==================== block 1
File: src/rtl/uart_tx_pkg.sv
// rtl/uart_tx_pkg.sv - shared types, constants and helpers for the configurable UART transmitter
package uart_tx_pkg;

    typedef enum logic [2:0] {
        IDLE,
        START,
        DATA,
        PARITY,
        STOP
    } tx_state_e;

    localparam logic PAR_EVEN = 1'b0;
    localparam logic PAR_ODD  = 1'b1;

    // Width needed to hold a word count of 0..depth inclusive
    function automatic int count_width(input int depth);
        return $clog2(depth) + 1;
    endfunction

endpackage

File: src/rtl/uart_tx_fifo.sv
// rtl/uart_tx_fifo.sv - first-word-fall-through synchronous FIFO feeding the transmitter
module uart_tx_fifo
    import uart_tx_pkg::*;
#(
    parameter int WIDTH = 8,
    parameter int DEPTH = 4
) (
    input  logic                          clk,
    input  logic                          reset,
    input  logic                          push,
    input  logic                          pop,
    input  logic [WIDTH-1:0]              wdata,
    output logic [WIDTH-1:0]              rdata,
    output logic                          full,
    output logic                          empty,
    output logic [count_width(DEPTH)-1:0] count
);

    localparam int AW = $clog2(DEPTH);
    localparam int CW = count_width(DEPTH);

    logic [WIDTH-1:0] mem_q [DEPTH];
    logic [AW-1:0]    wr_ptr_q;
    logic [AW-1:0]    rd_ptr_q;
    logic [CW-1:0]    count_q;
    logic             push_ok;
    logic             pop_ok;

    assign full    = (count_q == CW'(DEPTH));
    assign empty   = (count_q == '0);
    assign push_ok = push && !full;
    assign pop_ok  = pop && !empty;
    assign rdata   = mem_q[rd_ptr_q];
    assign count   = count_q;

    // Storage array; contents are don't-care until written, so no reset
    always_ff @(posedge clk) begin
        if (push_ok) begin
            mem_q[wr_ptr_q] <= wdata;
        end
    end

    // Pointers and occupancy; a simultaneous push and pop leaves the count unchanged
    always_ff @(posedge clk or negedge reset) begin
        if (!reset) begin
            wr_ptr_q <= '0;
            rd_ptr_q <= '0;
            count_q  <= '0;
        end else begin
            if (push_ok) wr_ptr_q <= wr_ptr_q + 1'b1;
            if (pop_ok)  rd_ptr_q <= rd_ptr_q + 1'b1;
            case ({push_ok, pop_ok})
                2'b10:   count_q <= count_q + 1'b1;
                2'b01:   count_q <= count_q - 1'b1;
                default: count_q <= count_q;
            endcase
        end
    end

endmodule

File: src/rtl/uart_tx_cfg.sv
// rtl/uart_tx_cfg.sv - buffered UART transmitter with configurable width, parity, stop bits and bit rate
module uart_tx_cfg
    import uart_tx_pkg::*;
#(
    parameter int DATA_WIDTH = 8,
    parameter int FIFO_DEPTH = 4,
    parameter int DIV_WIDTH  = 16
) (
    input  logic                               clk,
    input  logic                               reset,
    input  logic                               data_valid,
    input  logic [DATA_WIDTH-1:0]              data_in,
    output logic                               data_ready,
    input  logic                               par_en,
    input  logic                               par_typ,
    input  logic                               stop2,
    input  logic [DIV_WIDTH-1:0]               clk_div,
    output logic                               tx_out,
    output logic                               busy,
    output logic [count_width(FIFO_DEPTH)-1:0] fifo_count
);

    localparam int              BCW      = $clog2(DATA_WIDTH);
    localparam logic [BCW-1:0]  LAST_BIT = BCW'(DATA_WIDTH - 1);

    tx_state_e             state_q, state_d;
    logic [DATA_WIDTH-1:0] shreg_q, shreg_d;
    logic [DIV_WIDTH-1:0]  div_q, div_d;
    logic [DIV_WIDTH-1:0]  cnt_q, cnt_d;
    logic [BCW-1:0]        bit_q, bit_d;
    logic                  par_en_q, par_en_d;
    logic                  stop2_q, stop2_d;
    logic                  par_bit_q, par_bit_d;
    logic                  tx_q, tx_d;

    logic                  fifo_full;
    logic                  fifo_empty;
    logic [DATA_WIDTH-1:0] head;
    logic                  push;
    logic                  pop;
    logic                  bit_end;
    logic [DIV_WIDTH-1:0]  div_eff;

    assign div_eff    = (clk_div == '0) ? DIV_WIDTH'(1) : clk_div;
    assign bit_end    = (cnt_q == '0);
    assign push       = data_valid && !fifo_full;
    assign data_ready = !fifo_full;
    assign busy       = (state_q != IDLE);
    assign tx_out     = tx_q;

    uart_tx_fifo #(
        .WIDTH (DATA_WIDTH),
        .DEPTH (FIFO_DEPTH)
    ) u_fifo (
        .clk   (clk),
        .reset (reset),
        .push  (push),
        .pop   (pop),
        .wdata (data_in),
        .rdata (head),
        .full  (fifo_full),
        .empty (fifo_empty),
        .count (fifo_count)
    );

    // Next-state, bit timing, pop/config latch and registered line value
    always_comb begin
        state_d   = state_q;
        shreg_d   = shreg_q;
        div_d     = div_q;
        cnt_d     = cnt_q;
        bit_d     = bit_q;
        par_en_d  = par_en_q;
        stop2_d   = stop2_q;
        par_bit_d = par_bit_q;
        tx_d      = 1'b1;
        pop       = 1'b0;

        if (state_q != IDLE && !bit_end) begin
            cnt_d = cnt_q - 1'b1;
        end

        case (state_q)
            IDLE: begin
                if (!fifo_empty) pop = 1'b1;
            end
            START: begin
                if (bit_end) begin
                    state_d = DATA;
                    cnt_d   = div_q - 1'b1;
                end
            end
            DATA: begin
                if (bit_end) begin
                    cnt_d = div_q - 1'b1;
                    if (bit_q == LAST_BIT) begin
                        bit_d   = '0;
                        state_d = par_en_q ? PARITY : STOP;
                    end else begin
                        bit_d   = bit_q + 1'b1;
                        shreg_d = shreg_q >> 1;
                    end
                end
            end
            PARITY: begin
                if (bit_end) begin
                    state_d = STOP;
                    cnt_d   = div_q - 1'b1;
                end
            end
            STOP: begin
                if (bit_end) begin
                    if (stop2_q && bit_q == '0) begin
                        bit_d = BCW'(1);
                        cnt_d = div_q - 1'b1;
                    end else if (!fifo_empty) begin
                        pop = 1'b1;
                    end else begin
                        state_d = IDLE;
                        bit_d   = '0;
                    end
                end
            end
            default: state_d = IDLE;
        endcase

        // Loading a new frame: take the FIFO head and freeze this frame's settings
        if (pop) begin
            state_d   = START;
            shreg_d   = head;
            div_d     = div_eff;
            cnt_d     = div_eff - 1'b1;
            bit_d     = '0;
            par_en_d  = par_en;
            stop2_d   = stop2;
            par_bit_d = (^head) ^ (par_typ == PAR_ODD);
        end

        case (state_d)
            START:   tx_d = 1'b0;
            DATA:    tx_d = shreg_d[0];
            PARITY:  tx_d = par_bit_d;
            default: tx_d = 1'b1;
        endcase
    end

    // State register; reset returns the line to idle-high immediately
    always_ff @(posedge clk or negedge reset) begin
        if (!reset) begin
            state_q   <= IDLE;
            shreg_q   <= '0;
            div_q     <= '0;
            cnt_q     <= '0;
            bit_q     <= '0;
            par_en_q  <= 1'b0;
            stop2_q   <= 1'b0;
            par_bit_q <= 1'b0;
            tx_q      <= 1'b1;
        end else begin
            state_q   <= state_d;
            shreg_q   <= shreg_d;
            div_q     <= div_d;
            cnt_q     <= cnt_d;
            bit_q     <= bit_d;
            par_en_q  <= par_en_d;
            stop2_q   <= stop2_d;
            par_bit_q <= par_bit_d;
            tx_q      <= tx_d;
        end
    end

endmodule

File: config.mk
export PLATFORM = sky130hd
export DESIGN_NAME = uart_tx_cfg
export DESIGN_NICKNAME = d
export VERILOG_FILES = /design/src/rtl/uart_tx_pkg.sv /design/src/rtl/uart_tx_fifo.sv /design/src/rtl/uart_tx_cfg.sv
export SDC_FILE = /design/constraint.sdc
export NUM_CORES = 1
export LEC_CHECK = 0
export CORE_ASPECT_RATIO = 0.5
export CORE_UTILIZATION = 35
export DETAILED_ROUTE_END_ITERATION = 10
export MAX_ROUTING_LAYER = met4
export PLACE_DENSITY = 0.56
export SYNTH_ARGS = -nofsm -noshare
export SYNTH_HDL_FRONTEND = slang
export SYNTH_SLANG_ARGS = --single-unit
File: constraint.sdc
create_clock -name clk -period 3.5 [get_ports clk]
set_input_delay 0.7 -clock clk [delete_from_list [all_inputs] [get_ports clk]]
set_output_delay 0.7 -clock clk [all_outputs]
set_load 0.01 [all_outputs]
==> reports/results.txt <==
Pwr top -> sequential cells
Post-CTS setup repair buffer count -> 0
Post-Syn Instances -> 445
Worst Setup Slack post-DPL -> 0.2663 ns
Die Wd -> 170.2 µm
Layout Skew -> 0.007559 ns
Comb/total area -> 0.4053
Most numerous logic cells after layout -> 56 x dfrtp_1, 34 x clkdlybuf4s50_1, 32 x edfxtp_1
Max cap viols -> 0
CTS HTree Levels -> 3
Clock share of power -> 0.224
Sequential power -> 1850 µW
Initial antenna violation count -> 0
Switching Share -> 0.3655
Clk root buf -> clkbuf_16
Logic area -> 0.002377 mm²
Cts hold-fix bufs -> 0
Cell with the most instances after synthesis -> dfrtp_1
Setup TNS Final -> 0 ns
Cells along the critical path -> inv_1, ha_1, or4b_2, or4_1, o21ai_4, nand2_4, inv_2, ha_1, inv_1, fa_1, xor2_1, nor2_1, xor2_1
Synthesis Warnings -> 0
Chip area -> 0.01465 mm²
Remaining Overflow, GRT -> 0
Net count, final -> 530
Status -> complete, no violations
Total power -> 4372 µW
Combinational share of power -> 0.353
Share of post-route cells with drive strength above 1 -> 0.1341
Setup Viol. Count Final -> 0
Slew Viols, Final -> 0
Clock buf count -> 9
Seq area share -> 0.4072
Largest net degree at the start of global routing -> 27
Met3 wire len -> 587 µm
[worst paths after layout]
kind / start / end / slack (ns) / cells after the start
setup / recovery: cnt_q[0]$_DFF_PN0_ / u_fifo.count[2]$_DFFE_PN0P_ / 0.26 / 13
hold reg to reg: div_q[0]$_DFFE_PN0P_ / div_q[0]$_DFFE_PN0P_ / 0.53 / 1
setup reg to reg: cnt_q[0]$_DFF_PN0_ / u_fifo.count[2]$_DFFE_PN0P_ / 0.26 / 13
min in group clk: div_q[0]$_DFFE_PN0P_ / div_q[0]$_DFFE_PN0P_ / 0.53 / 1
hold / removal: reset / div_q[8]$_DFFE_PN0P_ / 0.36 / 1
max in group asynchronous: reset / u_fifo.rd_ptr_q[1]$_DFFE_PN0P_ / 2.18 / 3
[cell families after synthesis]
family | after synthesis | share of synthesized area
mux | 30 | 0.08470
simple gates | 147 | 0.1714
compound gates | 83 | 0.1145
fa+ha+maj | 13 | 0.03439
xor+xnor | 41 | 0.07535
flops | 89 | 0.4827
buf+inv | 42 | 0.03691
[metal layers]
layer	up-vias	GRT usage
met4	0	0.05078
met5	-	-
li1	1772	-
met2	91	0.2791
met3	10	0.03323
met1	1903	0.2623
### Routed clock nets over the placement, block 1

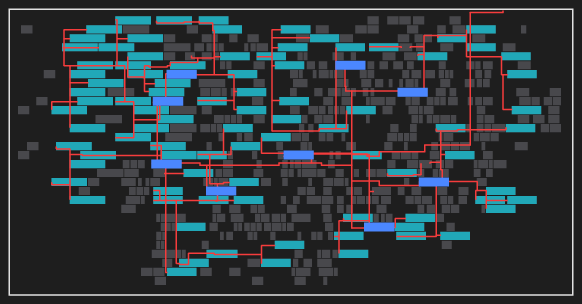
[flip-flops] cyan | count: 89
[clock drivers] blue | count: 9
[clock wires] red | length: 1230 µm
flops lie	widely spread

### Cell placement, block 1

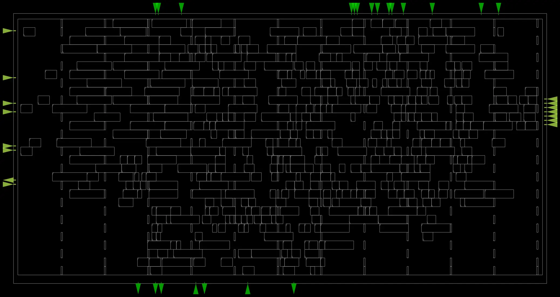
fin util: 0.4293
core area: 0.01366 mm²
registers: 89


==================== block 2
### Routed clock nets over the placement, block 2

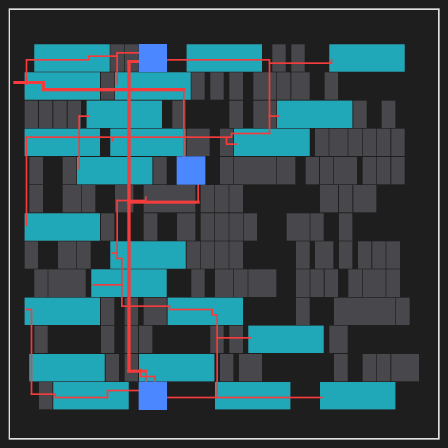
<file path="config.mk">
export PLATFORM = sky130hd
export DESIGN_NAME = button_event_arbiter
export DESIGN_NICKNAME = d
export VERILOG_FILES = /design/src/rtl/btn_pkg.sv /design/src/rtl/btn_debounce.sv /design/src/rtl/button_event_arbiter.sv
export SDC_FILE = /design/constraint.sdc
export NUM_CORES = 1
export LEC_CHECK = 0
export ABC_AREA = 1
export CORE_UTILIZATION = 58
export DETAILED_ROUTE_END_ITERATION = 10
export DONT_BUFFER_PORTS = 1
export HOLD_SLACK_MARGIN = 0.03
export PLACE_DENSITY = 0.74
export REMOVE_ABC_BUFFERS = 1
export SKIP_CTS_REPAIR_TIMING = 1
export SLEW_MARGIN = 10
export SYNTH_ARGS = -nofsm -noshare
export SYNTH_HDL_FRONTEND = slang
export SYNTH_HIERARCHICAL = 1
export SYNTH_SLANG_ARGS = --single-unit
</file>
<file path="constraint.sdc">
create_clock -name clk -period 1.75 [get_ports clk]
set_input_delay 0.2625 -clock clk [delete_from_list [all_inputs] [get_ports clk]]
set_output_delay 0.2625 -clock clk [all_outputs]
set_load 0.03 [all_outputs]
</file>
<file path="src/rtl/btn_pkg.sv">
// Shared types and helpers for the button event arbiter.
// The state encoding is also used by any block that snoops the output stage.
package btn_pkg;

    localparam int N_BTN_DEF = 4;

    typedef enum logic {
        IDLE    = 1'b0,
        PRESENT = 1'b1
    } arb_state_t;

    // Event index width; a single button still needs one bit of id
    function automatic int idw(input int n);
        return (n > 2) ? $clog2(n) : 1;
    endfunction

endpackage

</file>
<file path="src/rtl/btn_debounce.sv">
// Per-button front end: two-flop synchronizer, optional debounce, rising-edge pulse.
// Debounce counter is only built when BTN_DEBOUNCE_EN is defined.
module btn_debounce #(
    parameter int DB_CYCLES = 1000
) (
    input  logic clk,
    input  logic rst_n,
    input  logic raw,
    output logic rise
);

    logic [1:0] sync_q;
    logic       level;
    logic       level_d;

    always_ff @(posedge clk) begin
        if (!rst_n) sync_q <= '0;
        else        sync_q <= {sync_q[0], raw};
    end

`ifdef BTN_DEBOUNCE_EN
    localparam int             CW       = (DB_CYCLES > 1) ? $clog2(DB_CYCLES) : 1;
    localparam logic [CW-1:0]  CNT_LAST = CW'(DB_CYCLES - 1);

    logic          db_q;
    logic [CW-1:0] cnt_q;

    // Counter tracks consecutive disagreeing samples; the level flips on the
    // DB_CYCLES-th one, so it never has to hold DB_CYCLES itself.
    always_ff @(posedge clk) begin
        if (!rst_n) begin
            db_q  <= 1'b0;
            cnt_q <= '0;
        end else if (sync_q[1] == db_q) begin
            cnt_q <= '0;
        end else if (cnt_q == CNT_LAST) begin
            db_q  <= sync_q[1];
            cnt_q <= '0;
        end else begin
            cnt_q <= cnt_q + 1'b1;
        end
    end

    assign level = db_q;
`else
    assign level = sync_q[1];
`endif

    always_ff @(posedge clk) begin
        if (!rst_n) level_d <= 1'b0;
        else        level_d <= level;
    end

    assign rise = level & ~level_d;

endmodule

</file>
<file path="src/rtl/button_event_arbiter.sv">
// Debounced button presses queued as pending bits and presented one at a time,
// round-robin, over a valid/ready port. Debounce enabled by BTN_DEBOUNCE_EN.
module button_event_arbiter
    import btn_pkg::*;
#(
    parameter  int N_BTN     = N_BTN_DEF,
    parameter  int DB_CYCLES = 1000,
    localparam int IDW       = idw(N_BTN)
) (
    input  logic             clk,
    input  logic             rst_n,
    input  logic [N_BTN-1:0] button,
    output logic             evt_valid,
    input  logic             evt_ready,
    output logic [IDW-1:0]   evt_id,
    output logic             evt_overrun
);

    logic [N_BTN-1:0] rise;
    logic [N_BTN-1:0] pending;
    logic [N_BTN-1:0] pend_d;
    logic [N_BTN-1:0] clr;
    logic             ovr_d;
    logic [IDW-1:0]   last_grant;
    logic [IDW-1:0]   win;
    logic [IDW-1:0]   win_lo;
    logic [IDW-1:0]   win_hi;
    logic             found_hi;
    logic             any_pend;
    logic             load;
    arb_state_t       state_q;
    arb_state_t       state_d;

    for (genvar i = 0; i < N_BTN; i++) begin : g_btn
        btn_debounce #(
            .DB_CYCLES(DB_CYCLES)
        ) u_db (
            .clk  (clk),
            .rst_n(rst_n),
            .raw  (button[i]),
            .rise (rise[i])
        );
    end

    // Round-robin pick: lowest pending index above last_grant, else wrap to
    // the lowest pending index overall. Descending scan leaves the lowest hit.
    always_comb begin
        win_lo   = '0;
        win_hi   = '0;
        found_hi = 1'b0;
        for (int j = N_BTN - 1; j >= 0; j--) begin
            if (pending[j]) begin
                win_lo = IDW'(j);
                if (j > int'(last_grant)) begin
                    win_hi   = IDW'(j);
                    found_hi = 1'b1;
                end
            end
        end
        win = found_hi ? win_hi : win_lo;
    end

    assign any_pend = |pending;

    always_comb begin
        state_d = state_q;
        load    = 1'b0;
        case (state_q)
            IDLE: begin
                if (any_pend) begin
                    load    = 1'b1;
                    state_d = PRESENT;
                end
            end
            PRESENT: begin
                if (evt_ready) begin
                    if (any_pend) load    = 1'b1;
                    else          state_d = IDLE;
                end
            end
            default: state_d = IDLE;
        endcase
    end

    // A press landing on the same edge its pending bit is consumed re-arms it;
    // only a press on a bit that stays pending counts as lost.
    always_comb begin
        clr = '0;
        if (load) clr[win] = 1'b1;
        pend_d = (pending & ~clr) | rise;
        ovr_d  = |(rise & pending & ~clr);
    end

    always_ff @(posedge clk) begin
        if (!rst_n) begin
            state_q     <= IDLE;
            pending     <= '0;
            evt_id      <= '0;
            evt_overrun <= 1'b0;
            last_grant  <= IDW'(N_BTN - 1);
        end else begin
            state_q     <= state_d;
            pending     <= pend_d;
            evt_overrun <= ovr_d;
            if (load) begin
                evt_id     <= win;
                last_grant <= win;
            end
        end
    end

    assign evt_valid = (state_q == PRESENT);

endmodule

</file>
==> reports/results.txt <==
Mux cell area share -> 0
Total power -> 943.9 µW
DR WL/cell -> 8.839 µm
Initial antenna violation count -> 0
P_int -> 700.2 µW
Max VDD drop -> 0.7577 mV
Hold EP -> g_btn[0].u_db/sync_q[1]$_SDFF_PN0_
Area leader share -> 0.4903
Cell with the most instances after synthesis -> nand2_1
Biggest regs -> g_btn.u_db/sync_q: 8 flops, g_btn.u_db/level_d: 4 flops, pending: 4 flops
IO Pins -> 11
Min-delay src -> rst_n
Post-Route WL -> 1317 µm
Hold-critical path depth -> 2
Detailed placement HPWL -> 996.7 µm
Die Y -> 41.36 µm
Clock Sinks -> 22
Area grow syn2layout -> 8.078%
CTS tree -> done
GRT met2 Usage -> 0.3281
Yosys chip area -> 898.4 µm²
Status -> complete, no violations
Core Rows -> 13
RSZ-0062 raised after global routing -> false
Non-Filler Instances -> 149
Top reg by flops -> g_btn.u_db/sync_q
Yosys simple share -> 0.2953
Cells in synth_stat.txt -> 128
HP Class -> in2reg
Met3 Use GR -> 0.05851
Post-synthesis compound-gate area fraction -> 0.07660
CP startpoint kind -> flip-flop
Commonest flop -> dfxtp_1
Placement Cell Area -> 924.6 µm²
CP Data Required Time -> 1.95 ns
Commonest cells post-synth -> 42 x nand2_1, 32 x inv_1, 22 x dfxtp_1, 8 x a21oi_1, 8 x nor2_1
Fin util -> 0.7106
Design Area, Final -> 970.9 µm²
CP arrival -> 1.57 ns
#FFs+latches synth -> 22
Setup TNS Final -> 0 ns
Met3 wire len -> 64 µm
Count of library flops with an enable pin -> 0
Post-synth seq share -> 0.4903
Log Warnings -> 25
Cells after DPL -> 144
Clk slew on worst S/H paths -> 0.11 ns
Relative slew slack -> 0.7804
Comb area leader -> simple AND/OR/NAND/NOR gates
Chip area -> 0.001710 mm²
CTS HTree Levels -> 1
Worst Reg-to-Reg Cells -> 9
Adder Area Share -> 0
Synth top area cells -> dfxtp_1 49%, nand2_1 18%, inv_1 13%, a21oi_1 4.5%, nor2_2 4.2%
About 'Routed clock nets over the placement' of block 2:
[clock wires] red | length: 232 µm
[clock drivers] blue | count: 3
[flip-flops] cyan | count: 22
routed clock nets	4

-- layout make-up --
class	instances	area (µm²)
sequential	22	440.4
fill	117	395.4
multi-input combinational	73	334.1
inverter	33	123.9
clock buffer	4	36.28
tap	15	18.77
timing repair buffer	2	17.52
-- critical path: stages (launching register included) --
cell	delay (ns)
dfxtp_1	0.44
nor2_2	0.09
a21oi_4	0.21
inv_2	0.09
nor2_4	0.12
nand2_1	0.07
nand2_1	0.06
nand2_1	0.05
nor2_1	0.08
nor2_1	0.04
-- worst max path at each step --
stage | from | end | slack [ns]
after global routing | last_grant[0]$_SDFFE_PN1P_ | evt_overrun$_SDFF_PN0_ | 0.17
after global placement | pending[3]$_SDFF_PN0_ | evt_overrun$_SDFF_PN0_ | 0.41
after detailed placement | pending[3]$_SDFF_PN0_ | evt_overrun$_SDFF_PN0_ | 0.39
after floorplan | evt_valid$_SDFF_PN0_ | evt_overrun$_SDFF_PN0_ | 0.50
after CTS | pending[3]$_SDFF_PN0_ | evt_overrun$_SDFF_PN0_ | 0.37
final | pending[3]$_SDFF_PN0_ | evt_overrun$_SDFF_PN0_ | 0.39

==================== block 3
### Cell placement, block 3

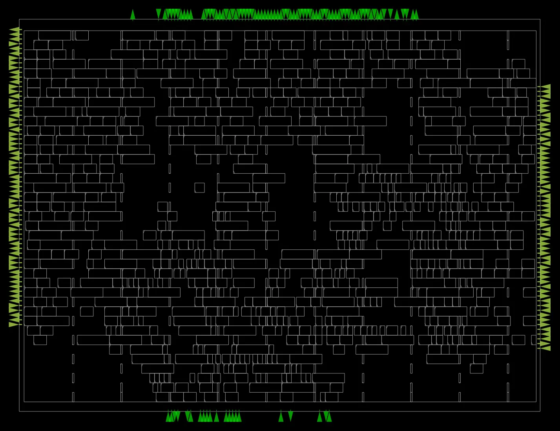
### Routed clock nets over the placement, block 3

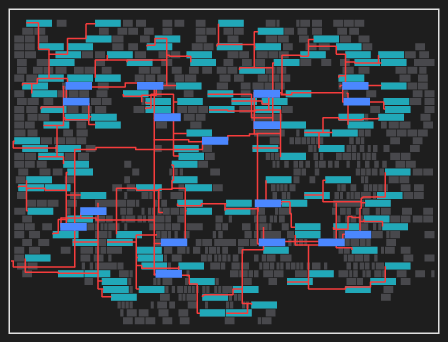
<file path="src/rtl/ren_conv_pkg.sv">
// ren_conv_pkg: shared definitions for the convolver loader slice.
//   - FSM state encoding for the Wishbone burst loader
//   - default top address byte of convolver instance 0
//   - instance-select width and per-word byte stride
//   - helpers for the instance address byte and the bus-state decode
package ren_conv_pkg;

    typedef enum logic [2:0] {
        ST_IDLE     = 3'd0,
        ST_WR_FETCH = 3'd1,
        ST_WR_BUS   = 3'd2,
        ST_RD_BUS   = 3'd3,
        ST_RD_PUSH  = 3'd4,
        ST_FINISH   = 3'd5
    } ren_state_e;

    localparam logic [7:0]  REN_BASE_ADDR_HI = 8'h30;
    localparam int          REN_INST_W       = 2;
    localparam logic [23:0] REN_BYTE_STRIDE  = 24'd4;

    // Top address byte of an instance: plain 8-bit add, no carry beyond.
    function automatic logic [7:0] ren_inst_hi(input logic [7:0] base,
                                               input logic [REN_INST_W-1:0] inst);
        return base + 8'(inst);
    endfunction

    // True in the two states that hold a Wishbone cycle open.
    function automatic logic ren_is_bus(input ren_state_e st);
        return (st == ST_WR_BUS) || (st == ST_RD_BUS);
    endfunction

endpackage

</file>
<file path="src/rtl/ren_wb_timer.sv">
// ren_wb_timer: bus-ack timeout counter shared by Wishbone masters.
//   clk    : clock, rising edge
//   rst_n  : asynchronous active-low reset
//   load   : hold the count at zero (asserted whenever no bus cycle is open)
//   en     : count one waiting cycle (bus cycle open and no ack this cycle)
//   expire : this waiting cycle is the TIMEOUT_CYCLES-th one in a row
module ren_wb_timer #(
    parameter int TIMEOUT_CYCLES = 16,
    parameter int TO_WIDTH       = 5
) (
    input  logic clk,
    input  logic rst_n,
    input  logic load,
    input  logic en,
    output logic expire
);

    localparam logic [TO_WIDTH-1:0] LAST_CNT = TO_WIDTH'(TIMEOUT_CYCLES - 1);
    localparam logic [TO_WIDTH-1:0] ONE_CNT  = TO_WIDTH'(1);

    logic [TO_WIDTH-1:0] cnt_r;

    // Waiting-cycle counter: cleared while idle, stepped on each unacked cycle.
    always_ff @(posedge clk or negedge rst_n) begin
        if (!rst_n) begin
            cnt_r <= {TO_WIDTH{1'b0}};
        end else if (load) begin
            cnt_r <= {TO_WIDTH{1'b0}};
        end else if (en) begin
            cnt_r <= cnt_r + ONE_CNT;
        end else begin
            cnt_r <= cnt_r;
        end
    end

    // Expiry is qualified by en, so an ack in the same cycle always wins.
    assign expire = en & ~load & (cnt_r == LAST_CNT);

endmodule

</file>
<file path="src/rtl/ren_conv_loader.sv">
// ren_conv_loader: Wishbone classic master feeding the 4-instance convolver.
// Moves one descriptor-defined burst of 32-bit words per command:
//   write: s_* stream -> instance window;  read: instance window -> m_* stream.
// Ports:
//   wb_clk_i / wb_rst_i        clock / async active-low reset
//   cmd_*                      descriptor handshake (rd, inst, offset, len)
//   s_valid_i/s_data_i/s_ready_o   input word stream (write direction)
//   m_valid_o/m_data_o/m_ready_i   output word stream (read direction)
//   wbm_*                      Wishbone classic master
//   busy_o / done_o / err_o    status; done_o pulses at end of every command,
//                              err_o pulses with it on a bus timeout
module ren_conv_loader
    import ren_conv_pkg::*;
#(
    parameter int         LEN_WIDTH      = 8,
    parameter int         TIMEOUT_CYCLES = 16,
    parameter int         TO_WIDTH       = 5,
    parameter logic [7:0] BASE_ADDR_HI   = REN_BASE_ADDR_HI
) (
    input  logic                  wb_clk_i,
    input  logic                  wb_rst_i,
    input  logic                  cmd_valid_i,
    output logic                  cmd_ready_o,
    input  logic                  cmd_rd_i,
    input  logic [REN_INST_W-1:0] cmd_inst_i,
    input  logic [23:0]           cmd_offset_i,
    input  logic [LEN_WIDTH-1:0]  cmd_len_i,
    input  logic                  s_valid_i,
    input  logic [31:0]           s_data_i,
    output logic                  s_ready_o,
    output logic                  m_valid_o,
    output logic [31:0]           m_data_o,
    input  logic                  m_ready_i,
    output logic                  wbm_cyc_o,
    output logic                  wbm_stb_o,
    output logic                  wbm_we_o,
    output logic [3:0]            wbm_sel_o,
    output logic [31:0]           wbm_adr_o,
    output logic [31:0]           wbm_dat_o,
    input  logic [31:0]           wbm_dat_i,
    input  logic                  wbm_ack_i,
    output logic                  busy_o,
    output logic                  done_o,
    output logic                  err_o
);

    localparam logic [LEN_WIDTH-1:0] LEN_ZERO = {LEN_WIDTH{1'b0}};
    localparam logic [LEN_WIDTH-1:0] LEN_ONE  = LEN_WIDTH'(1);

    ren_state_e           state_r;
    ren_state_e           state_nxt_s;
    logic [LEN_WIDTH-1:0] len_r;
    logic [LEN_WIDTH-1:0] cnt_r;
    logic                 bus_s;
    logic                 expire_s;
    logic                 last_s;
    logic                 bus_nxt_s;

    assign bus_s     = ren_is_bus(state_r);
    assign bus_nxt_s = ren_is_bus(state_nxt_s);
    // The word completing now is the final one of the burst.
    assign last_s    = ((cnt_r + LEN_ONE) == len_r);

    ren_wb_timer #(
        .TIMEOUT_CYCLES (TIMEOUT_CYCLES),
        .TO_WIDTH       (TO_WIDTH)
    ) u_timer (
        .clk    (wb_clk_i),
        .rst_n  (wb_rst_i),
        .load   (~bus_s),
        .en     (bus_s & ~wbm_ack_i),
        .expire (expire_s)
    );

    // Next-state decision for the burst sequencer.
    always_comb begin
        state_nxt_s = state_r;
        case (state_r)
            ST_IDLE: begin
                if (cmd_valid_i) begin
                    if (cmd_len_i == LEN_ZERO) begin
                        state_nxt_s = ST_FINISH;
                    end else if (cmd_rd_i) begin
                        state_nxt_s = ST_RD_BUS;
                    end else begin
                        state_nxt_s = ST_WR_FETCH;
                    end
                end else begin
                    state_nxt_s = ST_IDLE;
                end
            end
            ST_WR_FETCH: begin
                if (s_valid_i) begin
                    state_nxt_s = ST_WR_BUS;
                end else begin
                    state_nxt_s = ST_WR_FETCH;
                end
            end
            ST_WR_BUS: begin
                if (wbm_ack_i) begin
                    state_nxt_s = last_s ? ST_FINISH : ST_WR_FETCH;
                end else if (expire_s) begin
                    state_nxt_s = ST_FINISH;
                end else begin
                    state_nxt_s = ST_WR_BUS;
                end
            end
            ST_RD_BUS: begin
                if (wbm_ack_i) begin
                    state_nxt_s = ST_RD_PUSH;
                end else if (expire_s) begin
                    state_nxt_s = ST_FINISH;
                end else begin
                    state_nxt_s = ST_RD_BUS;
                end
            end
            ST_RD_PUSH: begin
                if (m_ready_i) begin
                    state_nxt_s = last_s ? ST_FINISH : ST_RD_BUS;
                end else begin
                    state_nxt_s = ST_RD_PUSH;
                end
            end
            ST_FINISH: state_nxt_s = ST_IDLE;
            default:   state_nxt_s = ST_IDLE;
        endcase
    end

    // State, registered outputs and burst datapath; outputs decode the next state.
    always_ff @(posedge wb_clk_i or negedge wb_rst_i) begin
        if (!wb_rst_i) begin
            state_r     <= ST_IDLE;
            len_r       <= LEN_ZERO;
            cnt_r       <= LEN_ZERO;
            cmd_ready_o <= 1'b1;
            s_ready_o   <= 1'b0;
            m_valid_o   <= 1'b0;
            m_data_o    <= 32'h0000_0000;
            wbm_cyc_o   <= 1'b0;
            wbm_stb_o   <= 1'b0;
            wbm_we_o    <= 1'b0;
            wbm_sel_o   <= 4'h0;
            wbm_adr_o   <= 32'h0000_0000;
            wbm_dat_o   <= 32'h0000_0000;
            busy_o      <= 1'b0;
            done_o      <= 1'b0;
            err_o       <= 1'b0;
        end else begin
            state_r     <= state_nxt_s;
            cmd_ready_o <= (state_nxt_s == ST_IDLE);
            s_ready_o   <= (state_nxt_s == ST_WR_FETCH);
            m_valid_o   <= (state_nxt_s == ST_RD_PUSH);
            wbm_cyc_o   <= bus_nxt_s;
            wbm_stb_o   <= bus_nxt_s;
            wbm_we_o    <= (state_nxt_s == ST_WR_BUS);
            wbm_sel_o   <= bus_nxt_s ? 4'hF : 4'h0;
            busy_o      <= (state_nxt_s != ST_IDLE);
            done_o      <= (state_nxt_s == ST_FINISH);
            // expire_s already excludes an ack, so it marks exactly the abort path.
            err_o       <= expire_s;

            // The address register doubles as the running offset; the low
            // 24 bits wrap on their own and never touch the instance byte.
            if ((state_r == ST_IDLE) && cmd_valid_i) begin
                len_r     <= cmd_len_i;
                cnt_r     <= LEN_ZERO;
                wbm_adr_o <= {ren_inst_hi(BASE_ADDR_HI, cmd_inst_i), cmd_offset_i};
            end else if (((state_r == ST_WR_BUS) && wbm_ack_i) ||
                         ((state_r == ST_RD_PUSH) && m_ready_i)) begin
                cnt_r           <= cnt_r + LEN_ONE;
                wbm_adr_o[23:0] <= wbm_adr_o[23:0] + REN_BYTE_STRIDE;
            end else begin
                cnt_r     <= cnt_r;
                wbm_adr_o <= wbm_adr_o;
            end

            if ((state_r == ST_WR_FETCH) && s_valid_i) begin
                wbm_dat_o <= s_data_i;
            end else begin
                wbm_dat_o <= wbm_dat_o;
            end

            if ((state_r == ST_RD_BUS) && wbm_ack_i) begin
                m_data_o <= wbm_dat_i;
            end else begin
                m_data_o <= m_data_o;
            end
        end
    end

endmodule
</file>
<file path="config.mk">
export PLATFORM = sky130hd
export DESIGN_NAME = ren_conv_loader
export DESIGN_NICKNAME = d
export VERILOG_FILES = /design/src/rtl/ren_conv_pkg.sv /design/src/rtl/ren_wb_timer.sv /design/src/rtl/ren_conv_loader.sv
export SDC_FILE = /design/constraint.sdc
export NUM_CORES = 1
export LEC_CHECK = 0
export CAP_MARGIN = 25
export CORE_ASPECT_RATIO = 0.75
export CORE_UTILIZATION = 35
export CTS_BUF_LIST = sky130_fd_sc_hd__clkbuf_16
export DETAILED_ROUTE_END_ITERATION = 8
export PLACE_DENSITY = 0.65
export SYNTH_ARGS = -nofsm -noshare
export SYNTH_HDL_FRONTEND = slang
export SYNTH_HIERARCHICAL = 1
export SYNTH_SLANG_ARGS = --single-unit
</file>
<file path="constraint.sdc">
create_clock -name wb_clk_i -period 2.9 [get_ports wb_clk_i]
set_input_delay 0.725 -clock wb_clk_i [delete_from_list [all_inputs] [get_ports wb_clk_i]]
set_output_delay 0.725 -clock wb_clk_i [all_outputs]
set_load 0.01 [all_outputs]
</file>
==> reports/results.txt <==
Remaining Overflow, GRT -> 0
CTS max path bufs -> 2
IO Pins -> 214
CP startpoint kind -> input pin
Sequential power -> 3160 µW
Area leader share -> 0.5398
Status -> complete, no violations
Post-synth ARST share -> 1.000
Via count of the first global-routing pass -> 4732
N_diodes -> 0
Clock buf count -> 17
Cts hold-fix bufs -> 0
Synthesis Warnings -> 6
Count of library flops with an enable pin -> 0
Achievable Freq -> 410.0 MHz
Comb power -> 3960 µW
Detailed placement HPWL -> 10790 µm
Yosys simple share -> 0.1507
Flop area -> 0.003079 mm²
Setup Viol. Count Final -> 0
Signal buf overhead -> 0.2589
Share of power burned in registers -> 0.340
Largest net degree at the start of global routing -> 124
Final Hold Vio Count -> 0
Clock-cell share of area -> 0.07117
Die Wd -> 148.8 µm
Switching Share -> 0.3361
Relative slew slack -> 0.5572
Clk slew on worst S/H paths -> 0.05 ns
Most instantiated logic cell after routing -> clkdlybuf4s50_1
About 'Cell placement' of block 3:
fin util: 0.5506
# fillers: 1326
core area: 0.01552 mm²
tap cells: 205
Non-Filler Instances: 945

About 'Routed clock nets over the placement' of block 3:
[clock wires] red | length: 1690 µm
[clock drivers] blue | count: 17
[flip-flops] cyan | count: 123
routed clock nets	18
flops lie	widely spread
Clock Latency Late Sink: 0.41 ns
clock group total power: 2180 µW
clock share of power: 0.235

==> critical path, stage by stage <==
cell and delay (ns):
clkdlybuf4s50_1 0.56, nor2_1 0.20, nand2_1 0.07, nor2_1 0.18, nor2_1 0.10, a21oi_1 0.15
nor2_1 0.06, a31oi_1 0.32, o41ai_1 0.20, nor3b_2 0.21
==> worst paths after layout <==
kind | from | endpoint | slack [ns] | cells after the start
max | wbm_ack_i | s_ready_o$_DFF_PN0_ | 0.46 | 10
min | wb_rst_i | wbm_dat_o[22]$_DFFE_PN0P_ | 0.40 | 2
max reg2reg | state_r[2]$_DFF_PN0_ | s_ready_o$_DFF_PN0_ | 0.50 | 10
min reg2reg | wbm_adr_o[1]$_DFFE_PN0P_ | wbm_adr_o[1]$_DFFE_PN0P_ | 0.48 | 2
max in group asynchronous | wb_rst_i | len_r[0]$_DFFE_PN0P_ | 1.98 | 2
min in group wb_clk_i | wbm_adr_o[1]$_DFFE_PN0P_ | wbm_adr_o[1]$_DFFE_PN0P_ | 0.48 | 2
==> per-layer routing <==
layer	part of all wire	GRT usage
met3	0.10	0.07276
met2	0.46	0.2963
met4	0.010	0.05578
met1	0.43	0.2482
met5	0	0

==================== block 4
### Cell placement, block 4

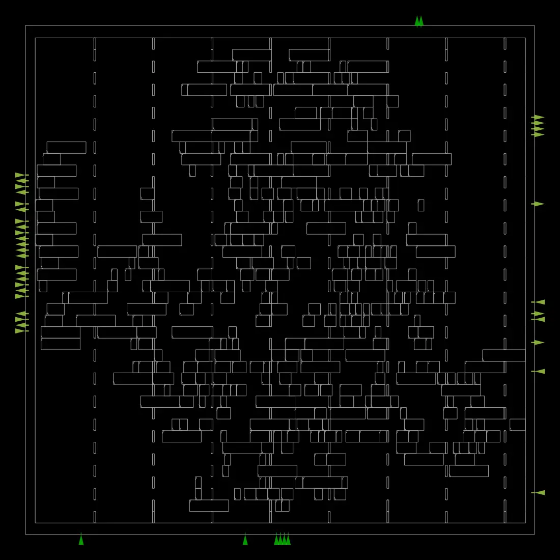
===== config.mk =====
export PLATFORM = sky130hd
export DESIGN_NAME = gcu_node_scheduler_flat
export DESIGN_NICKNAME = d
export VERILOG_FILES = /design/src/rtl/gcu_pkg.sv /design/src/rtl/gcu_node_scheduler_if.sv /design/src/rtl/gcu_sched_scatter_fwd.sv /design/src/rtl/gcu_node_scheduler.sv /design/src/flat_wrapper.sv
export SDC_FILE = /design/constraint.sdc
export NUM_CORES = 1
export LEC_CHECK = 0
export CORE_MARGIN = 2
export CORE_UTILIZATION = 25
export CTS_BUF_LIST = sky130_fd_sc_hd__clkbuf_8
export DETAILED_ROUTE_END_ITERATION = 8
export DONT_BUFFER_PORTS = 1
export PLACE_DENSITY = 0.39
export SLEW_MARGIN = 25
export SYNTH_ARGS = -nofsm -noshare
export SYNTH_HDL_FRONTEND = slang
export SYNTH_SLANG_ARGS = --single-unit

===== constraint.sdc =====
create_clock -name clk -period 2.19 [get_ports clk]
set_input_delay 0.438 -clock clk [delete_from_list [all_inputs] [get_ports clk]]
set_output_delay 0.438 -clock clk [all_outputs]
set_load 0.005 [all_outputs]

===== src/rtl/gcu_pkg.sv =====
// gcu_pkg: shared node scheduler types and default sizes
package gcu_pkg;
  localparam int NODE_ID_W = 4;
  localparam int MAX_NODES = 16;
  localparam int CNT_W = NODE_ID_W + 1;
  typedef enum logic [2:0] {IDLE, QUERY, WAIT_RSP, DISPATCH, DRAIN, DONE} sched_state_e;
endpackage


===== src/rtl/gcu_node_scheduler_if.sv =====
// gcu_node_scheduler_if: scoreboard query, executor dispatch/completion and scatter-done channels
// master = scheduler side, slave = scoreboard/executor side
interface gcu_node_scheduler_if import gcu_pkg::*; #(parameter int NODE_ID_W = gcu_pkg::NODE_ID_W);
  logic query_valid;
  logic [NODE_ID_W-1:0] query_node_id;
  logic front_ready;
  logic dispatch_valid;
  logic [NODE_ID_W-1:0] dispatch_node_id;
  logic dispatch_ready;
  logic comp_valid;
  logic comp_has_parent;
  logic [NODE_ID_W-1:0] comp_parent_id;
  logic [NODE_ID_W-1:0] comp_node_id;
  logic scatter_done_valid;
  logic [NODE_ID_W-1:0] scatter_done_child_id;
  logic [NODE_ID_W-1:0] scatter_done_parent_id;
  modport master(
    output query_valid, query_node_id, dispatch_valid, dispatch_node_id,
    output scatter_done_valid, scatter_done_child_id, scatter_done_parent_id,
    input front_ready, dispatch_ready, comp_valid, comp_has_parent, comp_parent_id, comp_node_id
  );
  modport slave(
    input query_valid, query_node_id, dispatch_valid, dispatch_node_id,
    input scatter_done_valid, scatter_done_child_id, scatter_done_parent_id,
    output front_ready, dispatch_ready, comp_valid, comp_has_parent, comp_parent_id, comp_node_id
  );
endinterface


===== src/rtl/gcu_sched_scatter_fwd.sv =====
// gcu_sched_scatter_fwd: registers completions into scatter-done events plus a one-cycle delayed valid
// fire/child/parent in; vld, vld_dly, child_o, parent_o out
module gcu_sched_scatter_fwd import gcu_pkg::*; #(parameter int NODE_ID_W = gcu_pkg::NODE_ID_W) (
  input  logic                 clk,
  input  logic                 rst_n,
  input  logic                 fire,
  input  logic [NODE_ID_W-1:0] child,
  input  logic [NODE_ID_W-1:0] parent,
  output logic                 vld,
  output logic                 vld_dly,
  output logic [NODE_ID_W-1:0] child_o,
  output logic [NODE_ID_W-1:0] parent_o
);
  logic vld_q, vld_d, dly_q, dly_d;
  logic [NODE_ID_W-1:0] child_q, child_d, parent_q, parent_d;
  always_comb begin
    vld_d = fire;
    dly_d = vld_q;
    child_d = fire ? child : child_q;
    parent_d = fire ? parent : parent_q;
  end
  always_ff @(posedge clk or negedge rst_n)
    if (!rst_n) begin
      vld_q <= 1'b0;
      dly_q <= 1'b0;
      child_q <= '0;
      parent_q <= '0;
    end else begin
      vld_q <= vld_d;
      dly_q <= dly_d;
      child_q <= child_d;
      parent_q <= parent_d;
    end
  assign vld = vld_q;
  assign vld_dly = dly_q;
  assign child_o = child_q;
  assign parent_o = parent_q;
endmodule


===== src/rtl/gcu_node_scheduler.sv =====
// gcu_node_scheduler: round-robin dispatch of ready task-graph nodes with completion and deadlock detection
// start/start_num_nodes in; busy/sched_done/sched_err out; bus = query, dispatch, completion, scatter-done
module gcu_node_scheduler import gcu_pkg::*; #(
  parameter int NODE_ID_W = gcu_pkg::NODE_ID_W,
  parameter int MAX_NODES = gcu_pkg::MAX_NODES,
  parameter int CNT_W = NODE_ID_W + 1
) (
  input  logic                 clk,
  input  logic                 rst_n,
  input  logic                 start,
  input  logic [CNT_W-1:0]     start_num_nodes,
  output logic                 busy,
  output logic                 sched_done,
  output logic                 sched_err,
  gcu_node_scheduler_if.master bus
);
  sched_state_e state_q, state_d;
  logic [CNT_W-1:0] ptr_q, ptr_d, num_q, num_d, issued_q, issued_d, comp_q, comp_d, miss_q, miss_d;
  logic [MAX_NODES-1:0] disp_q, disp_d;
  logic err_q, err_d, done_q, done_d;
  logic sd_vld, sd_dly, settle, dead;
  logic [NODE_ID_W-1:0] idx;
  logic [CNT_W-1:0] ptr_nxt, clamp, miss_inc;
  assign idx = ptr_q[NODE_ID_W-1:0];
  assign ptr_nxt = (ptr_q == num_q - CNT_W'(1)) ? '0 : ptr_q + CNT_W'(1);
  assign clamp = (start_num_nodes > CNT_W'(MAX_NODES)) ? CNT_W'(MAX_NODES) : start_num_nodes;
  assign miss_inc = miss_q + CNT_W'(1);
  // scoreboard counts may still be settling while a completion or its scatter event is in flight
  assign settle = bus.comp_valid | sd_vld | sd_dly;
  assign dead = !settle && (miss_inc >= num_q - issued_q) && (issued_q == comp_q);
  always_comb begin
    state_d = state_q;
    ptr_d = ptr_q;
    num_d = num_q;
    issued_d = issued_q;
    comp_d = comp_q + CNT_W'(busy && bus.comp_valid && state_q != DONE);
    miss_d = miss_q;
    disp_d = disp_q;
    err_d = err_q;
    done_d = state_q == DONE;
    unique case (state_q)
      IDLE: if (start) begin
        num_d = clamp;
        ptr_d = '0;
        issued_d = '0;
        comp_d = '0;
        miss_d = '0;
        disp_d = '0;
        err_d = 1'b0;
        state_d = (clamp == '0) ? DONE : QUERY;
      end
      QUERY: if (disp_q[idx]) ptr_d = ptr_nxt;
        else state_d = WAIT_RSP;
      WAIT_RSP: if (bus.front_ready) state_d = DISPATCH;
        else begin
          ptr_d = ptr_nxt;
          miss_d = miss_inc;
          err_d = dead;
          state_d = dead ? DONE : QUERY;
        end
      DISPATCH: if (bus.dispatch_ready) begin
        disp_d[idx] = 1'b1;
        issued_d = issued_q + CNT_W'(1);
        miss_d = '0;
        ptr_d = ptr_nxt;
        state_d = (issued_q + CNT_W'(1) == num_q) ? DRAIN : QUERY;
      end
      DRAIN: if (comp_q == num_q) state_d = DONE;
      DONE: state_d = IDLE;
      default: state_d = IDLE;
    endcase
    if (settle && state_q != IDLE) miss_d = '0;
  end
  always_ff @(posedge clk or negedge rst_n)
    if (!rst_n) begin
      state_q <= IDLE;
      ptr_q <= '0;
      num_q <= '0;
      issued_q <= '0;
      comp_q <= '0;
      miss_q <= '0;
      disp_q <= '0;
      err_q <= 1'b0;
      done_q <= 1'b0;
    end else begin
      state_q <= state_d;
      ptr_q <= ptr_d;
      num_q <= num_d;
      issued_q <= issued_d;
      comp_q <= comp_d;
      miss_q <= miss_d;
      disp_q <= disp_d;
      err_q <= err_d;
      done_q <= done_d;
    end
  assign busy = state_q != IDLE;
  assign sched_done = done_q;
  assign sched_err = err_q;
  assign bus.query_valid = state_q == QUERY && !disp_q[idx];
  assign bus.query_node_id = idx;
  assign bus.dispatch_valid = state_q == DISPATCH;
  assign bus.dispatch_node_id = idx;
  gcu_sched_scatter_fwd #(.NODE_ID_W(NODE_ID_W)) u_fwd (
    .clk(clk),
    .rst_n(rst_n),
    .fire(busy && bus.comp_valid && bus.comp_has_parent),
    .child(bus.comp_node_id),
    .parent(bus.comp_parent_id),
    .vld(sd_vld),
    .vld_dly(sd_dly),
    .child_o(bus.scatter_done_child_id),
    .parent_o(bus.scatter_done_parent_id)
  );
  assign bus.scatter_done_valid = sd_vld;
endmodule


===== src/flat_wrapper.sv =====
// flat-port wrapper written by rule: the top's interface ports become plain ports
module gcu_node_scheduler_flat import gcu_pkg::*;
#(
  parameter int NODE_ID_W = gcu_pkg::NODE_ID_W,
  parameter int MAX_NODES = gcu_pkg::MAX_NODES,
  parameter int CNT_W = NODE_ID_W + 1
)
  (clk, rst_n, start, start_num_nodes, busy, sched_done, sched_err, bus_query_valid, bus_query_node_id, bus_dispatch_valid, bus_dispatch_node_id, bus_scatter_done_valid, bus_scatter_done_child_id, bus_scatter_done_parent_id, bus_front_ready, bus_dispatch_ready, bus_comp_valid, bus_comp_has_parent, bus_comp_parent_id, bus_comp_node_id);
  gcu_node_scheduler_if #(.NODE_ID_W(NODE_ID_W)) bus_i ();
  input  logic clk;
  input  logic rst_n;
  input  logic start;
  input  logic [CNT_W-1:0] start_num_nodes;
  output logic busy;
  output logic sched_done;
  output logic sched_err;
  output wire logic [$bits(bus_i.query_valid)-1:0] bus_query_valid;
  output wire logic [$bits(bus_i.query_node_id)-1:0] bus_query_node_id;
  output wire logic [$bits(bus_i.dispatch_valid)-1:0] bus_dispatch_valid;
  output wire logic [$bits(bus_i.dispatch_node_id)-1:0] bus_dispatch_node_id;
  output wire logic [$bits(bus_i.scatter_done_valid)-1:0] bus_scatter_done_valid;
  output wire logic [$bits(bus_i.scatter_done_child_id)-1:0] bus_scatter_done_child_id;
  output wire logic [$bits(bus_i.scatter_done_parent_id)-1:0] bus_scatter_done_parent_id;
  input wire logic [$bits(bus_i.front_ready)-1:0] bus_front_ready;
  input wire logic [$bits(bus_i.dispatch_ready)-1:0] bus_dispatch_ready;
  input wire logic [$bits(bus_i.comp_valid)-1:0] bus_comp_valid;
  input wire logic [$bits(bus_i.comp_has_parent)-1:0] bus_comp_has_parent;
  input wire logic [$bits(bus_i.comp_parent_id)-1:0] bus_comp_parent_id;
  input wire logic [$bits(bus_i.comp_node_id)-1:0] bus_comp_node_id;
  assign bus_query_valid = bus_i.query_valid;
  assign bus_query_node_id = bus_i.query_node_id;
  assign bus_dispatch_valid = bus_i.dispatch_valid;
  assign bus_dispatch_node_id = bus_i.dispatch_node_id;
  assign bus_scatter_done_valid = bus_i.scatter_done_valid;
  assign bus_scatter_done_child_id = bus_i.scatter_done_child_id;
  assign bus_scatter_done_parent_id = bus_i.scatter_done_parent_id;
  assign bus_i.front_ready = bus_front_ready;
  assign bus_i.dispatch_ready = bus_dispatch_ready;
  assign bus_i.comp_valid = bus_comp_valid;
  assign bus_i.comp_has_parent = bus_comp_has_parent;
  assign bus_i.comp_parent_id = bus_comp_parent_id;
  assign bus_i.comp_node_id = bus_comp_node_id;
  gcu_node_scheduler #(.NODE_ID_W(NODE_ID_W), .MAX_NODES(MAX_NODES), .CNT_W(CNT_W)) u_core (.clk(clk), .rst_n(rst_n), .start(start), .start_num_nodes(start_num_nodes), .busy(busy), .sched_done(sched_done), .sched_err(sched_err), .bus(bus_i));
endmodule

==> reports/results.txt <==
Status -> finished with violations
Violated checks -> negative setup slack
Flop area -> 0.001403 mm²
Max VDD drop -> 0.3530 mV
Share of post-route cells with drive strength above 1 -> 0.2011
Die Wd -> 119.9 µm
Final WS setup -> -0.02270 ns
Post-Syn Instances -> 348
Initial antenna violation count -> 0
Setup TNS Final -> -0.02270 ns
IO Pins -> 42
Count of library flops with an enable pin -> 0
Gr usage total -> 0.1272
Min-delay src -> start_num_nodes[4]
Final Cycle Share -> 1.010
CTS HTree Levels -> 2
P_int -> 3017 µW
Drt first pass iters -> 4
Post-CTS setup repair buffer count -> 3
FF-to-FF End -> u_core.state_q[2]$_DFFE_PN0P_
DRT met1 WL -> 4159 µm
Area leader, netlist -> dfrtp_1
Power per cell area -> 1401 mW/mm²
DR WL met2 -> 3769 µm
Chip area -> 0.01437 mm²
CP startpoint kind -> flip-flop
Crit path capture type -> output port
Switching pwr -> 2380 µW
CP max FO -> 6
Most instantiated logic cell after routing -> dfrtp_1
CTS tree -> done
Placement Cell Area -> 0.003669 mm²
Logic area -> 0.001773 mm²
Core area -> 0.01319 mm²
Critical path origin -> u_core.ptr_q[2]$_DFFE_PN0P_
Cells in synth_stat.txt -> 348
Achievable Freq -> 451.9 MHz
Layout Skew -> 0.01821 ns
R2r startpoint -> u_core.issued_q[0]$_DFFE_PN0P_
Hold-critical path depth -> 2
Relative slew slack -> 0.7061
Setup Viol. Count Final -> 1
Top layer in use -> met4
Measured slew at the worst slew-check pin -> 0.4369 ns
PortBufs -> 0
CP Data Required Time -> 1.75 ns
Log Warnings -> 31
Cells after DPL -> 531
Repair and plain buffers -> 34
Switching Share -> 0.4410
DR vias/cell -> 4.590
Notes on 'Cell placement' of block 4 above:
fin util: 0.2920
tap cells: 176
# fillers: 1406

[worst max-delay path: stages (launching register included)]
cell and delay [ns]:
dfrtp_2 0.47, mux4_2 0.54, a22oi_2 0.21, o211ai_2 0.13, inv_2 0.08
[power by group through the flow]
stage	clock network [µW]	logic [µW]	registers [µW]
3_3_place_gp	0	2860	1790
3_5_place_dp	0	2870	1780
4_1_cts	677	2970	1760
2_1_floorplan	0	2160	1630
5_1_grt	709	3370	1820
6_report	638	3000	1760
[cells by family (layout without fill, tap and decap cells)]
logic type / after synthesis / count (layout) / synth area share
buf+inv: 44 / 64 / 0.06224
fa+ha+maj: 19 / 19 / 0.07305
flops: 56 / 56 / 0.4174
compound gates: 67 / 67 / 0.1267
simple gates: 115 / 115 / 0.1677
mux: 17 / 17 / 0.07231
xor+xnor: 30 / 30 / 0.08051
[stage by stage]
step	hold slack (ns)	util
final	0.2086	0.2920
after global routing	0.2194	0.2920
after CTS	0.1919	0.2906
after detailed placement	0.1446	0.2781
after global placement	0.1443	0.2781
after floorplan	0.1424	-
[layer usage]
metal | vias to the layer above | GRT usage
met3 | 8 | 0.03375
met4 | 0 | 0.05441
met5 | - | 0
met1 | 1201 | 0.1726
met2 | 58 | 0.1907
li1 | 1230 | -

==================== block 5
### Cell placement, block 5

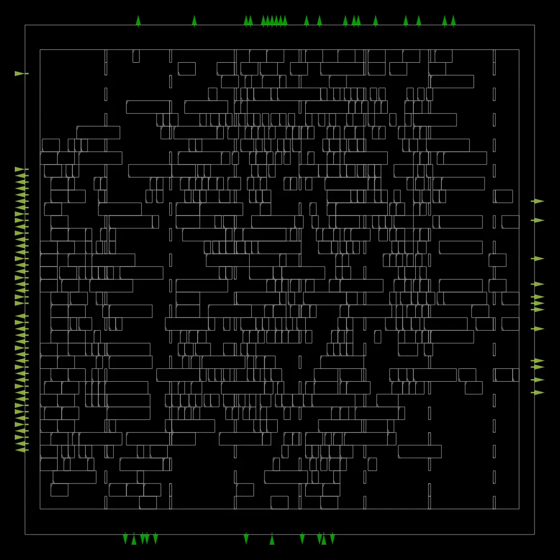
### src/rtl/framebuffer_clear_engine.sv
// Framebuffer clear engine: on a start pulse, streams one replicated-colour fill word
// per accepted beat across the whole framebuffer, then pulses clear_done.
`timescale 1ns/1ps
module framebuffer_clear_engine #(
  parameter int                FB_WIDTH     = 320,
  parameter int                FB_HEIGHT    = 240,
  parameter int                PIXEL_W      = 16,
  parameter int                PIX_PER_WORD = 2,
  parameter int                ADDR_W       = 32,
  parameter logic [ADDR_W-1:0] BASE_ADDR    = '0
) (
  input  logic                            clk,
  input  logic                            rst,
  input  logic                            clear_start,
  input  logic [PIXEL_W-1:0]              clear_color,
  output logic                            clear_done,
  output logic                            busy,
  output logic                            fb_wr_valid,
  input  logic                            fb_wr_ready,
  output logic [ADDR_W-1:0]               fb_wr_addr,
  output logic [PIXEL_W*PIX_PER_WORD-1:0] fb_wr_data,
  output logic                            fb_wr_last
);

  localparam int NUM_WORDS = FB_WIDTH * FB_HEIGHT / PIX_PER_WORD;
  localparam int STRIDE    = PIXEL_W * PIX_PER_WORD / 8;
  localparam int CNT_W     = $clog2(NUM_WORDS + 1);

  localparam logic [CNT_W-1:0]  LAST_CNT = CNT_W'(NUM_WORDS - 1);
  localparam logic [ADDR_W-1:0] STEP     = ADDR_W'(STRIDE);

  if ((FB_WIDTH * FB_HEIGHT) % PIX_PER_WORD != 0) begin : g_bad_geometry
    $error("FB_WIDTH*FB_HEIGHT must be divisible by PIX_PER_WORD");
  end

  typedef enum logic [1:0] {
    S_IDLE,
    S_WRITE,
    S_DONE
  } state_e;

  state_e               state_q, state_d;
  logic [CNT_W-1:0]     count_q, count_d;
  logic [ADDR_W-1:0]    addr_q,  addr_d;
  logic [PIXEL_W-1:0]   color_q, color_d;

  always_ff @(posedge clk or posedge rst) begin
    if (rst) begin
      state_q <= S_IDLE;
      count_q <= '0;
      addr_q  <= BASE_ADDR;
      color_q <= '0;
    end else begin
      state_q <= state_d;
      count_q <= count_d;
      addr_q  <= addr_d;
      color_q <= color_d;
    end
  end

  always_comb begin
    state_d = state_q;
    count_d = count_q;
    addr_d  = addr_q;
    color_d = color_q;
    unique case (state_q)
      S_IDLE: begin
        if (clear_start) begin
          color_d = clear_color;
          addr_d  = BASE_ADDR;
          count_d = '0;
          state_d = S_WRITE;
        end
      end
      S_WRITE: begin
        if (fb_wr_ready) begin
          addr_d  = addr_q + STEP;
          count_d = count_q + CNT_W'(1);
          if (count_q == LAST_CNT) begin
            state_d = S_DONE;
          end
        end
      end
      S_DONE: begin
        state_d = S_IDLE;
      end
      default: begin
        state_d = S_IDLE;
      end
    endcase
  end

  // All outputs decode straight from registered state, so reset clears them without a clock edge.
  always_comb begin
    fb_wr_valid = (state_q == S_WRITE);
    fb_wr_last  = (state_q == S_WRITE) && (count_q == LAST_CNT);
    clear_done  = (state_q == S_DONE);
    busy        = (state_q != S_IDLE);
    fb_wr_addr  = addr_q;
    fb_wr_data  = {PIX_PER_WORD{color_q}};
  end

endmodule

### config.mk
export PLATFORM = sky130hd
export DESIGN_NAME = framebuffer_clear_engine
export DESIGN_NICKNAME = d
export VERILOG_FILES = /design/src/rtl/framebuffer_clear_engine.sv
export SDC_FILE = /design/constraint.sdc
export NUM_CORES = 1
export LEC_CHECK = 0
export ABC_AREA = 1
export CAP_MARGIN = 20
export CORE_MARGIN = 3
export CORE_UTILIZATION = 34
export DETAILED_ROUTE_END_ITERATION = 8
export PLACE_DENSITY = 0.62
export SLEW_MARGIN = 10
export SYNTH_ARGS = -nofsm -noshare
export SYNTH_HDL_FRONTEND = slang
export SYNTH_SLANG_ARGS = --single-unit
export TNS_END_PERCENT = 20
### constraint.sdc
create_clock -name clk -period 3.5 [get_ports clk]
set_input_delay 0.7 -clock clk [delete_from_list [all_inputs] [get_ports clk]]
set_output_delay 0.7 -clock clk [all_outputs]
set_load 0.01 [all_outputs]
==> reports/results.txt <==
CTS tree -> done
Relative slew slack -> 0.4444
#FFs+latches synth -> 64
Yosys chip area -> 0.003581 mm²
Detailed placement HPWL -> 6513 µm
Count of library flops with an enable pin -> 0
Yosys simple share -> 0.3875
Post-CTS setup repair buffer count -> 0
Gr usage total -> 0.1620
CP startpoint kind -> flip-flop
Cell with the most instances after synthesis -> nand2_1
Setup Viol. Count Final -> 0
Cells along the critical path -> ha_1, nand2_1, nor2_1, nand2_1, inv_1, nand2_1, nor2_1, clkdlybuf4s50_1
Most numerous logic cells after layout -> 168 x nand2_1, 85 x clkdlybuf4s50_1, 78 x nor2_1
Largest net degree at the start of global routing -> 65
Power per cell area -> 529.5 mW/mm²
CTS Buf Count -> 9
Cells in synth_stat.txt -> 503
Post-synth ARST share -> 1.000
Switching Share -> 0.3053
Achievable Freq -> 336.8 MHz
Adder Area Share -> 0.006988
Cts hold-fix bufs -> 0
Final Cycle Share -> 0.8484
Status -> complete, no violations
Area grow syn2layout -> 30.01%
Cell Type Count -> 28
Sequential power -> 1010 µW
About 'Cell placement' of block 5:
core area: 0.01000 mm²
Seq area share: 0.3440

[metal layers]
layer / GRT usage / vias up / wire length (µm)
li1: - / 1709 / -
met1: 0.2170 / 1616 / 4274
met2: 0.2573 / 104 / 4246
met3: 0.03671 / 10 / 492
met4: 0.05951 / 0 / 103
met5: 0 / - / 0
[registers in the layout, indices dropped and copies added (netlist names)]
| name | count |
|---|---|
| color_q | 16 |
| fb_wr_addr | 30 |
| state_q | 2 |
| count_q | 16 |
[cell type report]
| cell class | count | area (µm²) | area share |
|---|---|---|---|
| clock buffer | 14 | 172.7 | 0.03709 |
| clock inverter | 2 | 60.06 | 0.01290 |
| multi-input combinational | 364 | 1609 | 0.3456 |
| tap | 133 | 166.4 | 0.03574 |
| timing repair buffer | 88 | 873.3 | 0.1876 |
| sequential | 64 | 1602 | 0.3440 |
| inverter | 46 | 172.7 | 0.03709 |
[cells by family (layout without fill, tap and decap cells)]
family | count (synthesis) | in the layout
other | 1 | 2
adder cells (fa/ha/maj) | 2 | 2
XOR/XNOR | 2 | 2
buffers and inverters | 76 | 150
AND/OR/NAND/NOR | 324 | 324
flip-flops | 64 | 64
AND-OR/OR-AND | 34 | 34

==================== block 6
### Routed clock nets over the placement, block 6

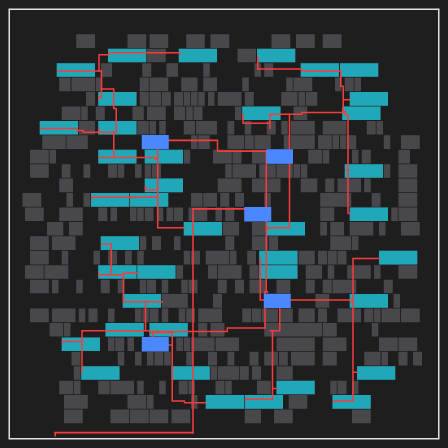
<file path="config.mk">
export PLATFORM = sky130hd
export DESIGN_NAME = counter_ctrl
export DESIGN_NICKNAME = d
export VERILOG_FILES = /design/src/rtl/counter_ctrl.sv
export SDC_FILE = /design/constraint.sdc
export NUM_CORES = 1
export LEC_CHECK = 0
export CORE_MARGIN = 2
export CORE_UTILIZATION = 40
export DETAILED_ROUTE_END_ITERATION = 12
export GPL_TIMING_DRIVEN = 0
export SETUP_SLACK_MARGIN = 0.02
export SYNTH_ARGS = -nofsm -noshare
export SYNTH_HDL_FRONTEND = slang
export SYNTH_SLANG_ARGS = --single-unit
</file>
<file path="constraint.sdc">
create_clock -name clk -period 3.8 [get_ports clk]
set_input_delay 1.14 -clock clk [delete_from_list [all_inputs] [get_ports clk]]
set_output_delay 1.14 -clock clk [all_outputs]
set_load 0.005 [all_outputs]
</file>
<file path="src/rtl/counter_ctrl.sv">
// Sequencing controller for the outCounter datapath: programmable start/limit/step
// count runs driven by START/PAUSE/ABORT commands over a valid/ready handshake.
module counter_ctrl #(
    parameter int WIDTH = 8
) (
    input  logic             clk,
    input  logic             rst,
    input  logic             cmd_valid,
    output logic             cmd_ready,
    input  logic [1:0]       cmd_op,
    input  logic [WIDTH-1:0] cfg_start,
    input  logic [WIDTH-1:0] cfg_limit,
    input  logic [WIDTH-1:0] cfg_step,
    input  logic             cfg_wrap,
    output logic [WIDTH-1:0] outCounter,
    output logic             busy,
    output logic             done,
    output logic             wrap
);

    typedef enum logic [1:0] {
        ST_IDLE  = 2'd0,
        ST_RUN   = 2'd1,
        ST_PAUSE = 2'd2,
        ST_DONE  = 2'd3
    } state_t;

    localparam logic [1:0]       OP_START = 2'b01;
    localparam logic [1:0]       OP_PAUSE = 2'b10;
    localparam logic [1:0]       OP_ABORT = 2'b11;
    localparam logic [WIDTH-1:0] ONE_VAL  = {{(WIDTH-1){1'b0}}, 1'b1};
    localparam logic [WIDTH-1:0] ZERO_VAL = {WIDTH{1'b0}};

    state_t             state_r, state_s;
    logic [WIDTH-1:0]   count_r, count_s;
    logic [WIDTH-1:0]   start_r, start_s;
    logic [WIDTH-1:0]   limit_r, limit_s;
    logic [WIDTH-1:0]   step_r, step_s;
    logic               wrap_cfg_r, wrap_cfg_s;
    logic               wrap_s;
    logic               load_s;
    logic               cmd_acc_s;
    logic [WIDTH:0]     sum_s;
    logic               busy_r, done_r, wrap_r, cmd_ready_r;

    // One extra bit keeps the limit compare correct when count+step exceeds 2^WIDTH-1.
    assign sum_s     = {1'b0, count_r} + {1'b0, step_r};
    assign cmd_acc_s = cmd_valid && cmd_ready_r;

    // Next-state, next-count and config-latch decode.
    always_comb begin
        state_s    = state_r;
        count_s    = count_r;
        start_s    = start_r;
        limit_s    = limit_r;
        step_s     = step_r;
        wrap_cfg_s = wrap_cfg_r;
        wrap_s     = 1'b0;
        load_s     = 1'b0;
        case (state_r)
            ST_IDLE: begin
                if (cmd_acc_s && (cmd_op == OP_START)) begin
                    load_s = 1'b1;
                end else begin
                    state_s = ST_IDLE;
                end
            end
            ST_RUN: begin
                if (cmd_acc_s && (cmd_op == OP_START)) begin
                    load_s = 1'b1;
                end else if (cmd_acc_s && (cmd_op == OP_PAUSE)) begin
                    state_s = ST_PAUSE;
                end else if (cmd_acc_s && (cmd_op == OP_ABORT)) begin
                    state_s = ST_IDLE;
                end else if (sum_s >= {1'b0, limit_r}) begin
                    if (wrap_cfg_r) begin
                        count_s = start_r;
                        wrap_s  = 1'b1;
                    end else begin
                        count_s = limit_r;
                        state_s = ST_DONE;
                    end
                end else begin
                    count_s = sum_s[WIDTH-1:0];
                end
            end
            ST_PAUSE: begin
                if (cmd_acc_s && (cmd_op == OP_START)) begin
                    state_s = ST_RUN;
                end else if (cmd_acc_s && (cmd_op == OP_ABORT)) begin
                    state_s = ST_IDLE;
                end else begin
                    state_s = ST_PAUSE;
                end
            end
            ST_DONE: begin
                state_s = ST_IDLE;
            end
            default: begin
                state_s = ST_IDLE;
            end
        endcase
        // A fresh START reloads everything; a zero step would stall, so it becomes 1.
        if (load_s) begin
            count_s    = cfg_start;
            start_s    = cfg_start;
            limit_s    = cfg_limit;
            step_s     = (cfg_step == ZERO_VAL) ? ONE_VAL : cfg_step;
            wrap_cfg_s = cfg_wrap;
            state_s    = (cfg_start >= cfg_limit) ? ST_DONE : ST_RUN;
        end else begin
            wrap_cfg_s = wrap_cfg_s;
        end
    end

    // State, datapath and registered status outputs.
    always_ff @(posedge clk) begin
        if (rst) begin
            state_r     <= ST_IDLE;
            count_r     <= ZERO_VAL;
            start_r     <= ZERO_VAL;
            limit_r     <= ZERO_VAL;
            step_r      <= ONE_VAL;
            wrap_cfg_r  <= 1'b0;
            busy_r      <= 1'b0;
            done_r      <= 1'b0;
            wrap_r      <= 1'b0;
            cmd_ready_r <= 1'b1;
        end else begin
            state_r     <= state_s;
            count_r     <= count_s;
            start_r     <= start_s;
            limit_r     <= limit_s;
            step_r      <= step_s;
            wrap_cfg_r  <= wrap_cfg_s;
            busy_r      <= (state_s == ST_RUN) || (state_s == ST_PAUSE);
            done_r      <= (state_s == ST_DONE);
            wrap_r      <= wrap_s;
            cmd_ready_r <= (state_s != ST_DONE);
        end
    end

    assign outCounter = count_r;
    assign busy       = busy_r;
    assign done       = done_r;
    assign wrap       = wrap_r;
    assign cmd_ready  = cmd_ready_r;

endmodule

</file>
==> reports/results.txt <==
Status -> complete, no violations
Signal buf overhead -> 0.1542
Comb power -> 340 µW
Post-synthesis compound-gate area fraction -> 0.2453
Placement Cell Area -> 0.002851 mm²
Hold EP -> limit_r[5]$_SDFFE_PP0P_
Gr usage total -> 0.2065
Count of library flops with an enable pin -> 0
Slowest cell on the critical path -> or4_4
CTS tree -> done
FF-to-FF End -> busy$_SDFF_PP0_
Via count of the first global-routing pass -> 2098
Met3 wire len -> 375 µm
RSZ-0062 raised after global routing -> false
Seq area share -> 0.2615
CP Class -> reg2reg
Post-cts resize count -> 0
Largest cell class -> multi-input combinational cells
Cells after DPL -> 411
#MultiIn Comb -> 226
Crit path capture type -> flip-flop
Most numerous logic cells after layout -> 57 x nand2_1, 41 x clkdlybuf4s50_1, 39 x dfxtp_1
Remaining Overflow, GRT -> 0
Clock group total power -> 366 µW
Net count, final -> 402
Yosys simple share -> 0.1916
Hold-critical path depth -> 2
Worst Reg-to-Reg Cells -> 15
R2r startpoint -> outCounter[0]$_SDFFE_PP0P_
FF-to-FF setup slack -> 0.25 ns
Post-synth seq share -> 0.3321
Final min period -> 3.551 ns
Design Area, Final -> 0.002985 mm²
CP startpoint kind -> flip-flop
Notes on 'Routed clock nets over the placement' of block 6 above:
[flip-flops] cyan | count: 39
[clock drivers] blue | count: 5
[clock wires] red | length: 562 µm
flops lie	widely spread
Clock Latency Late Sink: 0.30 ns
Layout Skew: 0.005921 ns

synthesized netlist by cell type (2+ instances only):
cell       n  area (µm²)
a211oi_1   5       37.54
a21o_1     4       30.03
a21oi_1   36       180.2
a21oi_2    2       17.52
a41oi_1    6       52.55
and3_1     2       12.51
buf_1      2       7.510
clkbuf_1  10       37.54
dfxtp_1   39       780.8
ha_1      25       312.8
inv_1     20       75.07
mux2i_1    3       30.03
nand2_1   57       214.0
nand2b_1   3       18.77
nand3_1   13       65.06
nor2_1    12       45.04
nor2b_1    3       18.77
nor3_1     4       20.02
o21a_1     4       30.03
o21ai_0   15       75.07
o21bai_1   6       45.04
o22ai_1    2       12.51
or3_1      2       12.51
xnor2_1    4       35.03
kinds of logic (layout without fill, tap and decap cells):
logic type | after synthesis | count (layout)
buffers and inverters | 33 | 82
XOR/XNOR | 5 | 5
AND/OR/NAND/NOR | 101 | 101
flip-flops | 39 | 39
AND-OR/OR-AND | 90 | 90
multiplexers | 4 | 4
adder cells (fa/ha/maj) | 26 | 26
registers in the layout, summed over array words and instances, names as in the netlist, 2 cells and up:
register,flops
start_r,8
state_r,2
step_r,8
limit_r,8
outCounter,8

==================== block 7
### Cells by drive strength, block 7

The bar under the picture is 50 µm long.
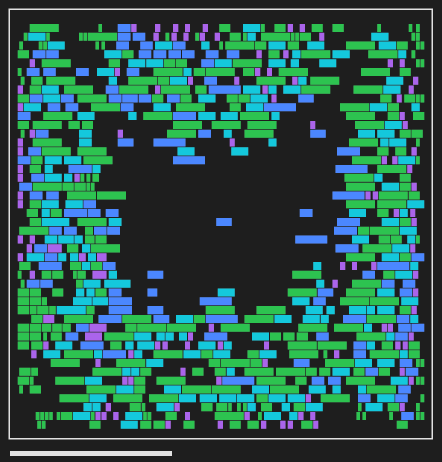
### Sequential cells grouped by signal name, block 7

The bar under the picture is 50 µm long. Other sequential cells in the stronger grey, the rest of the logic in the fainter grey.
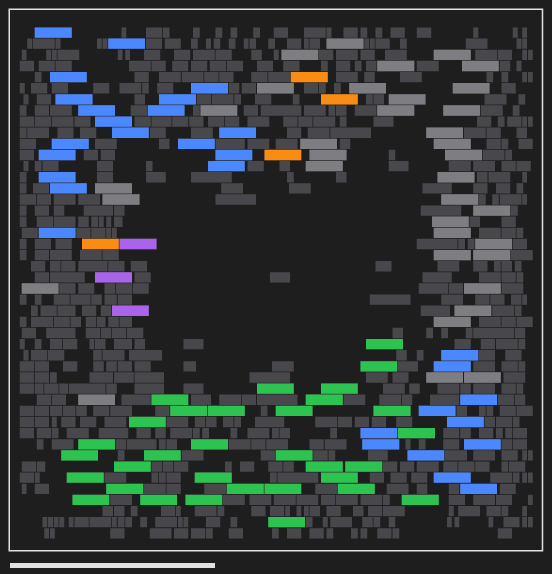
$ cat src/rtl/axi3_master.sv
// Single-outstanding AXI3 master bridging the fabric req/ack word bus
// onto a single-beat HP port (one AW/W/B or AR/R exchange per request).
module axi3_master #(
    parameter int IDW = 6,
    parameter logic [IDW-1:0] ID = '0
) (
    input  logic           clk,
    input  logic           resetn,
    input  logic           dma_req,
    input  logic           dma_wr,
    input  logic [31:0]    dma_addr,
    input  logic [31:0]    dma_wdata,
    input  logic [3:0]     dma_wstrb,
    output logic           dma_ack,
    output logic [31:0]    dma_rdata,
    output logic           dma_err,
    output logic           hp0_awvalid,
    input  logic           hp0_awready,
    output logic [31:0]    hp0_awaddr,
    output logic           hp0_wvalid,
    input  logic           hp0_wready,
    output logic [31:0]    hp0_wdata,
    output logic [3:0]     hp0_wstrb,
    output logic           hp0_wlast,
    input  logic           hp0_bvalid,
    output logic           hp0_bready,
    input  logic [1:0]     hp0_bresp,
    input  logic [IDW-1:0] hp0_bid,
    output logic           hp0_arvalid,
    input  logic           hp0_arready,
    output logic [31:0]    hp0_araddr,
    input  logic           hp0_rvalid,
    output logic           hp0_rready,
    input  logic [31:0]    hp0_rdata,
    input  logic [1:0]     hp0_rresp,
    input  logic           hp0_rlast,
    input  logic [IDW-1:0] hp0_rid,
    output logic [IDW-1:0] hp0_awid,
    output logic [IDW-1:0] hp0_wid,
    output logic [IDW-1:0] hp0_arid,
    output logic [3:0]     hp0_awlen,
    output logic [3:0]     hp0_arlen,
    output logic [2:0]     hp0_awsize,
    output logic [2:0]     hp0_arsize,
    output logic [1:0]     hp0_awburst,
    output logic [1:0]     hp0_arburst,
    output logic [1:0]     hp0_awlock,
    output logic [1:0]     hp0_arlock,
    output logic [3:0]     hp0_awcache,
    output logic [3:0]     hp0_arcache,
    output logic [2:0]     hp0_awprot,
    output logic [2:0]     hp0_arprot,
    output logic [3:0]     hp0_awqos,
    output logic [3:0]     hp0_arqos
);

    typedef enum logic [2:0] {
        IDLE, WREQ, WRESP, RREQ, RRESP, ACK
    } state_t;

    state_t      state_q, state_d;
    logic        aw_done, w_done;
    logic        aw_hs, w_hs;
    logic [31:0] addr_q;
    logic [31:0] wdata_q;
    logic [3:0]  wstrb_q;
    logic        unused_addr_lsb;

    assign unused_addr_lsb = ^dma_addr[1:0];

    assign hp0_awaddr  = addr_q;
    assign hp0_araddr  = addr_q;
    assign hp0_wdata   = wdata_q;
    assign hp0_wstrb   = wstrb_q;
    assign hp0_wlast   = 1'b1;
    assign hp0_awid    = ID;
    assign hp0_wid     = ID;
    assign hp0_arid    = ID;
    assign hp0_awlen   = 4'd0;
    assign hp0_arlen   = 4'd0;
    assign hp0_awsize  = 3'd2;
    assign hp0_arsize  = 3'd2;
    assign hp0_awburst = 2'd1;
    assign hp0_arburst = 2'd1;
    assign hp0_awlock  = 2'd0;
    assign hp0_arlock  = 2'd0;
    assign hp0_awcache = 4'b0011;
    assign hp0_arcache = 4'b0011;
    assign hp0_awprot  = 3'd0;
    assign hp0_arprot  = 3'd0;
    assign hp0_awqos   = 4'd0;
    assign hp0_arqos   = 4'd0;

    assign aw_hs = hp0_awvalid & hp0_awready;
    assign w_hs  = hp0_wvalid & hp0_wready;

    always_ff @(posedge clk or negedge resetn) begin
        if (!resetn) begin
            state_q   <= IDLE;
            aw_done   <= 1'b0;
            w_done    <= 1'b0;
            addr_q    <= '0;
            wdata_q   <= '0;
            wstrb_q   <= '0;
            dma_rdata <= '0;
            dma_err   <= 1'b0;
        end else begin
            state_q <= state_d;
            // AW and W complete independently; each flag remembers its own beat
            aw_done <= (state_q == WREQ) && (aw_done || aw_hs);
            w_done  <= (state_q == WREQ) && (w_done || w_hs);
            if (state_q == IDLE && dma_req) begin
                addr_q  <= {dma_addr[31:2], 2'b00};
                wdata_q <= dma_wdata;
                wstrb_q <= dma_wstrb;
            end
            if (state_q == WRESP && hp0_bvalid)
                dma_err <= hp0_bresp[1] | (hp0_bid != ID);
            if (state_q == RRESP && hp0_rvalid) begin
                dma_rdata <= hp0_rdata;
                dma_err   <= hp0_rresp[1] | (hp0_rid != ID) | ~hp0_rlast;
            end
        end
    end

    always_comb begin
        state_d     = state_q;
        hp0_awvalid = 1'b0;
        hp0_wvalid  = 1'b0;
        hp0_bready  = 1'b0;
        hp0_arvalid = 1'b0;
        hp0_rready  = 1'b0;
        dma_ack     = 1'b0;
        unique case (state_q)
            IDLE: begin
                if (dma_req)
                    state_d = dma_wr ? WREQ : RREQ;
            end
            WREQ: begin
                hp0_awvalid = ~aw_done;
                hp0_wvalid  = ~w_done;
                if ((aw_done || aw_hs) && (w_done || w_hs))
                    state_d = WRESP;
            end
            WRESP: begin
                hp0_bready = 1'b1;
                if (hp0_bvalid)
                    state_d = ACK;
            end
            RREQ: begin
                hp0_arvalid = 1'b1;
                if (hp0_arready)
                    state_d = RRESP;
            end
            RRESP: begin
                hp0_rready = 1'b1;
                if (hp0_rvalid)
                    state_d = ACK;
            end
            ACK: begin
                dma_ack = 1'b1;
                state_d = IDLE;
            end
            default: state_d = IDLE;
        endcase
    end

endmodule

$ cat config.mk
export PLATFORM = sky130hd
export DESIGN_NAME = axi3_master
export DESIGN_NICKNAME = d
export VERILOG_FILES = /design/src/rtl/axi3_master.sv
export SDC_FILE = /design/constraint.sdc
export NUM_CORES = 1
export LEC_CHECK = 0
export ABC_AREA = 0
export CAP_MARGIN = 20
export CORE_AREA = 2 2 128 130
export CTS_BUF_LIST = sky130_fd_sc_hd__clkbuf_4 sky130_fd_sc_hd__clkbuf_8
export DETAILED_ROUTE_END_ITERATION = 8
export DIE_AREA = 0 0 130 132
export PLACE_DENSITY = 0.7
export SETUP_SLACK_MARGIN = 0.2
export SLEW_MARGIN = 10
export SYNTH_ARGS = -nofsm -noshare
export SYNTH_HDL_FRONTEND = slang
export SYNTH_SLANG_ARGS = --single-unit
$ cat constraint.sdc
create_clock -name clk -period 1.6 [get_ports clk]
set_clock_uncertainty 0.15 [all_clocks]
set_input_delay 0.32 -clock clk [delete_from_list [all_inputs] [get_ports clk]]
set_output_delay 0.32 -clock clk [all_outputs]
set_load 0.005 [all_outputs]
==> reports/results.txt <==
Comb area leader -> multiplexers
IO Pins -> 328
Setup TNS Final -> -29.29 ns
Setup Viol. Count Final -> 107
Post-Syn Area -> 0.004840 mm²
XOR/XNOR Fraction of Synth Area -> 0
DR WL/cell -> 16.91 µm
Mux cell area share -> 0.2366
Worst Setup Slack post-DPL -> -0.5960 ns
Cts hold-fix bufs -> 1
Fp_density -> 0.3080
CP max FO -> 8
Status -> finished with violations
PortBufs -> 256
Final Hold Vio Count -> 0
Crit path capture type -> flip-flop
Final WS setup -> -0.3399 ns
Post-synthesis compound-gate area fraction -> 0.01629
Violated checks -> negative setup slack
Drt first pass iters -> 4
Clk root buf -> clkbuf_8
Notes on 'Cells by drive strength' of block 7 above:
size	colour	cells
_3 and _4 cells	cyan	168
_0 and _1 cells	green	315
_2 cells	purple	116
_6 and larger	blue	113

Notes on 'Sequential cells grouped by signal name' of block 7 above:
signal	colour	flops
hp0_wstrb	orange	4
dma_rdata	green	32
hp0_araddr	blue	30
state_q	purple	3
not coloured	35

==> cell usage after synthesis, types with 2 or more instances <==
cell type,instances
dfrtp_1,104
buf_4,101
mux2_2,51
mux2_1,48
nor2_1,8
buf_2,4
buf_6,4
mux2i_1,3
nor3b_1,3
a2bb2oi_1,2
and3b_1,2
clkbuf_1,2
conb_1,2
nand2_1,2
nor2b_1,2
nor4_1,2
==> critical path: stages (launching register included) <==
cell,delay (ns)
dfrtp_1,0.40
buf_6,0.14
nor4b_4,0.26
buf_4,0.18
buf_12,0.14
buf_12,0.11
buf_16,0.14
mux2_4,0.31
==> metal layers <==
layer,vias up,global-route usage,share of wire
li1,1758,-,-
met1,1890,0.1901,0.37
met2,183,0.3310,0.54
met3,19,0.04748,0.070
met4,0,0.04898,0.014
met5,-,0,0
==> area by class of cell <==
cell class                      count  area [µm²]  area share
Timing Repair Buffer              388        3641      0.4133
Sequential cell                   104        2603      0.2954
Multi-Input combinational cell    206        2132      0.2420
Tap cell                          216       270.3     0.03068
Clock buffer                       11       145.1     0.01647
Clock inverter                      3       18.77    0.002130
==> power breakdown <==
part,switching (µW),internal [µW],total [µW]
sequential,827,3950,4780
clock,890,611,1500
combinational,3130,6550,9690

==================== block 8
### src/rtl/cpu_param.sv
// Parametrised multicycle CPU core: 16-bit instructions, DATA_W-bit datapath, eight registers.
// Define CPU_PARAM_ALU_FLAGS_EN to make ADD/AND/MVN update N, V, Z as well as CMP.
module cpu_param #(
    parameter int DATA_W = 16
) (
    input  logic              clk,
    input  logic              reset,
    input  logic              s,
    input  logic              load,
    input  logic [15:0]       in,
    output logic [DATA_W-1:0] out,
    output logic              N,
    output logic              V,
    output logic              Z,
    output logic              w,
    output logic              illegal
);

    typedef enum logic [2:0] {
        S_WAIT,
        S_DECODE,
        S_GET_A,
        S_GET_B,
        S_EXEC,
        S_WRITE_REG,
        S_WRITE_IMM
    } state_t;

    state_t state, state_next;

    logic [15:0]       ir;
    logic [DATA_W-1:0] a, b, c;
    logic [DATA_W-1:0] regs [8];

    logic [2:0] opcode, rn, rd, rm;
    logic [1:0] op, sh;
    logic       is_mov_imm, is_mov_reg, is_alu, is_cmp, is_legal;
    logic [DATA_W-1:0] sximm8, bsh, ain, sum, diff, alu_res;
    logic       sub_v;

    assign opcode = ir[15:13];
    assign op     = ir[12:11];
    assign rn     = ir[10:8];
    assign rd     = ir[7:5];
    assign sh     = ir[4:3];
    assign rm     = ir[2:0];

    assign is_mov_imm = (opcode == 3'b110) && (op == 2'b10);
    assign is_mov_reg = (opcode == 3'b110) && (op == 2'b00);
    assign is_alu     = (opcode == 3'b101);
    assign is_cmp     = is_alu && (op == 2'b01);
    assign is_legal   = is_mov_imm || is_mov_reg || is_alu;

    assign sximm8 = DATA_W'($signed(ir[7:0]));

    // NOTE: every variable assigned in always_comb gets a default first, so no latch is inferred.
    always_comb begin
        bsh = b;
        case (sh)
            2'b01:   bsh = {b[DATA_W-2:0], 1'b0};
            2'b10:   bsh = {1'b0, b[DATA_W-1:1]};
            2'b11:   bsh = {b[DATA_W-1], b[DATA_W-1:1]};
            default: bsh = b;
        endcase
    end

    // MOV reg goes through the adder with a zero A operand.
    assign ain   = is_mov_reg ? '0 : a;
    assign sum   = ain + bsh;
    assign diff  = ain - bsh;
    assign sub_v = (ain[DATA_W-1] != bsh[DATA_W-1]) && (diff[DATA_W-1] != ain[DATA_W-1]);

    always_comb begin
        alu_res = sum;
        if (is_alu && op == 2'b10) alu_res = ain & bsh;
        if (is_alu && op == 2'b11) alu_res = ~bsh;
    end

`ifdef CPU_PARAM_ALU_FLAGS_EN
    logic add_v;
    assign add_v = (ain[DATA_W-1] == bsh[DATA_W-1]) && (sum[DATA_W-1] != ain[DATA_W-1]);
`endif

    always_comb begin
        state_next = state;
        case (state)
            S_WAIT:      if (s) state_next = S_DECODE;
            S_DECODE: begin
                if (is_mov_imm)      state_next = S_WRITE_IMM;
                else if (is_mov_reg) state_next = S_GET_B;
                else if (is_alu)     state_next = S_GET_A;
                else                 state_next = S_WAIT;
            end
            S_GET_A:     state_next = S_GET_B;
            S_GET_B:     state_next = S_EXEC;
            S_EXEC:      state_next = is_cmp ? S_WAIT : S_WRITE_REG;
            S_WRITE_REG: state_next = S_WAIT;
            S_WRITE_IMM: state_next = S_WAIT;
            default:     state_next = S_WAIT;
        endcase
    end

    // NOTE: sequential state uses non-blocking assignments only.
    always_ff @(posedge clk or negedge reset) begin
        if (!reset) state <= S_WAIT;
        else        state <= state_next;
    end

    always_ff @(posedge clk or negedge reset) begin
        if (!reset) begin
            ir      <= '0;
            a       <= '0;
            b       <= '0;
            c       <= '0;
            N       <= 1'b0;
            V       <= 1'b0;
            Z       <= 1'b0;
            illegal <= 1'b0;
            // NOTE: the register file is architecturally visible and must read zero after reset.
            for (int i = 0; i < 8; i++) regs[i] <= '0;
        end else begin
            case (state)
                S_WAIT: begin
                    if (load) ir <= in;
                    if (s)    illegal <= 1'b0;
                end
                S_DECODE:    if (!is_legal) illegal <= 1'b1;
                S_GET_A:     a <= regs[rn];
                S_GET_B:     b <= regs[rm];
                S_EXEC: begin
                    if (is_cmp) begin
                        N <= diff[DATA_W-1];
                        Z <= (diff == '0);
                        V <= sub_v;
                    end else begin
                        c <= alu_res;
`ifdef CPU_PARAM_ALU_FLAGS_EN
                        if (is_alu) begin
                            N <= alu_res[DATA_W-1];
                            Z <= (alu_res == '0);
                            V <= (op == 2'b00) ? add_v : 1'b0;
                        end
`endif
                    end
                end
                S_WRITE_REG: regs[rd] <= c;
                S_WRITE_IMM: regs[rn] <= sximm8;
                default: ;
            endcase
        end
    end

    assign out = c;
    assign w   = (state == S_WAIT);

endmodule
### config.mk
export PLATFORM = sky130hd
export DESIGN_NAME = cpu_param
export DESIGN_NICKNAME = d
export VERILOG_FILES = /design/src/rtl/cpu_param.sv
export SDC_FILE = /design/constraint.sdc
export NUM_CORES = 1
export LEC_CHECK = 0
export ABC_CLOCK_PERIOD_IN_PS = 5900
export CAP_MARGIN = 0
export CELL_PAD_IN_SITES_DETAIL_PLACEMENT = 1
export CELL_PAD_IN_SITES_GLOBAL_PLACEMENT = 1
export CORE_ASPECT_RATIO = 0.9
export CORE_MARGIN = 2
export CORE_UTILIZATION = 52
export DETAILED_ROUTE_END_ITERATION = 16
export PLACE_DENSITY_LB_ADDON = 0.1
export SETUP_SLACK_MARGIN = 0.2
export SLEW_MARGIN = 20
export SYNTH_ARGS = -nofsm -noshare
export SYNTH_HDL_FRONTEND = slang
export SYNTH_SLANG_ARGS = --single-unit
### constraint.sdc
create_clock -name clk -period 5.9 [get_ports clk]
set_clock_uncertainty 0.05 [all_clocks]
set_input_delay 0.59 -clock clk [delete_from_list [all_inputs] [get_ports clk]]
set_output_delay 0.59 -clock clk [all_outputs]
set_load 0.01 [all_outputs]
### Cells by drive strength, block 8

The bar under the picture is 50 µm long.
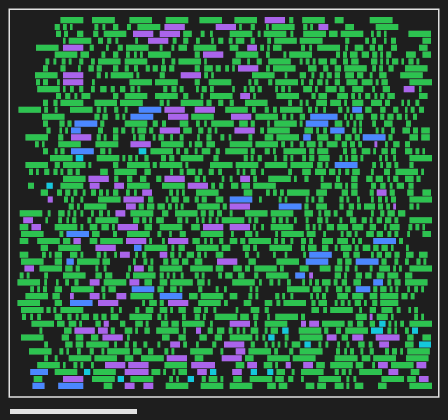
size	colour	cells
_3 and _4 cells	cyan	16
_0 and _1 cells	green	1233
_2 cells	purple	95
_6 and larger	blue	30
Design Area, Final: 0.01378 mm²
Repair and plain buffers: 55
Final WS setup: 1.599 ns
area grow syn2layout: 8.556%

==> worst reg2reg max path, cell delays in order, from the launching register on <==
cell	delay, ns
dfrtp_2	0.63
nor3b_1	0.40
nand2_1	0.11
nor2_1	0.10
buf_4	0.24
nor2b_1	0.11
ha_1	0.44
or3_1	0.43
o21bai_1	0.27
a31oi_1	0.18
nor3b_1	0.17
o41ai_1	0.54
xnor2_1	0.20
mux2_1	0.32
==> area by class of cell <==
type,instances,share of cell area
multi-input combinational,1058,0.5193
sequential,199,0.3617
timing repair buffer,55,0.04004
clock buffer,18,0.03114
tap,308,0.02797
clock inverter,14,0.01171
inverter,30,0.008172
==> power by group through the flow <==
stage | combinational [µW] | clock, µW | sequential (µW)
2_1_floorplan | 2260 | 0 | 1780
3_3_place_gp | 2810 | 0 | 2110
3_5_place_dp | 2900 | 0 | 2130
4_1_cts | 2920 | 1240 | 2110
5_1_grt | 3200 | 1290 | 2170
6_report | 2950 | 1230 | 2120
==> state kept, by name (all words and copies together), names as in the netlist <==
name	flops
N	1
out	16
a	16
Z	1
ir	16
V	1
regs	128
state	3
b	16
illegal	1
==> reports/results.txt <==
Clock share of power -> 0.195
Area leader share -> 0.3923
Gr usage total -> 0.3309
CTS max path bufs -> 2
Max cap viols -> 0
Most numerous logic cells after layout -> 222 x nand2_1, 196 x dfrtp_1, 164 x o21ai_0
Crit path capture type -> flip-flop
GRT met2 Usage -> 0.5146
Post-CTS setup repair buffer count -> 0
Clk root buf -> clkbuf_16
Clock Sinks -> 199
Drt initial violations -> 952
CP Class -> reg2reg
Clk slew on worst S/H paths -> 0.08 ns
Achievable Freq -> 232.5 MHz
Leak -> 0.005459 µW
Yosys simple share -> 0.1437
Floorplan Nets -> 1461
Commonest flop -> dfrtp_1
Final Cycle Share -> 0.7289
CP startpoint kind -> flip-flop
Switching pwr -> 2932 µW
Crit-path leading delay family -> simple AND/OR/NAND/NOR gates
Commonest cells post-synth -> 224 x nand2_1, 199 x dfrtp_1, 164 x o21ai_0, 97 x clkbuf_1, 88 x nor2_1
First-pass GRT wire length -> 66070 µm
Hold WS -> 0.4507 ns
DR WL met2 -> 19340 µm
Detail Route Antenna Nets -> 0
Final Hold Vio Count -> 0
CTS Buf Count -> 17
Vias -> 11232
CP endpoint -> N$_DFFE_PN0P_
Worst Reg-to-Reg Cells -> 13
Drt first pass iters -> 5
Most used cell, CP -> nor3b_1
Detailed placement HPWL -> 28330 µm
Post-Syn Instances -> 1408
Measured slew at the worst slew-check pin -> 1.083 ns
Status -> complete, no violations
Placement Cell Area -> 0.01315 mm²
Die Y -> 152.2 µm
Post-synth ARST share -> 1.000
DR WL/cell -> 24.66 µm
Hold-critical path depth -> 2
Fin util -> 0.5713
Remaining Overflow, GRT -> 0
XOR/XNOR Fraction of Synth Area -> 0.01035
CTS HTree Levels -> 4
DRT met1 WL -> 18720 µm
CP arrival -> 4.59 ns
DR vias/cell -> 6.678
Initial antenna violation count -> 0
Adder Area Share -> 0.03371
Core area -> 0.02412 mm²

==================== block 9
$ cat config.mk
export PLATFORM = sky130hd
export DESIGN_NAME = expr_pipe_eval
export DESIGN_NICKNAME = d
export VERILOG_FILES = /design/src/rtl/expr_pipe_pkg.sv /design/src/rtl/expr_lane_alu.sv /design/src/rtl/expr_pipe_eval.sv
export SDC_FILE = /design/constraint.sdc
export NUM_CORES = 1
export LEC_CHECK = 0
export CAP_MARGIN = 20
export CELL_PAD_IN_SITES_DETAIL_PLACEMENT = 2
export CELL_PAD_IN_SITES_GLOBAL_PLACEMENT = 2
export CORE_ASPECT_RATIO = 1.1
export CORE_MARGIN = 8
export CORE_UTILIZATION = 30
export DETAILED_ROUTE_END_ITERATION = 7
export GPL_TIMING_DRIVEN = 1
export PLACE_DENSITY = 0.82
export SETUP_SLACK_MARGIN = 0.15
export SYNTH_ARGS = -nofsm -noshare
export SYNTH_HDL_FRONTEND = slang
export SYNTH_SLANG_ARGS = --single-unit
$ cat constraint.sdc
create_clock -name clk -period 6.69 [get_ports clk]
set_input_delay 1.338 -clock clk [delete_from_list [all_inputs] [get_ports clk]]
set_output_delay 1.338 -clock clk [all_outputs]
set_load 0.005 [all_outputs]
$ cat src/rtl/expr_pipe_pkg.sv
// expr_pipe_pkg: opcode encoding and compare-range helper shared by the expression pipeline
package expr_pipe_pkg;
  typedef enum logic [3:0] {
    OP_ADD, OP_SUB, OP_MUL, OP_AND, OP_OR, OP_XOR, OP_XNOR, OP_SHL,
    OP_SHR, OP_ASHR, OP_LT, OP_GE, OP_EQ, OP_NE, OP_MIN, OP_MAX
  } op_e;
  localparam logic [3:0] OP_CMP_LO = 4'd10;
  localparam logic [3:0] OP_CMP_HI = 4'd13;
  function automatic logic is_cmp(input logic [3:0] op);
    return op >= OP_CMP_LO && op <= OP_CMP_HI;
  endfunction
endpackage

$ cat src/rtl/expr_lane_alu.sv
// expr_lane_alu: one combinational lane on operands pre-extended to W+1 bits by their own signedness
module expr_lane_alu
  import expr_pipe_pkg::*;
#(
  parameter int W = 6
) (
  input  logic [W:0]   ext_a,
  input  logic [W:0]   ext_b,
  input  logic         sgn,
  input  logic [3:0]   op,
  output logic [W-1:0] res,
  output logic         flag
);
  logic [W-1:0] a, b;
  logic [W:0] ca, cb, sh;
  logic big, lt;
  assign a = ext_a[W-1:0];
  assign b = ext_b[W-1:0];
  assign ca = sgn ? ext_a : {1'b0, a};
  assign cb = sgn ? ext_b : {1'b0, b};
  assign lt = $signed(ca) < $signed(cb);
  assign big = int'(b) >= W;
  assign sh = $signed(ext_a) >>> b;
  always_comb begin
    res = '0;
    flag = 1'b0;
    case (op_e'(op))
      OP_ADD:  res = a + b;
      OP_SUB:  res = a - b;
      OP_MUL:  res = a * b;
      OP_AND:  res = a & b;
      OP_OR:   res = a | b;
      OP_XOR:  res = a ^ b;
      OP_XNOR: res = ~(a ^ b);
      OP_SHL:  res = big ? '0 : a << b;
      OP_SHR:  res = big ? '0 : a >> b;
      OP_ASHR: res = big ? {W{ext_a[W]}} : sh[W-1:0];
      OP_LT:   flag = lt;
      OP_GE:   flag = !lt;
      OP_EQ:   flag = a == b;
      OP_NE:   flag = a != b;
      OP_MIN:  res = lt ? a : b;
      OP_MAX:  res = lt ? b : a;
      default: res = '0;
    endcase
    if (is_cmp(op)) res = {{(W-1){1'b0}}, flag};
  end
endmodule

$ cat src/rtl/expr_pipe_eval.sv
// expr_pipe_eval: two-stage valid/ready lane evaluator; EXPR_PIPE_SIG_EN enables the output signature
module expr_pipe_eval
  import expr_pipe_pkg::*;
#(
  parameter int WIDTH = 6,
  parameter int NCH   = 6,
  parameter int OPW   = 4,
  parameter int CNTW  = 16
) (
  input  logic                 clk,
  input  logic                 reset,
  input  logic                 in_valid,
  output logic                 in_ready,
  input  logic [OPW-1:0]       op,
  input  logic [NCH*WIDTH-1:0] a,
  input  logic [NCH*WIDTH-1:0] b,
  input  logic [NCH-1:0]       a_sgn,
  input  logic [NCH-1:0]       b_sgn,
  output logic                 out_valid,
  input  logic                 out_ready,
  output logic [NCH*WIDTH-1:0] y,
  output logic [NCH-1:0]       cmp_flag,
  output logic [CNTW-1:0]      txn_cnt,
  output logic [WIDTH-1:0]     sig
);
  localparam int EW = WIDTH + 1;
  logic s1_valid, s2_valid, s2_adv;
  logic [NCH*EW-1:0] ea, eb, s1_a, s1_b;
  logic [NCH-1:0] s1_sgn, lane_flag;
  logic [OPW-1:0] s1_op;
  logic [NCH*WIDTH-1:0] lane_res;
  assign s2_adv = !s2_valid || out_ready;
  assign in_ready = !s1_valid || s2_adv;
  assign out_valid = s2_valid;
  for (genvar i = 0; i < NCH; i++) begin : g_lane
    assign ea[i*EW +: EW] = {a_sgn[i] & a[i*WIDTH+WIDTH-1], a[i*WIDTH +: WIDTH]};
    assign eb[i*EW +: EW] = {b_sgn[i] & b[i*WIDTH+WIDTH-1], b[i*WIDTH +: WIDTH]};
    expr_lane_alu #(.W(WIDTH)) u_alu (
      .ext_a(s1_a[i*EW +: EW]),
      .ext_b(s1_b[i*EW +: EW]),
      .sgn  (s1_sgn[i]),
      .op   (s1_op),
      .res  (lane_res[i*WIDTH +: WIDTH]),
      .flag (lane_flag[i])
    );
  end
  always_ff @(posedge clk)
    if (reset) s1_valid <= 1'b0;
    else if (in_ready) begin
      s1_valid <= in_valid;
      if (in_valid) begin
        s1_a <= ea;
        s1_b <= eb;
        s1_sgn <= a_sgn & b_sgn;
        s1_op <= op;
      end
    end
  always_ff @(posedge clk)
    if (reset) begin
      s2_valid <= 1'b0;
      y <= '0;
      cmp_flag <= '0;
    end else if (s2_adv) begin
      s2_valid <= s1_valid;
      if (s1_valid) begin
        y <= lane_res;
        cmp_flag <= lane_flag;
      end
    end
  always_ff @(posedge clk)
    if (reset) txn_cnt <= '0;
    else if (out_valid && out_ready) txn_cnt <= txn_cnt + 1'b1;
`ifdef EXPR_PIPE_SIG_EN
  logic [WIDTH-1:0] y_x;
  always_comb begin
    y_x = '0;
    for (int j = 0; j < NCH; j++) y_x ^= y[j*WIDTH +: WIDTH];
  end
  always_ff @(posedge clk)
    if (reset) sig <= '0;
    else if (out_valid && out_ready) sig <= {sig[WIDTH-2:0], sig[WIDTH-1]} ^ y_x;
`else
  assign sig = '0;
`endif
endmodule

==> reports/results.txt <==
XOR/XNOR Fraction of Synth Area -> 0.05921
Net count, final -> 2431
Hold EP -> y[8]$_SDFFE_PP0P_
Min-delay src -> y[8]$_SDFFE_PP0P_
DRT met1 WL -> 32600 µm
CTS tree -> done
Post-Syn Instances -> 2081
Worst Reg-to-Reg Cells -> 15
Critical path origin -> s1_b[23]$_DFFE_PP_
Count of library flops with an enable pin -> 94
Fin util -> 0.3512
Share of post-route cells with drive strength above 1 -> 0.05462
Comb power -> 905 µW
Measured slew at the worst slew-check pin -> 1.217 ns
Status -> complete, no violations
Total power -> 3050 µW
First-pass GRT wire length -> 119700 µm
Via count of the first global-routing pass -> 19146
FF-to-FF setup slack -> 2.15 ns
Synthesis Warnings -> 0
Slowest cell on the critical path -> edfxtp_1
Area leader, netlist -> edfxtp_1
Met3 Use GR -> 0.04429
Post-synthesis compound-gate area fraction -> 0.2149
[how the worst max path moves through the flow]
stage	slack, ns	endpoint
6_report	2.15	y[23]$_SDFFE_PP0P_
5_1_grt	1.96	y[23]$_SDFFE_PP0P_
4_1_cts	2.16	y[23]$_SDFFE_PP0P_
3_5_place_dp	1.86	y[1]$_SDFFE_PP0P_
3_3_place_gp	2.03	y[1]$_SDFFE_PP0P_
2_1_floorplan	2.38	s1_a[0]$_DFFE_PP_
[layout make-up]
cell class	instances	area [µm²]
Fill cell	6446	36490
Inverter	152	570.5
Timing Repair Buffer	185	1779
Clock buffer	19	464.2
Tap cell	744	930.9
Clock inverter	13	98.84
Sequential cell	154	4024
Multi-Input combinational cell	1619	11890
[metrics by stage]
step	hold WS, ns	cell area [µm²]	std cells	setup slack, ns
after floorplan	0.4460	17120	2086	2.377
after global placement	0.4618	19190	2854	2.031
after detailed placement	0.4595	19190	2854	1.860
after CTS	0.4753	19750	2886	2.164
after global routing	0.5062	19750	2886	1.958
final	0.4756	19750	2886	2.155
[sequential cells by signal, indices dropped and copies added, names as in the netlist]
name,count
cmp_flag,6
y,36
out_valid,1
s1_valid,1
s1_a,42
s1_b,42
s1_sgn,6
txn_cnt,16
s1_op,4
### Sequential cells grouped by signal name, block 9

The bar under the picture is 50 µm long. Other sequential cells in the stronger grey, the rest of the logic in the fainter grey.
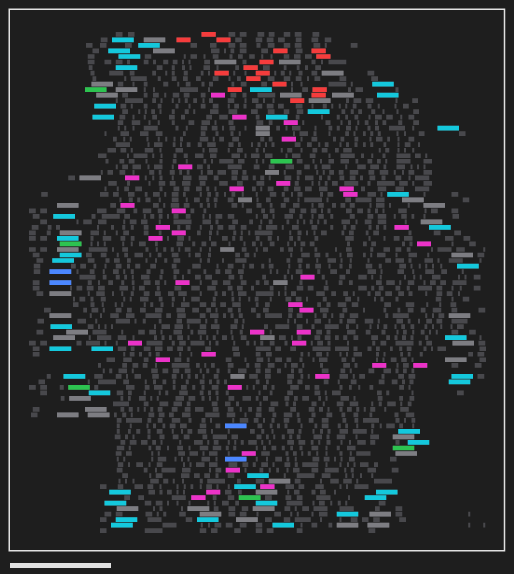
signal	colour	flops
y	magenta	36
s1_b	cyan	42
txn_cnt	red	16
s1_sgn	green	6
s1_op	blue	4
not coloured	50

### Routed clock nets over the placement, block 9

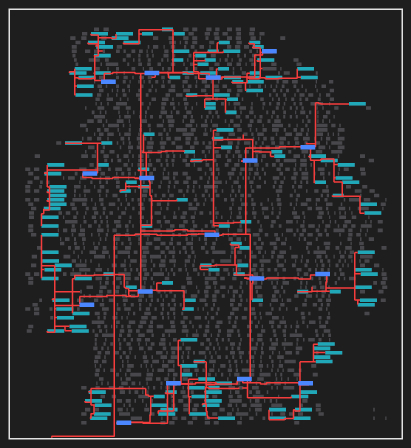
[clock wires] red | length: 2950 µm
[clock drivers] blue | count: 17
[flip-flops] cyan | count: 154
routed clock nets	18
flops lie	widely spread


==================== block 10
### config.mk
export PLATFORM = sky130hd
export DESIGN_NAME = div_seq_flat
export DESIGN_NICKNAME = d
export VERILOG_FILES = /design/src/rtl/div_seq_if.sv /design/src/rtl/div_seq.sv /design/src/flat_wrapper.sv
export SDC_FILE = /design/constraint.sdc
export NUM_CORES = 1
export LEC_CHECK = 0
export CAP_MARGIN = 20
export CORE_MARGIN = 1
export CORE_UTILIZATION = 31
export CTS_BUF_LIST = sky130_fd_sc_hd__clkbuf_8 sky130_fd_sc_hd__clkbuf_16
export CTS_CLUSTER_SIZE = 28
export DETAILED_ROUTE_END_ITERATION = 10
export SLEW_MARGIN = 20
export SYNTH_ARGS = -nofsm -noshare
export SYNTH_HDL_FRONTEND = slang
export SYNTH_SLANG_ARGS = --single-unit
### constraint.sdc
create_clock -name clk -period 4.95 [get_ports clk]
set_input_delay 0.99 -clock clk [delete_from_list [all_inputs] [get_ports clk]]
set_output_delay 0.99 -clock clk [all_outputs]
set_load 0.03 [all_outputs]
### src/rtl/div_seq_if.sv
// div_seq_if: request/response bundle between the core and the divide sequencer
interface div_seq_if #(parameter int DATA_WIDTH = 32);
  logic                  start;
  logic [1:0]            op;
  logic [DATA_WIDTH-1:0] rs1;
  logic [DATA_WIDTH-1:0] rs2;
  logic                  kill;
  logic                  busy;
  logic                  stall;
  logic                  done;
  logic [DATA_WIDTH-1:0] result;
  modport master(output start, op, rs1, rs2, kill, input busy, stall, done, result);
  modport slave(input start, op, rs1, rs2, kill, output busy, stall, done, result);
endinterface

### src/rtl/div_seq.sv
// div_seq: multi-cycle radix-2 restoring divider for DIV/DIVU/REM/REMU with stall and done strobe
module div_seq #(
  parameter int DATA_WIDTH = 32
) (
  input  logic      clk,
  input  logic      rst,
  div_seq_if.slave  bus
);
  localparam int W  = DATA_WIDTH;
  localparam int CW = $clog2(W);
  typedef enum logic [1:0] {IDLE, CALC, FIX, DONE} state_t;
  state_t         state, state_nx;
  logic [W-1:0]   dvd, dvs, rem, result_q;
  logic [CW-1:0]  cnt;
  logic           neg_q, neg_r, sel_r;
  logic           go, s_neg1, s_neg2, div0, ovf, spec;
  logic [W-1:0]   abs1, abs2, spec_res, rem_nx, dvd_nx, q_fix, r_fix;
  logic [W+1:0]   trial;
  // operand conditioning, special-case detection and one restoring-division step
  always_comb begin
    go       = bus.start & ~bus.kill;
    s_neg1   = ~bus.op[0] & bus.rs1[W-1];
    s_neg2   = ~bus.op[0] & bus.rs2[W-1];
    abs1     = s_neg1 ? -bus.rs1 : bus.rs1;
    abs2     = s_neg2 ? -bus.rs2 : bus.rs2;
    div0     = bus.rs2 == '0;
    ovf      = ~bus.op[0] & (bus.rs1 == {1'b1, {(W-1){1'b0}}}) & (bus.rs2 == '1);
    spec     = div0 | ovf;
    spec_res = div0 ? (bus.op[1] ? bus.rs1 : '1) : (bus.op[1] ? '0 : bus.rs1);
    trial    = {1'b0, rem, dvd[W-1]} - {2'b00, dvs};
    rem_nx   = trial[W+1] ? {rem[W-2:0], dvd[W-1]} : trial[W-1:0];
    dvd_nx   = {dvd[W-2:0], ~trial[W+1]};
    q_fix    = neg_q ? -dvd : dvd;
    r_fix    = neg_r ? -rem : rem;
  end
  // next state and state-decoded outputs; kill always wins
  always_comb begin
    state_nx   = bus.kill ? IDLE :
                 state == IDLE ? (bus.start ? (spec ? DONE : CALC) : IDLE) :
                 state == CALC ? (cnt == CW'(W-1) ? FIX : CALC) :
                 state == FIX  ? DONE : IDLE;
    bus.busy   = state != IDLE;
    bus.stall  = (state == IDLE & go) | state == CALC | state == FIX;
    bus.done   = state == DONE;
    bus.result = result_q;
  end
  // state register
  always_ff @(posedge clk or posedge rst) begin
    if (rst) state <= IDLE;
    else state <= state_nx;
  end
  // datapath: latch magnitudes on accept, shift/subtract in CALC, sign-fix and load result in FIX
  always_ff @(posedge clk or posedge rst) begin
    if (rst) begin
      dvd      <= '0;
      dvs      <= '0;
      rem      <= '0;
      cnt      <= '0;
      neg_q    <= 1'b0;
      neg_r    <= 1'b0;
      sel_r    <= 1'b0;
      result_q <= '0;
    end else begin
      if (state == IDLE && go) begin
        dvd   <= abs1;
        dvs   <= abs2;
        rem   <= '0;
        cnt   <= '0;
        neg_q <= s_neg1 ^ s_neg2;
        neg_r <= s_neg1;
        sel_r <= bus.op[1];
        if (spec) result_q <= spec_res;
      end
      if (state == CALC) begin
        rem <= rem_nx;
        dvd <= dvd_nx;
        cnt <= cnt + CW'(1);
      end
      if (state == FIX && !bus.kill) result_q <= sel_r ? r_fix : q_fix;
    end
  end
endmodule

### src/flat_wrapper.sv
// flat-port wrapper written by rule: the top's interface ports become plain ports
module div_seq_flat 
#(
  parameter int DATA_WIDTH = 32
)
  (clk, rst, bus_start, bus_op, bus_rs1, bus_rs2, bus_kill, bus_busy, bus_stall, bus_done, bus_result);
  div_seq_if #(.DATA_WIDTH(DATA_WIDTH)) bus_i ();
  input  logic clk;
  input  logic rst;
  input wire logic [$bits(bus_i.start)-1:0] bus_start;
  input wire logic [$bits(bus_i.op)-1:0] bus_op;
  input wire logic [$bits(bus_i.rs1)-1:0] bus_rs1;
  input wire logic [$bits(bus_i.rs2)-1:0] bus_rs2;
  input wire logic [$bits(bus_i.kill)-1:0] bus_kill;
  output wire logic [$bits(bus_i.busy)-1:0] bus_busy;
  output wire logic [$bits(bus_i.stall)-1:0] bus_stall;
  output wire logic [$bits(bus_i.done)-1:0] bus_done;
  output wire logic [$bits(bus_i.result)-1:0] bus_result;
  assign bus_i.start = bus_start;
  assign bus_i.op = bus_op;
  assign bus_i.rs1 = bus_rs1;
  assign bus_i.rs2 = bus_rs2;
  assign bus_i.kill = bus_kill;
  assign bus_busy = bus_i.busy;
  assign bus_stall = bus_i.stall;
  assign bus_done = bus_i.done;
  assign bus_result = bus_i.result;
  div_seq #(.DATA_WIDTH(DATA_WIDTH)) u_core (.clk(clk), .rst(rst), .bus(bus_i));
endmodule
==> reports/results.txt <==
R2r startpoint -> u_core.rem[0]$_DFFE_PP0P_
Chip area -> 0.03546 mm²
Die Wd -> 188.3 µm
Hold EP -> u_core.dvs[14]$_DFFE_PP0P_
IO Pins -> 105
RSZ-0062 raised after global routing -> false
# fillers -> 3505
Adder Area Share -> 0.05280
Clk slew on worst S/H paths -> 0.06 ns
Repair and plain buffers -> 123
Post-synth seq share -> 0.3210
Gr usage total -> 0.1864
Tap cells -> 448
CP arrival -> 4.65 ns
PortBufs -> 104
Achievable Freq -> 232.3 MHz
CTS max path bufs -> 2
Power per cell area -> 487.5 mW/mm²
Die Y -> 188.3 µm
Core area -> 0.03387 mm²
CP Data Required Time -> 5.30 ns
Clk root buf -> clkbuf_16
Residual DRC -> 0
Net count, final -> 1538
Drt first pass iters -> 5
Commonest flop -> dfrtp_1
Cell Type Count -> 69
Setup TNS Final -> 0 ns
Post-synthesis compound-gate area fraction -> 0.2503
Hold-critical path depth -> 2
DR WL/cell -> 17.29 µm
FF-to-FF End -> u_core.dvd[0]$_DFFE_PP0P_
Via count of the first global-routing pass -> 9767
Post-synth ARST share -> 1.000
Flop area -> 0.003453 mm²
Area grow syn2layout -> 19.77%
Synthesis Warnings -> 0
Detail Route Antenna Nets -> 0
Area leader, netlist -> dfrtp_1
Cts hold-fix bufs -> 0
Min-delay src -> u_core.dvs[14]$_DFFE_PP0P_
CTS Buf Count -> 17
Measured slew at the worst slew-check pin -> 1.064 ns
Seq area share -> 0.2680
Yosys simple share -> 0.1908
Synth top area cells -> dfrtp_1 32%, o21ai_0 7.5%, xnor2_1 6.8%, nand2_1 5.9%, xor2_1 5.0%
Critical path origin -> bus_rs1[26]
Yosys chip area -> 0.01076 mm²
Status -> complete, no violations
Largest cell class -> multi-input combinational cells
First-pass GRT wire length -> 53190 µm
Post-cts resize count -> 0
Final WS setup -> 0.6445 ns
Most numerous logic cells after layout -> 168 x nand2_1, 161 x o21ai_0, 138 x dfrtp_1
Core Rows -> 67
Layout Skew -> 0.01390 ns
Count of library flops with an enable pin -> 0
Comb area leader -> AND-OR/OR-AND gates
FF-to-FF setup slack -> 1.12 ns
Fp_density -> 0.3177
where the power goes:
part,switching [µW],internal [µW]
Sequential,460,1400
Combinational,1680,1300
Clock,506,932
Total,2650,3630
critical path: stages:
cell	delay (ns)
clkdlybuf4s50_1	0.51
or3_1	0.45
or3_1	0.36
nor3_1	0.64
nand4_1	0.42
o21bai_1	0.29
nand2_1	0.21
buf_4	0.33
a211oi_1	0.21
a21oi_1	0.06
a21oi_1	0.15
routing by layer:
metal	part of all wire	vias to the layer above	track usage	wire length (µm)
met5	0	-	0	0
li1	-	5042	-	-
met4	0.011	0	0.04311	347
met2	0.44	340	0.2875	14440
met3	0.059	30	0.02980	1940
met1	0.49	4859	0.2709	15930
through the flow:
stage,hold slack [ns],cell area (µm²),total power (µW),std cells,utilization
floorplan,0.4494,10760,4037,1367,-
global placement,0.4619,12220,4747,1857,0.3609
detailed placement,0.4712,12220,4811,1857,0.3609
CTS,0.4836,12880,6278,1889,0.3804
global route,0.5141,12890,6767,1889,0.3805
finish,0.4735,12890,6282,1889,0.3805
kinds of logic (layout without fill, tap and decap cells):
family,count (synthesis),after routing
compound gates,451,451
xor+xnor,146,146
fa+ha+maj,46,46
buf+inv,138,212
flops,138,138
mux,19,19
simple gates,429,429
### Cells by drive strength, block 10

The bar under the picture is 50 µm long.
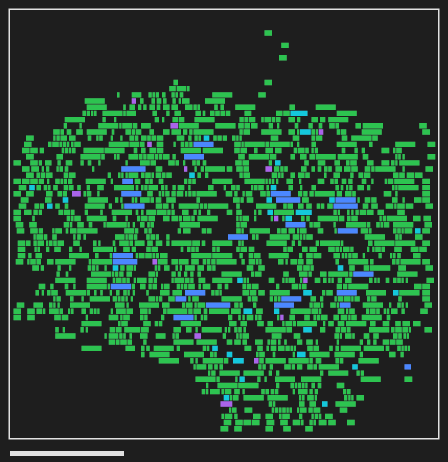
size	colour	cells
_0 and _1 cells	green	1370
_6 and larger	blue	26
_3 and _4 cells	cyan	31
_2 cells	purple	14

### Routed clock nets over the placement, block 10

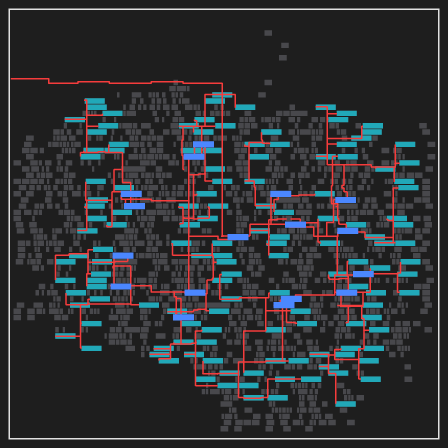
[clock drivers] blue | count: 17
[flip-flops] cyan | count: 138
[clock wires] red | length: 2050 µm
routed clock nets	18


==================== block 11
### Routed clock nets over the placement, block 11

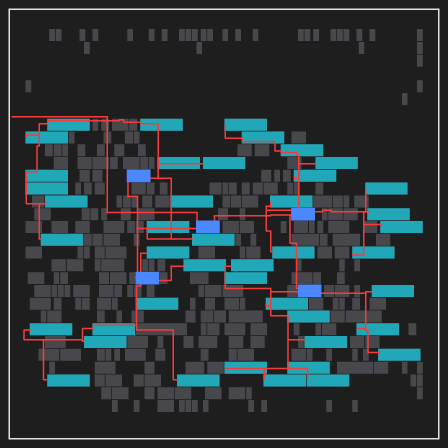
### Cell placement, block 11

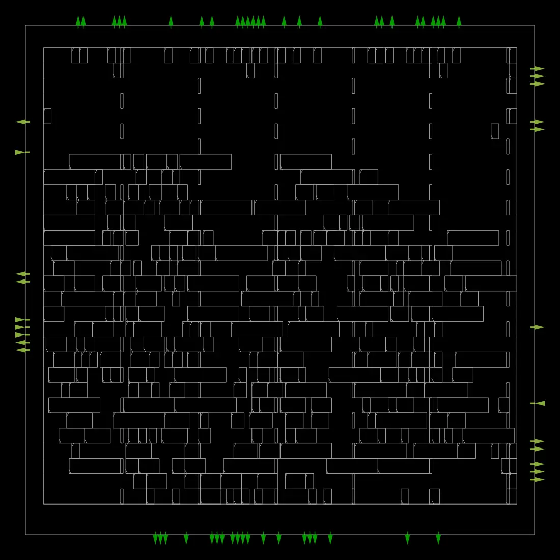
--- config.mk ---
export PLATFORM = sky130hd
export DESIGN_NAME = ddr_cmd_scheduler_flat
export DESIGN_NICKNAME = d
export VERILOG_FILES = /design/src/rtl/ddr_cmd_scheduler_if.sv /design/src/rtl/ddr_cmd_scheduler.sv /design/src/flat_wrapper.sv
export SDC_FILE = /design/constraint.sdc
export NUM_CORES = 1
export LEC_CHECK = 0
export CAP_MARGIN = 20
export CORE_MARGIN = 3
export CORE_UTILIZATION = 40
export DETAILED_ROUTE_END_ITERATION = 10
export GPL_ROUTABILITY_DRIVEN = 0
export PLACE_DENSITY = 0.66
export SKIP_LAST_GASP = 1
export SLEW_MARGIN = 5
export SYNTH_ARGS = -nofsm -noshare
export SYNTH_HDL_FRONTEND = slang
export SYNTH_SLANG_ARGS = --single-unit
export TNS_END_PERCENT = 5
--- constraint.sdc ---
create_clock -name CLK -period 3.95 [get_ports CLK]
set_input_delay 0.79 -clock CLK [delete_from_list [all_inputs] [get_ports CLK]]
set_output_delay 0.79 -clock CLK [all_outputs]
set_load 0.05 [all_outputs]
--- src/rtl/ddr_cmd_scheduler_if.sv ---
// Bundle between ddr_cmd_scheduler, its requesters, and the DDR3 command SM.
// Requests are levels held until their one-cycle ack; a request dropped before it is granted is not served.
// A command strobe stays high until the SM drops sm_idle, which counts as the accept.
// The SM raising sm_idle again marks the command as done.
interface ddr_cmd_scheduler_if;
  logic        wr_req;
  logic        wr_ack;
  logic        rd_req;
  logic        rd_ack;
  logic        sm_idle;
  logic        WRITE;
  logic        READ;
  logic        REF;
  logic [3:0]  ref_pending;
  logic        ref_urgent;
  logic        timeout_err;
  logic [15:0] wr_count;
  logic [15:0] rd_count;
  logic [15:0] ref_count;

  modport slave (
    input  wr_req, rd_req, sm_idle,
    output wr_ack, rd_ack, WRITE, READ, REF,
    output ref_pending, ref_urgent, timeout_err,
    output wr_count, rd_count, ref_count
  );

  modport master (
    output wr_req, rd_req, sm_idle,
    input  wr_ack, rd_ack, WRITE, READ, REF,
    input  ref_pending, ref_urgent, timeout_err,
    input  wr_count, rd_count, ref_count
  );
endinterface

--- src/rtl/ddr_cmd_scheduler.sv ---
// Arbitrates the DDR3 command SM between refresh, write and read, and tracks postponed refresh credits.
// Define SCHED_STATS_EN to build the wr/rd/ref completion counters; otherwise they read as 0.
module ddr_cmd_scheduler #(
  parameter int TREFI_CYC    = 6400000,
  parameter int POSTPONE_MAX = 8,
  parameter int CMD_TIMEOUT  = 1024
) (
  input  logic               CLK,
  input  logic               RESET_n,
  ddr_cmd_scheduler_if.slave bus,
  output logic [1:0]         o_dbg_state
);

  localparam int TW = (TREFI_CYC > 1) ? $clog2(TREFI_CYC) : 1;
  localparam int CW = (CMD_TIMEOUT > 1) ? $clog2(CMD_TIMEOUT) : 1;
  localparam logic [TW-1:0] TREFI_LAST = TW'(TREFI_CYC - 1);
  localparam logic [CW-1:0] TO_LAST    = CW'(CMD_TIMEOUT - 1);

  typedef enum logic [1:0] {
    S_IDLE      = 2'd0,
    S_ISSUE     = 2'd1,
    S_WAIT_DONE = 2'd2,
    S_ACK       = 2'd3
  } state_t;

  typedef enum logic [1:0] {
    C_NONE = 2'd0,
    C_WR   = 2'd1,
    C_RD   = 2'd2,
    C_REF  = 2'd3
  } cmd_t;

  state_t        r_state, w_state_nxt;
  cmd_t          r_cmd, w_cmd_nxt, w_pick;
  logic [TW-1:0] r_timer;
  logic [CW-1:0] r_to_cnt, w_to_nxt;
  logic [3:0]    r_ref_pending;
  logic          r_last_grant, w_last_grant_nxt;  // 1: write was granted last
  logic          r_timeout_err, w_timeout_set;
  logic          w_wrap, w_ref_done, w_ref_urgent;

  // ---------------------------------------------------------------
  // Refresh credit tracking
  // ---------------------------------------------------------------
  assign w_wrap       = (r_timer == TREFI_LAST);
  assign w_ref_done   = (r_state == S_ACK) && (r_cmd == C_REF);
  assign w_ref_urgent = (int'({28'd0, r_ref_pending}) >= POSTPONE_MAX);

  always_ff @(posedge CLK or negedge RESET_n) begin
    if (!RESET_n) begin
      r_timer <= '0;
    end else begin
      r_timer <= w_wrap ? '0 : r_timer + TW'(1);
    end
  end

  // A credit earned and a refresh retired in the same cycle cancel out.
  always_ff @(posedge CLK or negedge RESET_n) begin
    if (!RESET_n) begin
      r_ref_pending <= 4'd0;
    end else if (w_wrap && !w_ref_done) begin
      if (r_ref_pending != 4'hF) r_ref_pending <= r_ref_pending + 4'd1;
    end else if (w_ref_done && !w_wrap) begin
      if (r_ref_pending != 4'd0) r_ref_pending <= r_ref_pending - 4'd1;
    end
  end

  // ---------------------------------------------------------------
  // Grant selection
  // ---------------------------------------------------------------
  always_comb begin
    w_pick = C_NONE;
    if (w_ref_urgent) begin
      w_pick = C_REF;
    end else if (bus.wr_req && bus.rd_req) begin
      w_pick = r_last_grant ? C_RD : C_WR;
    end else if (bus.wr_req) begin
      w_pick = C_WR;
    end else if (bus.rd_req) begin
      w_pick = C_RD;
    end else if (r_ref_pending != 4'd0) begin
      w_pick = C_REF;
    end
  end

  // ---------------------------------------------------------------
  // Command FSM
  // ---------------------------------------------------------------
  always_ff @(posedge CLK or negedge RESET_n) begin
    if (!RESET_n) begin
      r_state       <= S_IDLE;
      r_cmd         <= C_NONE;
      r_to_cnt      <= '0;
      r_last_grant  <= 1'b0;
      r_timeout_err <= 1'b0;
    end else begin
      r_state      <= w_state_nxt;
      r_cmd        <= w_cmd_nxt;
      r_to_cnt     <= w_to_nxt;
      r_last_grant <= w_last_grant_nxt;
      if (w_timeout_set) r_timeout_err <= 1'b1;
    end
  end

  always_comb begin
    w_state_nxt      = r_state;
    w_cmd_nxt        = r_cmd;
    w_to_nxt         = r_to_cnt;
    w_last_grant_nxt = r_last_grant;
    w_timeout_set    = 1'b0;
    unique case (r_state)
      S_IDLE: begin
        w_cmd_nxt = C_NONE;
        if (bus.sm_idle && (w_pick != C_NONE)) begin
          w_state_nxt = S_ISSUE;
          w_cmd_nxt   = w_pick;
          w_to_nxt    = '0;
        end
      end
      // Timeout wins over a same-cycle accept or done: the command is abandoned.
      S_ISSUE: begin
        if (r_to_cnt == TO_LAST) begin
          w_timeout_set = 1'b1;
          w_state_nxt   = S_IDLE;
          w_cmd_nxt     = C_NONE;
        end else begin
          w_to_nxt = r_to_cnt + CW'(1);
          if (!bus.sm_idle) w_state_nxt = S_WAIT_DONE;
        end
      end
      S_WAIT_DONE: begin
        if (r_to_cnt == TO_LAST) begin
          w_timeout_set = 1'b1;
          w_state_nxt   = S_IDLE;
          w_cmd_nxt     = C_NONE;
        end else begin
          w_to_nxt = r_to_cnt + CW'(1);
          if (bus.sm_idle) w_state_nxt = S_ACK;
        end
      end
      S_ACK: begin
        w_state_nxt = S_IDLE;
        w_cmd_nxt   = C_NONE;
        if (r_cmd == C_WR) w_last_grant_nxt = 1'b1;
        if (r_cmd == C_RD) w_last_grant_nxt = 1'b0;
      end
      default: begin
        w_state_nxt = S_IDLE;
        w_cmd_nxt   = C_NONE;
      end
    endcase
  end

  // Strobes and acks decode straight from registered state so reset clears them at once.
  assign bus.WRITE       = (r_state == S_ISSUE) && (r_cmd == C_WR);
  assign bus.READ        = (r_state == S_ISSUE) && (r_cmd == C_RD);
  assign bus.REF         = (r_state == S_ISSUE) && (r_cmd == C_REF);
  assign bus.wr_ack      = (r_state == S_ACK) && (r_cmd == C_WR);
  assign bus.rd_ack      = (r_state == S_ACK) && (r_cmd == C_RD);
  assign bus.ref_pending = r_ref_pending;
  assign bus.ref_urgent  = w_ref_urgent;
  assign bus.timeout_err = r_timeout_err;
  assign o_dbg_state     = r_state;

  // ---------------------------------------------------------------
  // Completion statistics
  // ---------------------------------------------------------------
`ifdef SCHED_STATS_EN
  logic [15:0] r_wr_count, r_rd_count, r_ref_count;

  always_ff @(posedge CLK or negedge RESET_n) begin
    if (!RESET_n) begin
      r_wr_count  <= 16'd0;
      r_rd_count  <= 16'd0;
      r_ref_count <= 16'd0;
    end else if (r_state == S_ACK) begin
      if (r_cmd == C_WR)  r_wr_count  <= r_wr_count + 16'd1;
      if (r_cmd == C_RD)  r_rd_count  <= r_rd_count + 16'd1;
      if (r_cmd == C_REF) r_ref_count <= r_ref_count + 16'd1;
    end
  end

  assign bus.wr_count  = r_wr_count;
  assign bus.rd_count  = r_rd_count;
  assign bus.ref_count = r_ref_count;
`else
  assign bus.wr_count  = 16'd0;
  assign bus.rd_count  = 16'd0;
  assign bus.ref_count = 16'd0;
`endif

endmodule

--- src/flat_wrapper.sv ---
// flat-port wrapper written by rule: the top's interface ports become plain ports
module ddr_cmd_scheduler_flat 
#(
  parameter int TREFI_CYC    = 6400000,
  parameter int POSTPONE_MAX = 8,
  parameter int CMD_TIMEOUT  = 1024
)
  (CLK, RESET_n, o_dbg_state, bus_wr_req, bus_rd_req, bus_sm_idle, bus_wr_ack, bus_rd_ack, bus_WRITE, bus_READ, bus_REF, bus_ref_pending, bus_ref_urgent, bus_timeout_err, bus_wr_count, bus_rd_count, bus_ref_count);
  ddr_cmd_scheduler_if bus_i ();
  input  logic CLK;
  input  logic RESET_n;
  output logic [1:0] o_dbg_state;
  input wire logic [$bits(bus_i.wr_req)-1:0] bus_wr_req;
  input wire logic [$bits(bus_i.rd_req)-1:0] bus_rd_req;
  input wire logic [$bits(bus_i.sm_idle)-1:0] bus_sm_idle;
  output wire logic [$bits(bus_i.wr_ack)-1:0] bus_wr_ack;
  output wire logic [$bits(bus_i.rd_ack)-1:0] bus_rd_ack;
  output wire logic [$bits(bus_i.WRITE)-1:0] bus_WRITE;
  output wire logic [$bits(bus_i.READ)-1:0] bus_READ;
  output wire logic [$bits(bus_i.REF)-1:0] bus_REF;
  output wire logic [$bits(bus_i.ref_pending)-1:0] bus_ref_pending;
  output wire logic [$bits(bus_i.ref_urgent)-1:0] bus_ref_urgent;
  output wire logic [$bits(bus_i.timeout_err)-1:0] bus_timeout_err;
  output wire logic [$bits(bus_i.wr_count)-1:0] bus_wr_count;
  output wire logic [$bits(bus_i.rd_count)-1:0] bus_rd_count;
  output wire logic [$bits(bus_i.ref_count)-1:0] bus_ref_count;
  assign bus_i.wr_req = bus_wr_req;
  assign bus_i.rd_req = bus_rd_req;
  assign bus_i.sm_idle = bus_sm_idle;
  assign bus_wr_ack = bus_i.wr_ack;
  assign bus_rd_ack = bus_i.rd_ack;
  assign bus_WRITE = bus_i.WRITE;
  assign bus_READ = bus_i.READ;
  assign bus_REF = bus_i.REF;
  assign bus_ref_pending = bus_i.ref_pending;
  assign bus_ref_urgent = bus_i.ref_urgent;
  assign bus_timeout_err = bus_i.timeout_err;
  assign bus_wr_count = bus_i.wr_count;
  assign bus_rd_count = bus_i.rd_count;
  assign bus_ref_count = bus_i.ref_count;
  ddr_cmd_scheduler #(.TREFI_CYC(TREFI_CYC), .POSTPONE_MAX(POSTPONE_MAX), .CMD_TIMEOUT(CMD_TIMEOUT)) u_core (.CLK(CLK), .RESET_n(RESET_n), .bus(bus_i), .o_dbg_state(o_dbg_state));
endmodule
==> reports/results.txt <==
Yosys simple share -> 0.2259
DR vias/cell -> 4.828
CTS max path bufs -> 2
Post-synth ARST share -> 1.000
CP startpoint kind -> flip-flop
DRT met1 WL -> 2266 µm
Commonest cells post-synth -> 48 x buf_4, 43 x dfrtp_1, 26 x nand2_1, 24 x nor2_1, 18 x nand3_1
Cells in synth_stat.txt -> 303
Hold-critical path depth -> 1
DR WL met2 -> 2420 µm
Worst Reg-to-Reg Cells -> 10
Signal buf overhead -> 0.05448
Area leader, netlist -> dfrtp_1
Post-Syn Instances -> 303
Clock buf count -> 6
Post-Syn Area -> 0.002892 mm²
CP max FO -> 7
R2r startpoint -> u_core.r_timer[0]$_DFF_PN0_
Clock-cell share of area -> 0.03384
Die Y -> 91.02 µm
Share of post-route cells with drive strength above 1 -> 0.07256
HP Class -> reg2reg
Crit path capture type -> output port
Largest net degree at the start of global routing -> 44
N_diodes -> 0
Log Warnings -> 31
Slew Viols, Final -> 0
Core area -> 0.006907 mm²
Met1 usage -> 0.1571
Final Cycle Share -> 0.7190
Repair and plain buffers -> 17
Fp_density -> 0.4187
Gr usage total -> 0.1179
Residual DRC -> 0
CTS tree -> done
Min-delay src -> u_core.r_timer[0]$_DFF_PN0_
Status -> complete, no violations
Die Wd -> 91.02 µm
#MultiIn Comb -> 242
Cell Type Count -> 52
Measured slew at the worst slew-check pin -> 0.9324 ns
Relative slew slack -> 0.3784
IO Pins -> 66
CTS HTree Levels -> 2
Post-Route WL -> 4898 µm
Design Area, Final -> 0.003032 mm²
Synth top area cells -> dfrtp_1 37%, buf_4 12%, ha_1 4.8%, xnor2_1 3.6%, nand2_1 3.4%
Adder Area Share -> 0.05452
Commonest flop -> dfrtp_1
RSZ-0062 raised after global routing -> false
Registers -> 43
PortBufs -> 17
# fillers -> 694
Detailed placement HPWL -> 3618 µm
Via count of the first global-routing pass -> 1764
Cts hold-fix bufs -> 0
Vias -> 1994
Post-CTS setup repair buffer count -> 0
Post-synth seq share -> 0.3721
Clk root buf -> clkbuf_8
Top layer in use -> met4
Notes on 'Routed clock nets over the placement' of block 11 above:
[clock wires] red | length: 545 µm
[clock drivers] blue | count: 5
[flip-flops] cyan | count: 43
routed clock nets	6

Notes on 'Cell placement' of block 11 above:
Core Rows: 30
fin util: 0.4389

-- placed cells by master, fill, tap and decap left out, types with 2 or more instances in the layout --
cell type and count:
nand4_4 2, nor3_1 2, clkbuf_8 5, nor2b_1 2
a21o_1 4, and4_1 5, ha_1 11, nand2b_1 2
a21oi_1 12, conb_1 48, nand4_1 9, mux2_2 3
clkdlybuf4s50_1 16, xnor2_1 12, o21ai_0 7, nand3_1 18
or4b_2 3, nor3_4 2, inv_1 8, o41ai_1 2
mux2i_1 7, and3_1 2, nor2_1 24, xor2_1 8
and2_1 7, o21ai_1 2, a22o_1 2, nand2_1 26
dfrtp_1 43
-- power by group --
part / switching (µW) / internal [µW] / total (µW)
registers: 44.5 / 477 / 521
logic: 336 / 133 / 469
clock network: 141 / 185 / 327
total: 522 / 796 / 1320
-- state kept, by name, summed over array words and instances, names as in the netlist --
register                flops
u_core.bus.ref_pending      4
u_core.bus.timeout_err      1
u_core.o_dbg_state          2
u_core.r_cmd                2
u_core.r_last_grant         1
u_core.r_timer             23
u_core.r_to_cnt            10
-- critical path, stage by stage, from the launching register on --
cell             delay (ns)
dfrtp_1                0.42
inv_1                  0.11
ha_1                   0.28
and2_1                 0.16
clkdlybuf4s50_1        0.79


==> gallery <==
Sequential cells grouped by signal name.
(a)
The bar under the picture is 20 µm long. Other sequential cells in the stronger grey, the rest of the logic in the fainter grey.
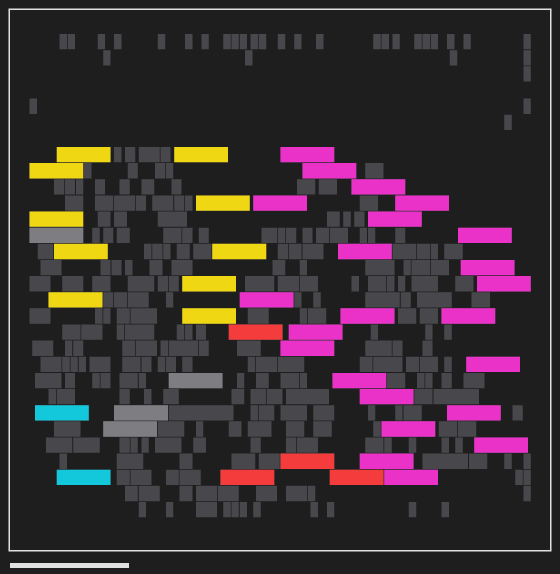
(b)
The bar under the picture is 50 µm long. Other sequential cells in the stronger grey, the rest of the logic in the fainter grey.
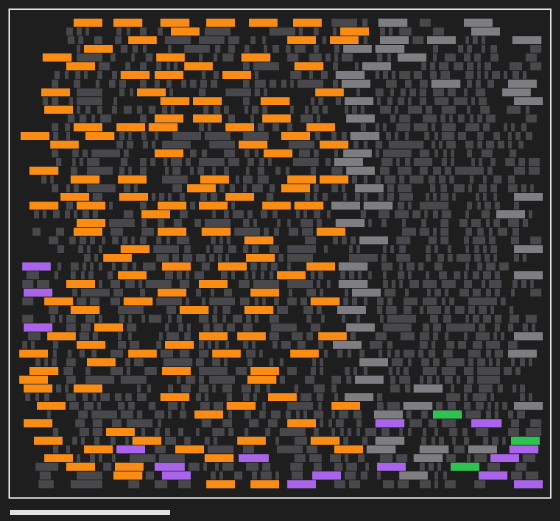
(c)
The bar under the picture is 10 µm long. Other sequential cells in the stronger grey, the rest of the logic in the fainter grey.
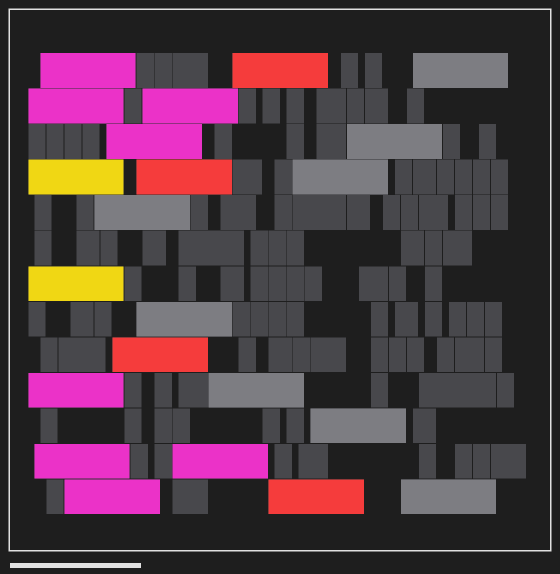
(d)
The bar under the picture is 50 µm long. Other sequential cells in the stronger grey, the rest of the logic in the fainter grey.
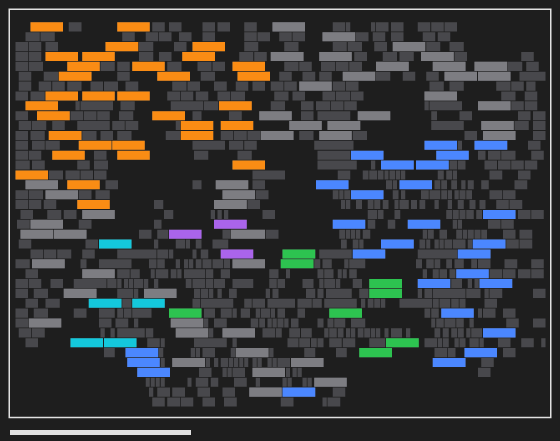
(e)
The bar under the picture is 50 µm long. Other sequential cells in the stronger grey, the rest of the logic in the fainter grey.
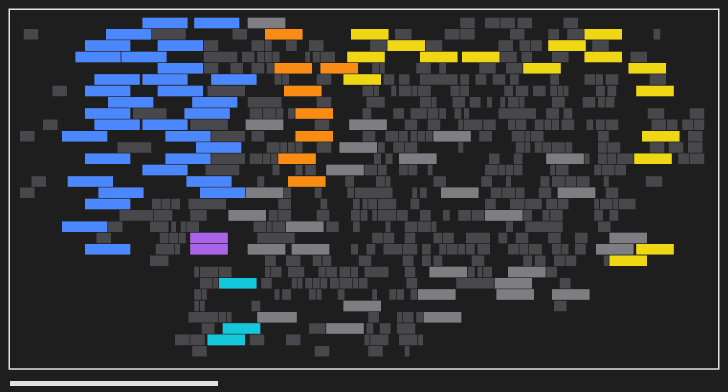
(f)
The bar under the picture is 20 µm long. Other sequential cells in the stronger grey, the rest of the logic in the fainter grey.
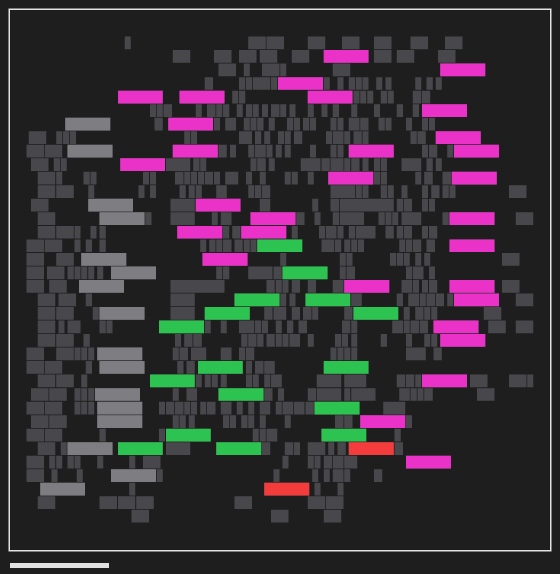
For block 11, see (a).
For block 3, see (d).
For block 8, see (b).
For block 1, see (e).
For block 2, see (c).
For block 5, see (f).
The one with the most cells is (b).
The one with the largest die is (b).


==> screenshots <==
Wiring heat map.
picture 1
30 x 22 tiles, from dark blue (low) to red (high), scaled to the fullest tile. Values are wire area over tile area, all layers added.
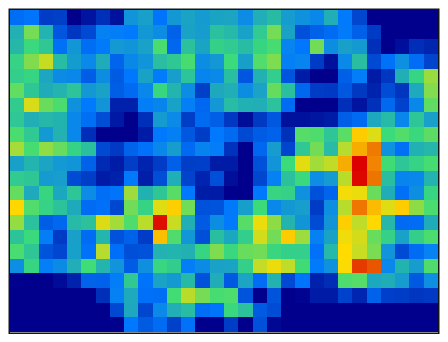
picture 2
34 x 30 tiles, from dark blue (low) to red (high), scaled to the fullest tile. Values are wire area over tile area, all layers added.
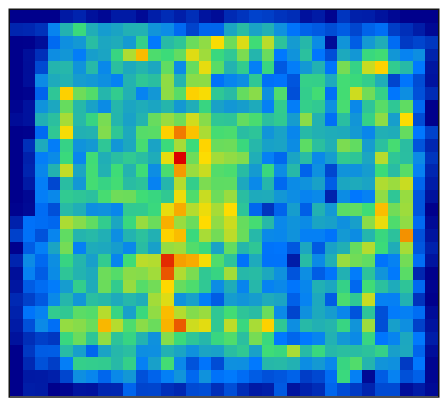
picture 3
16 x 16 tiles, from dark blue (low) to red (high), scaled to the fullest tile. Values are wire area over tile area, all layers added.
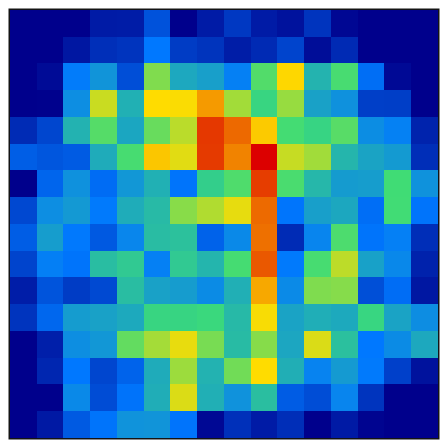
picture 4
22 x 22 tiles, from dark blue (low) to red (high), scaled to the fullest tile. Values are wire area over tile area, all layers added.
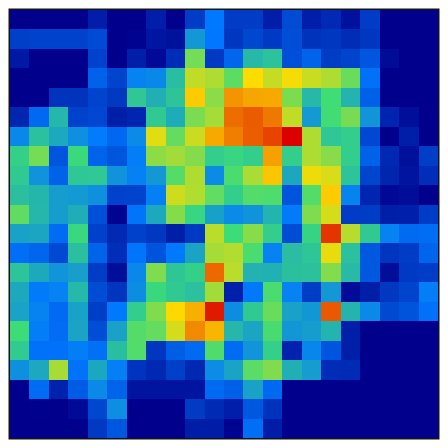
picture 5
18 x 18 tiles, from dark blue (low) to red (high), scaled to the fullest tile. Values are wire area over tile area, all layers added.
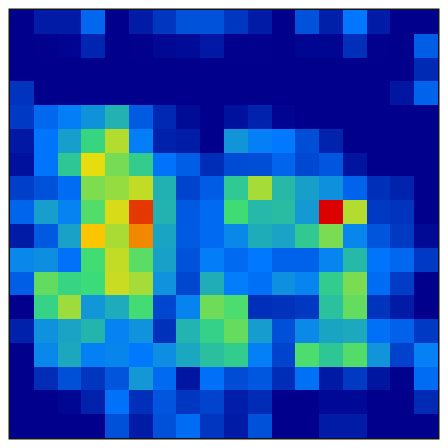
For block 6, see picture 3.
For block 8, see picture 2.
For block 11, see picture 5.
For block 3, see picture 1.
For block 5, see picture 4.

Key to picture 1:
fullest tile	0.49
tiles over half the peak	17%
densest ninth of the die	east

No activity file was given, so power comes from the tool's default toggle rates.
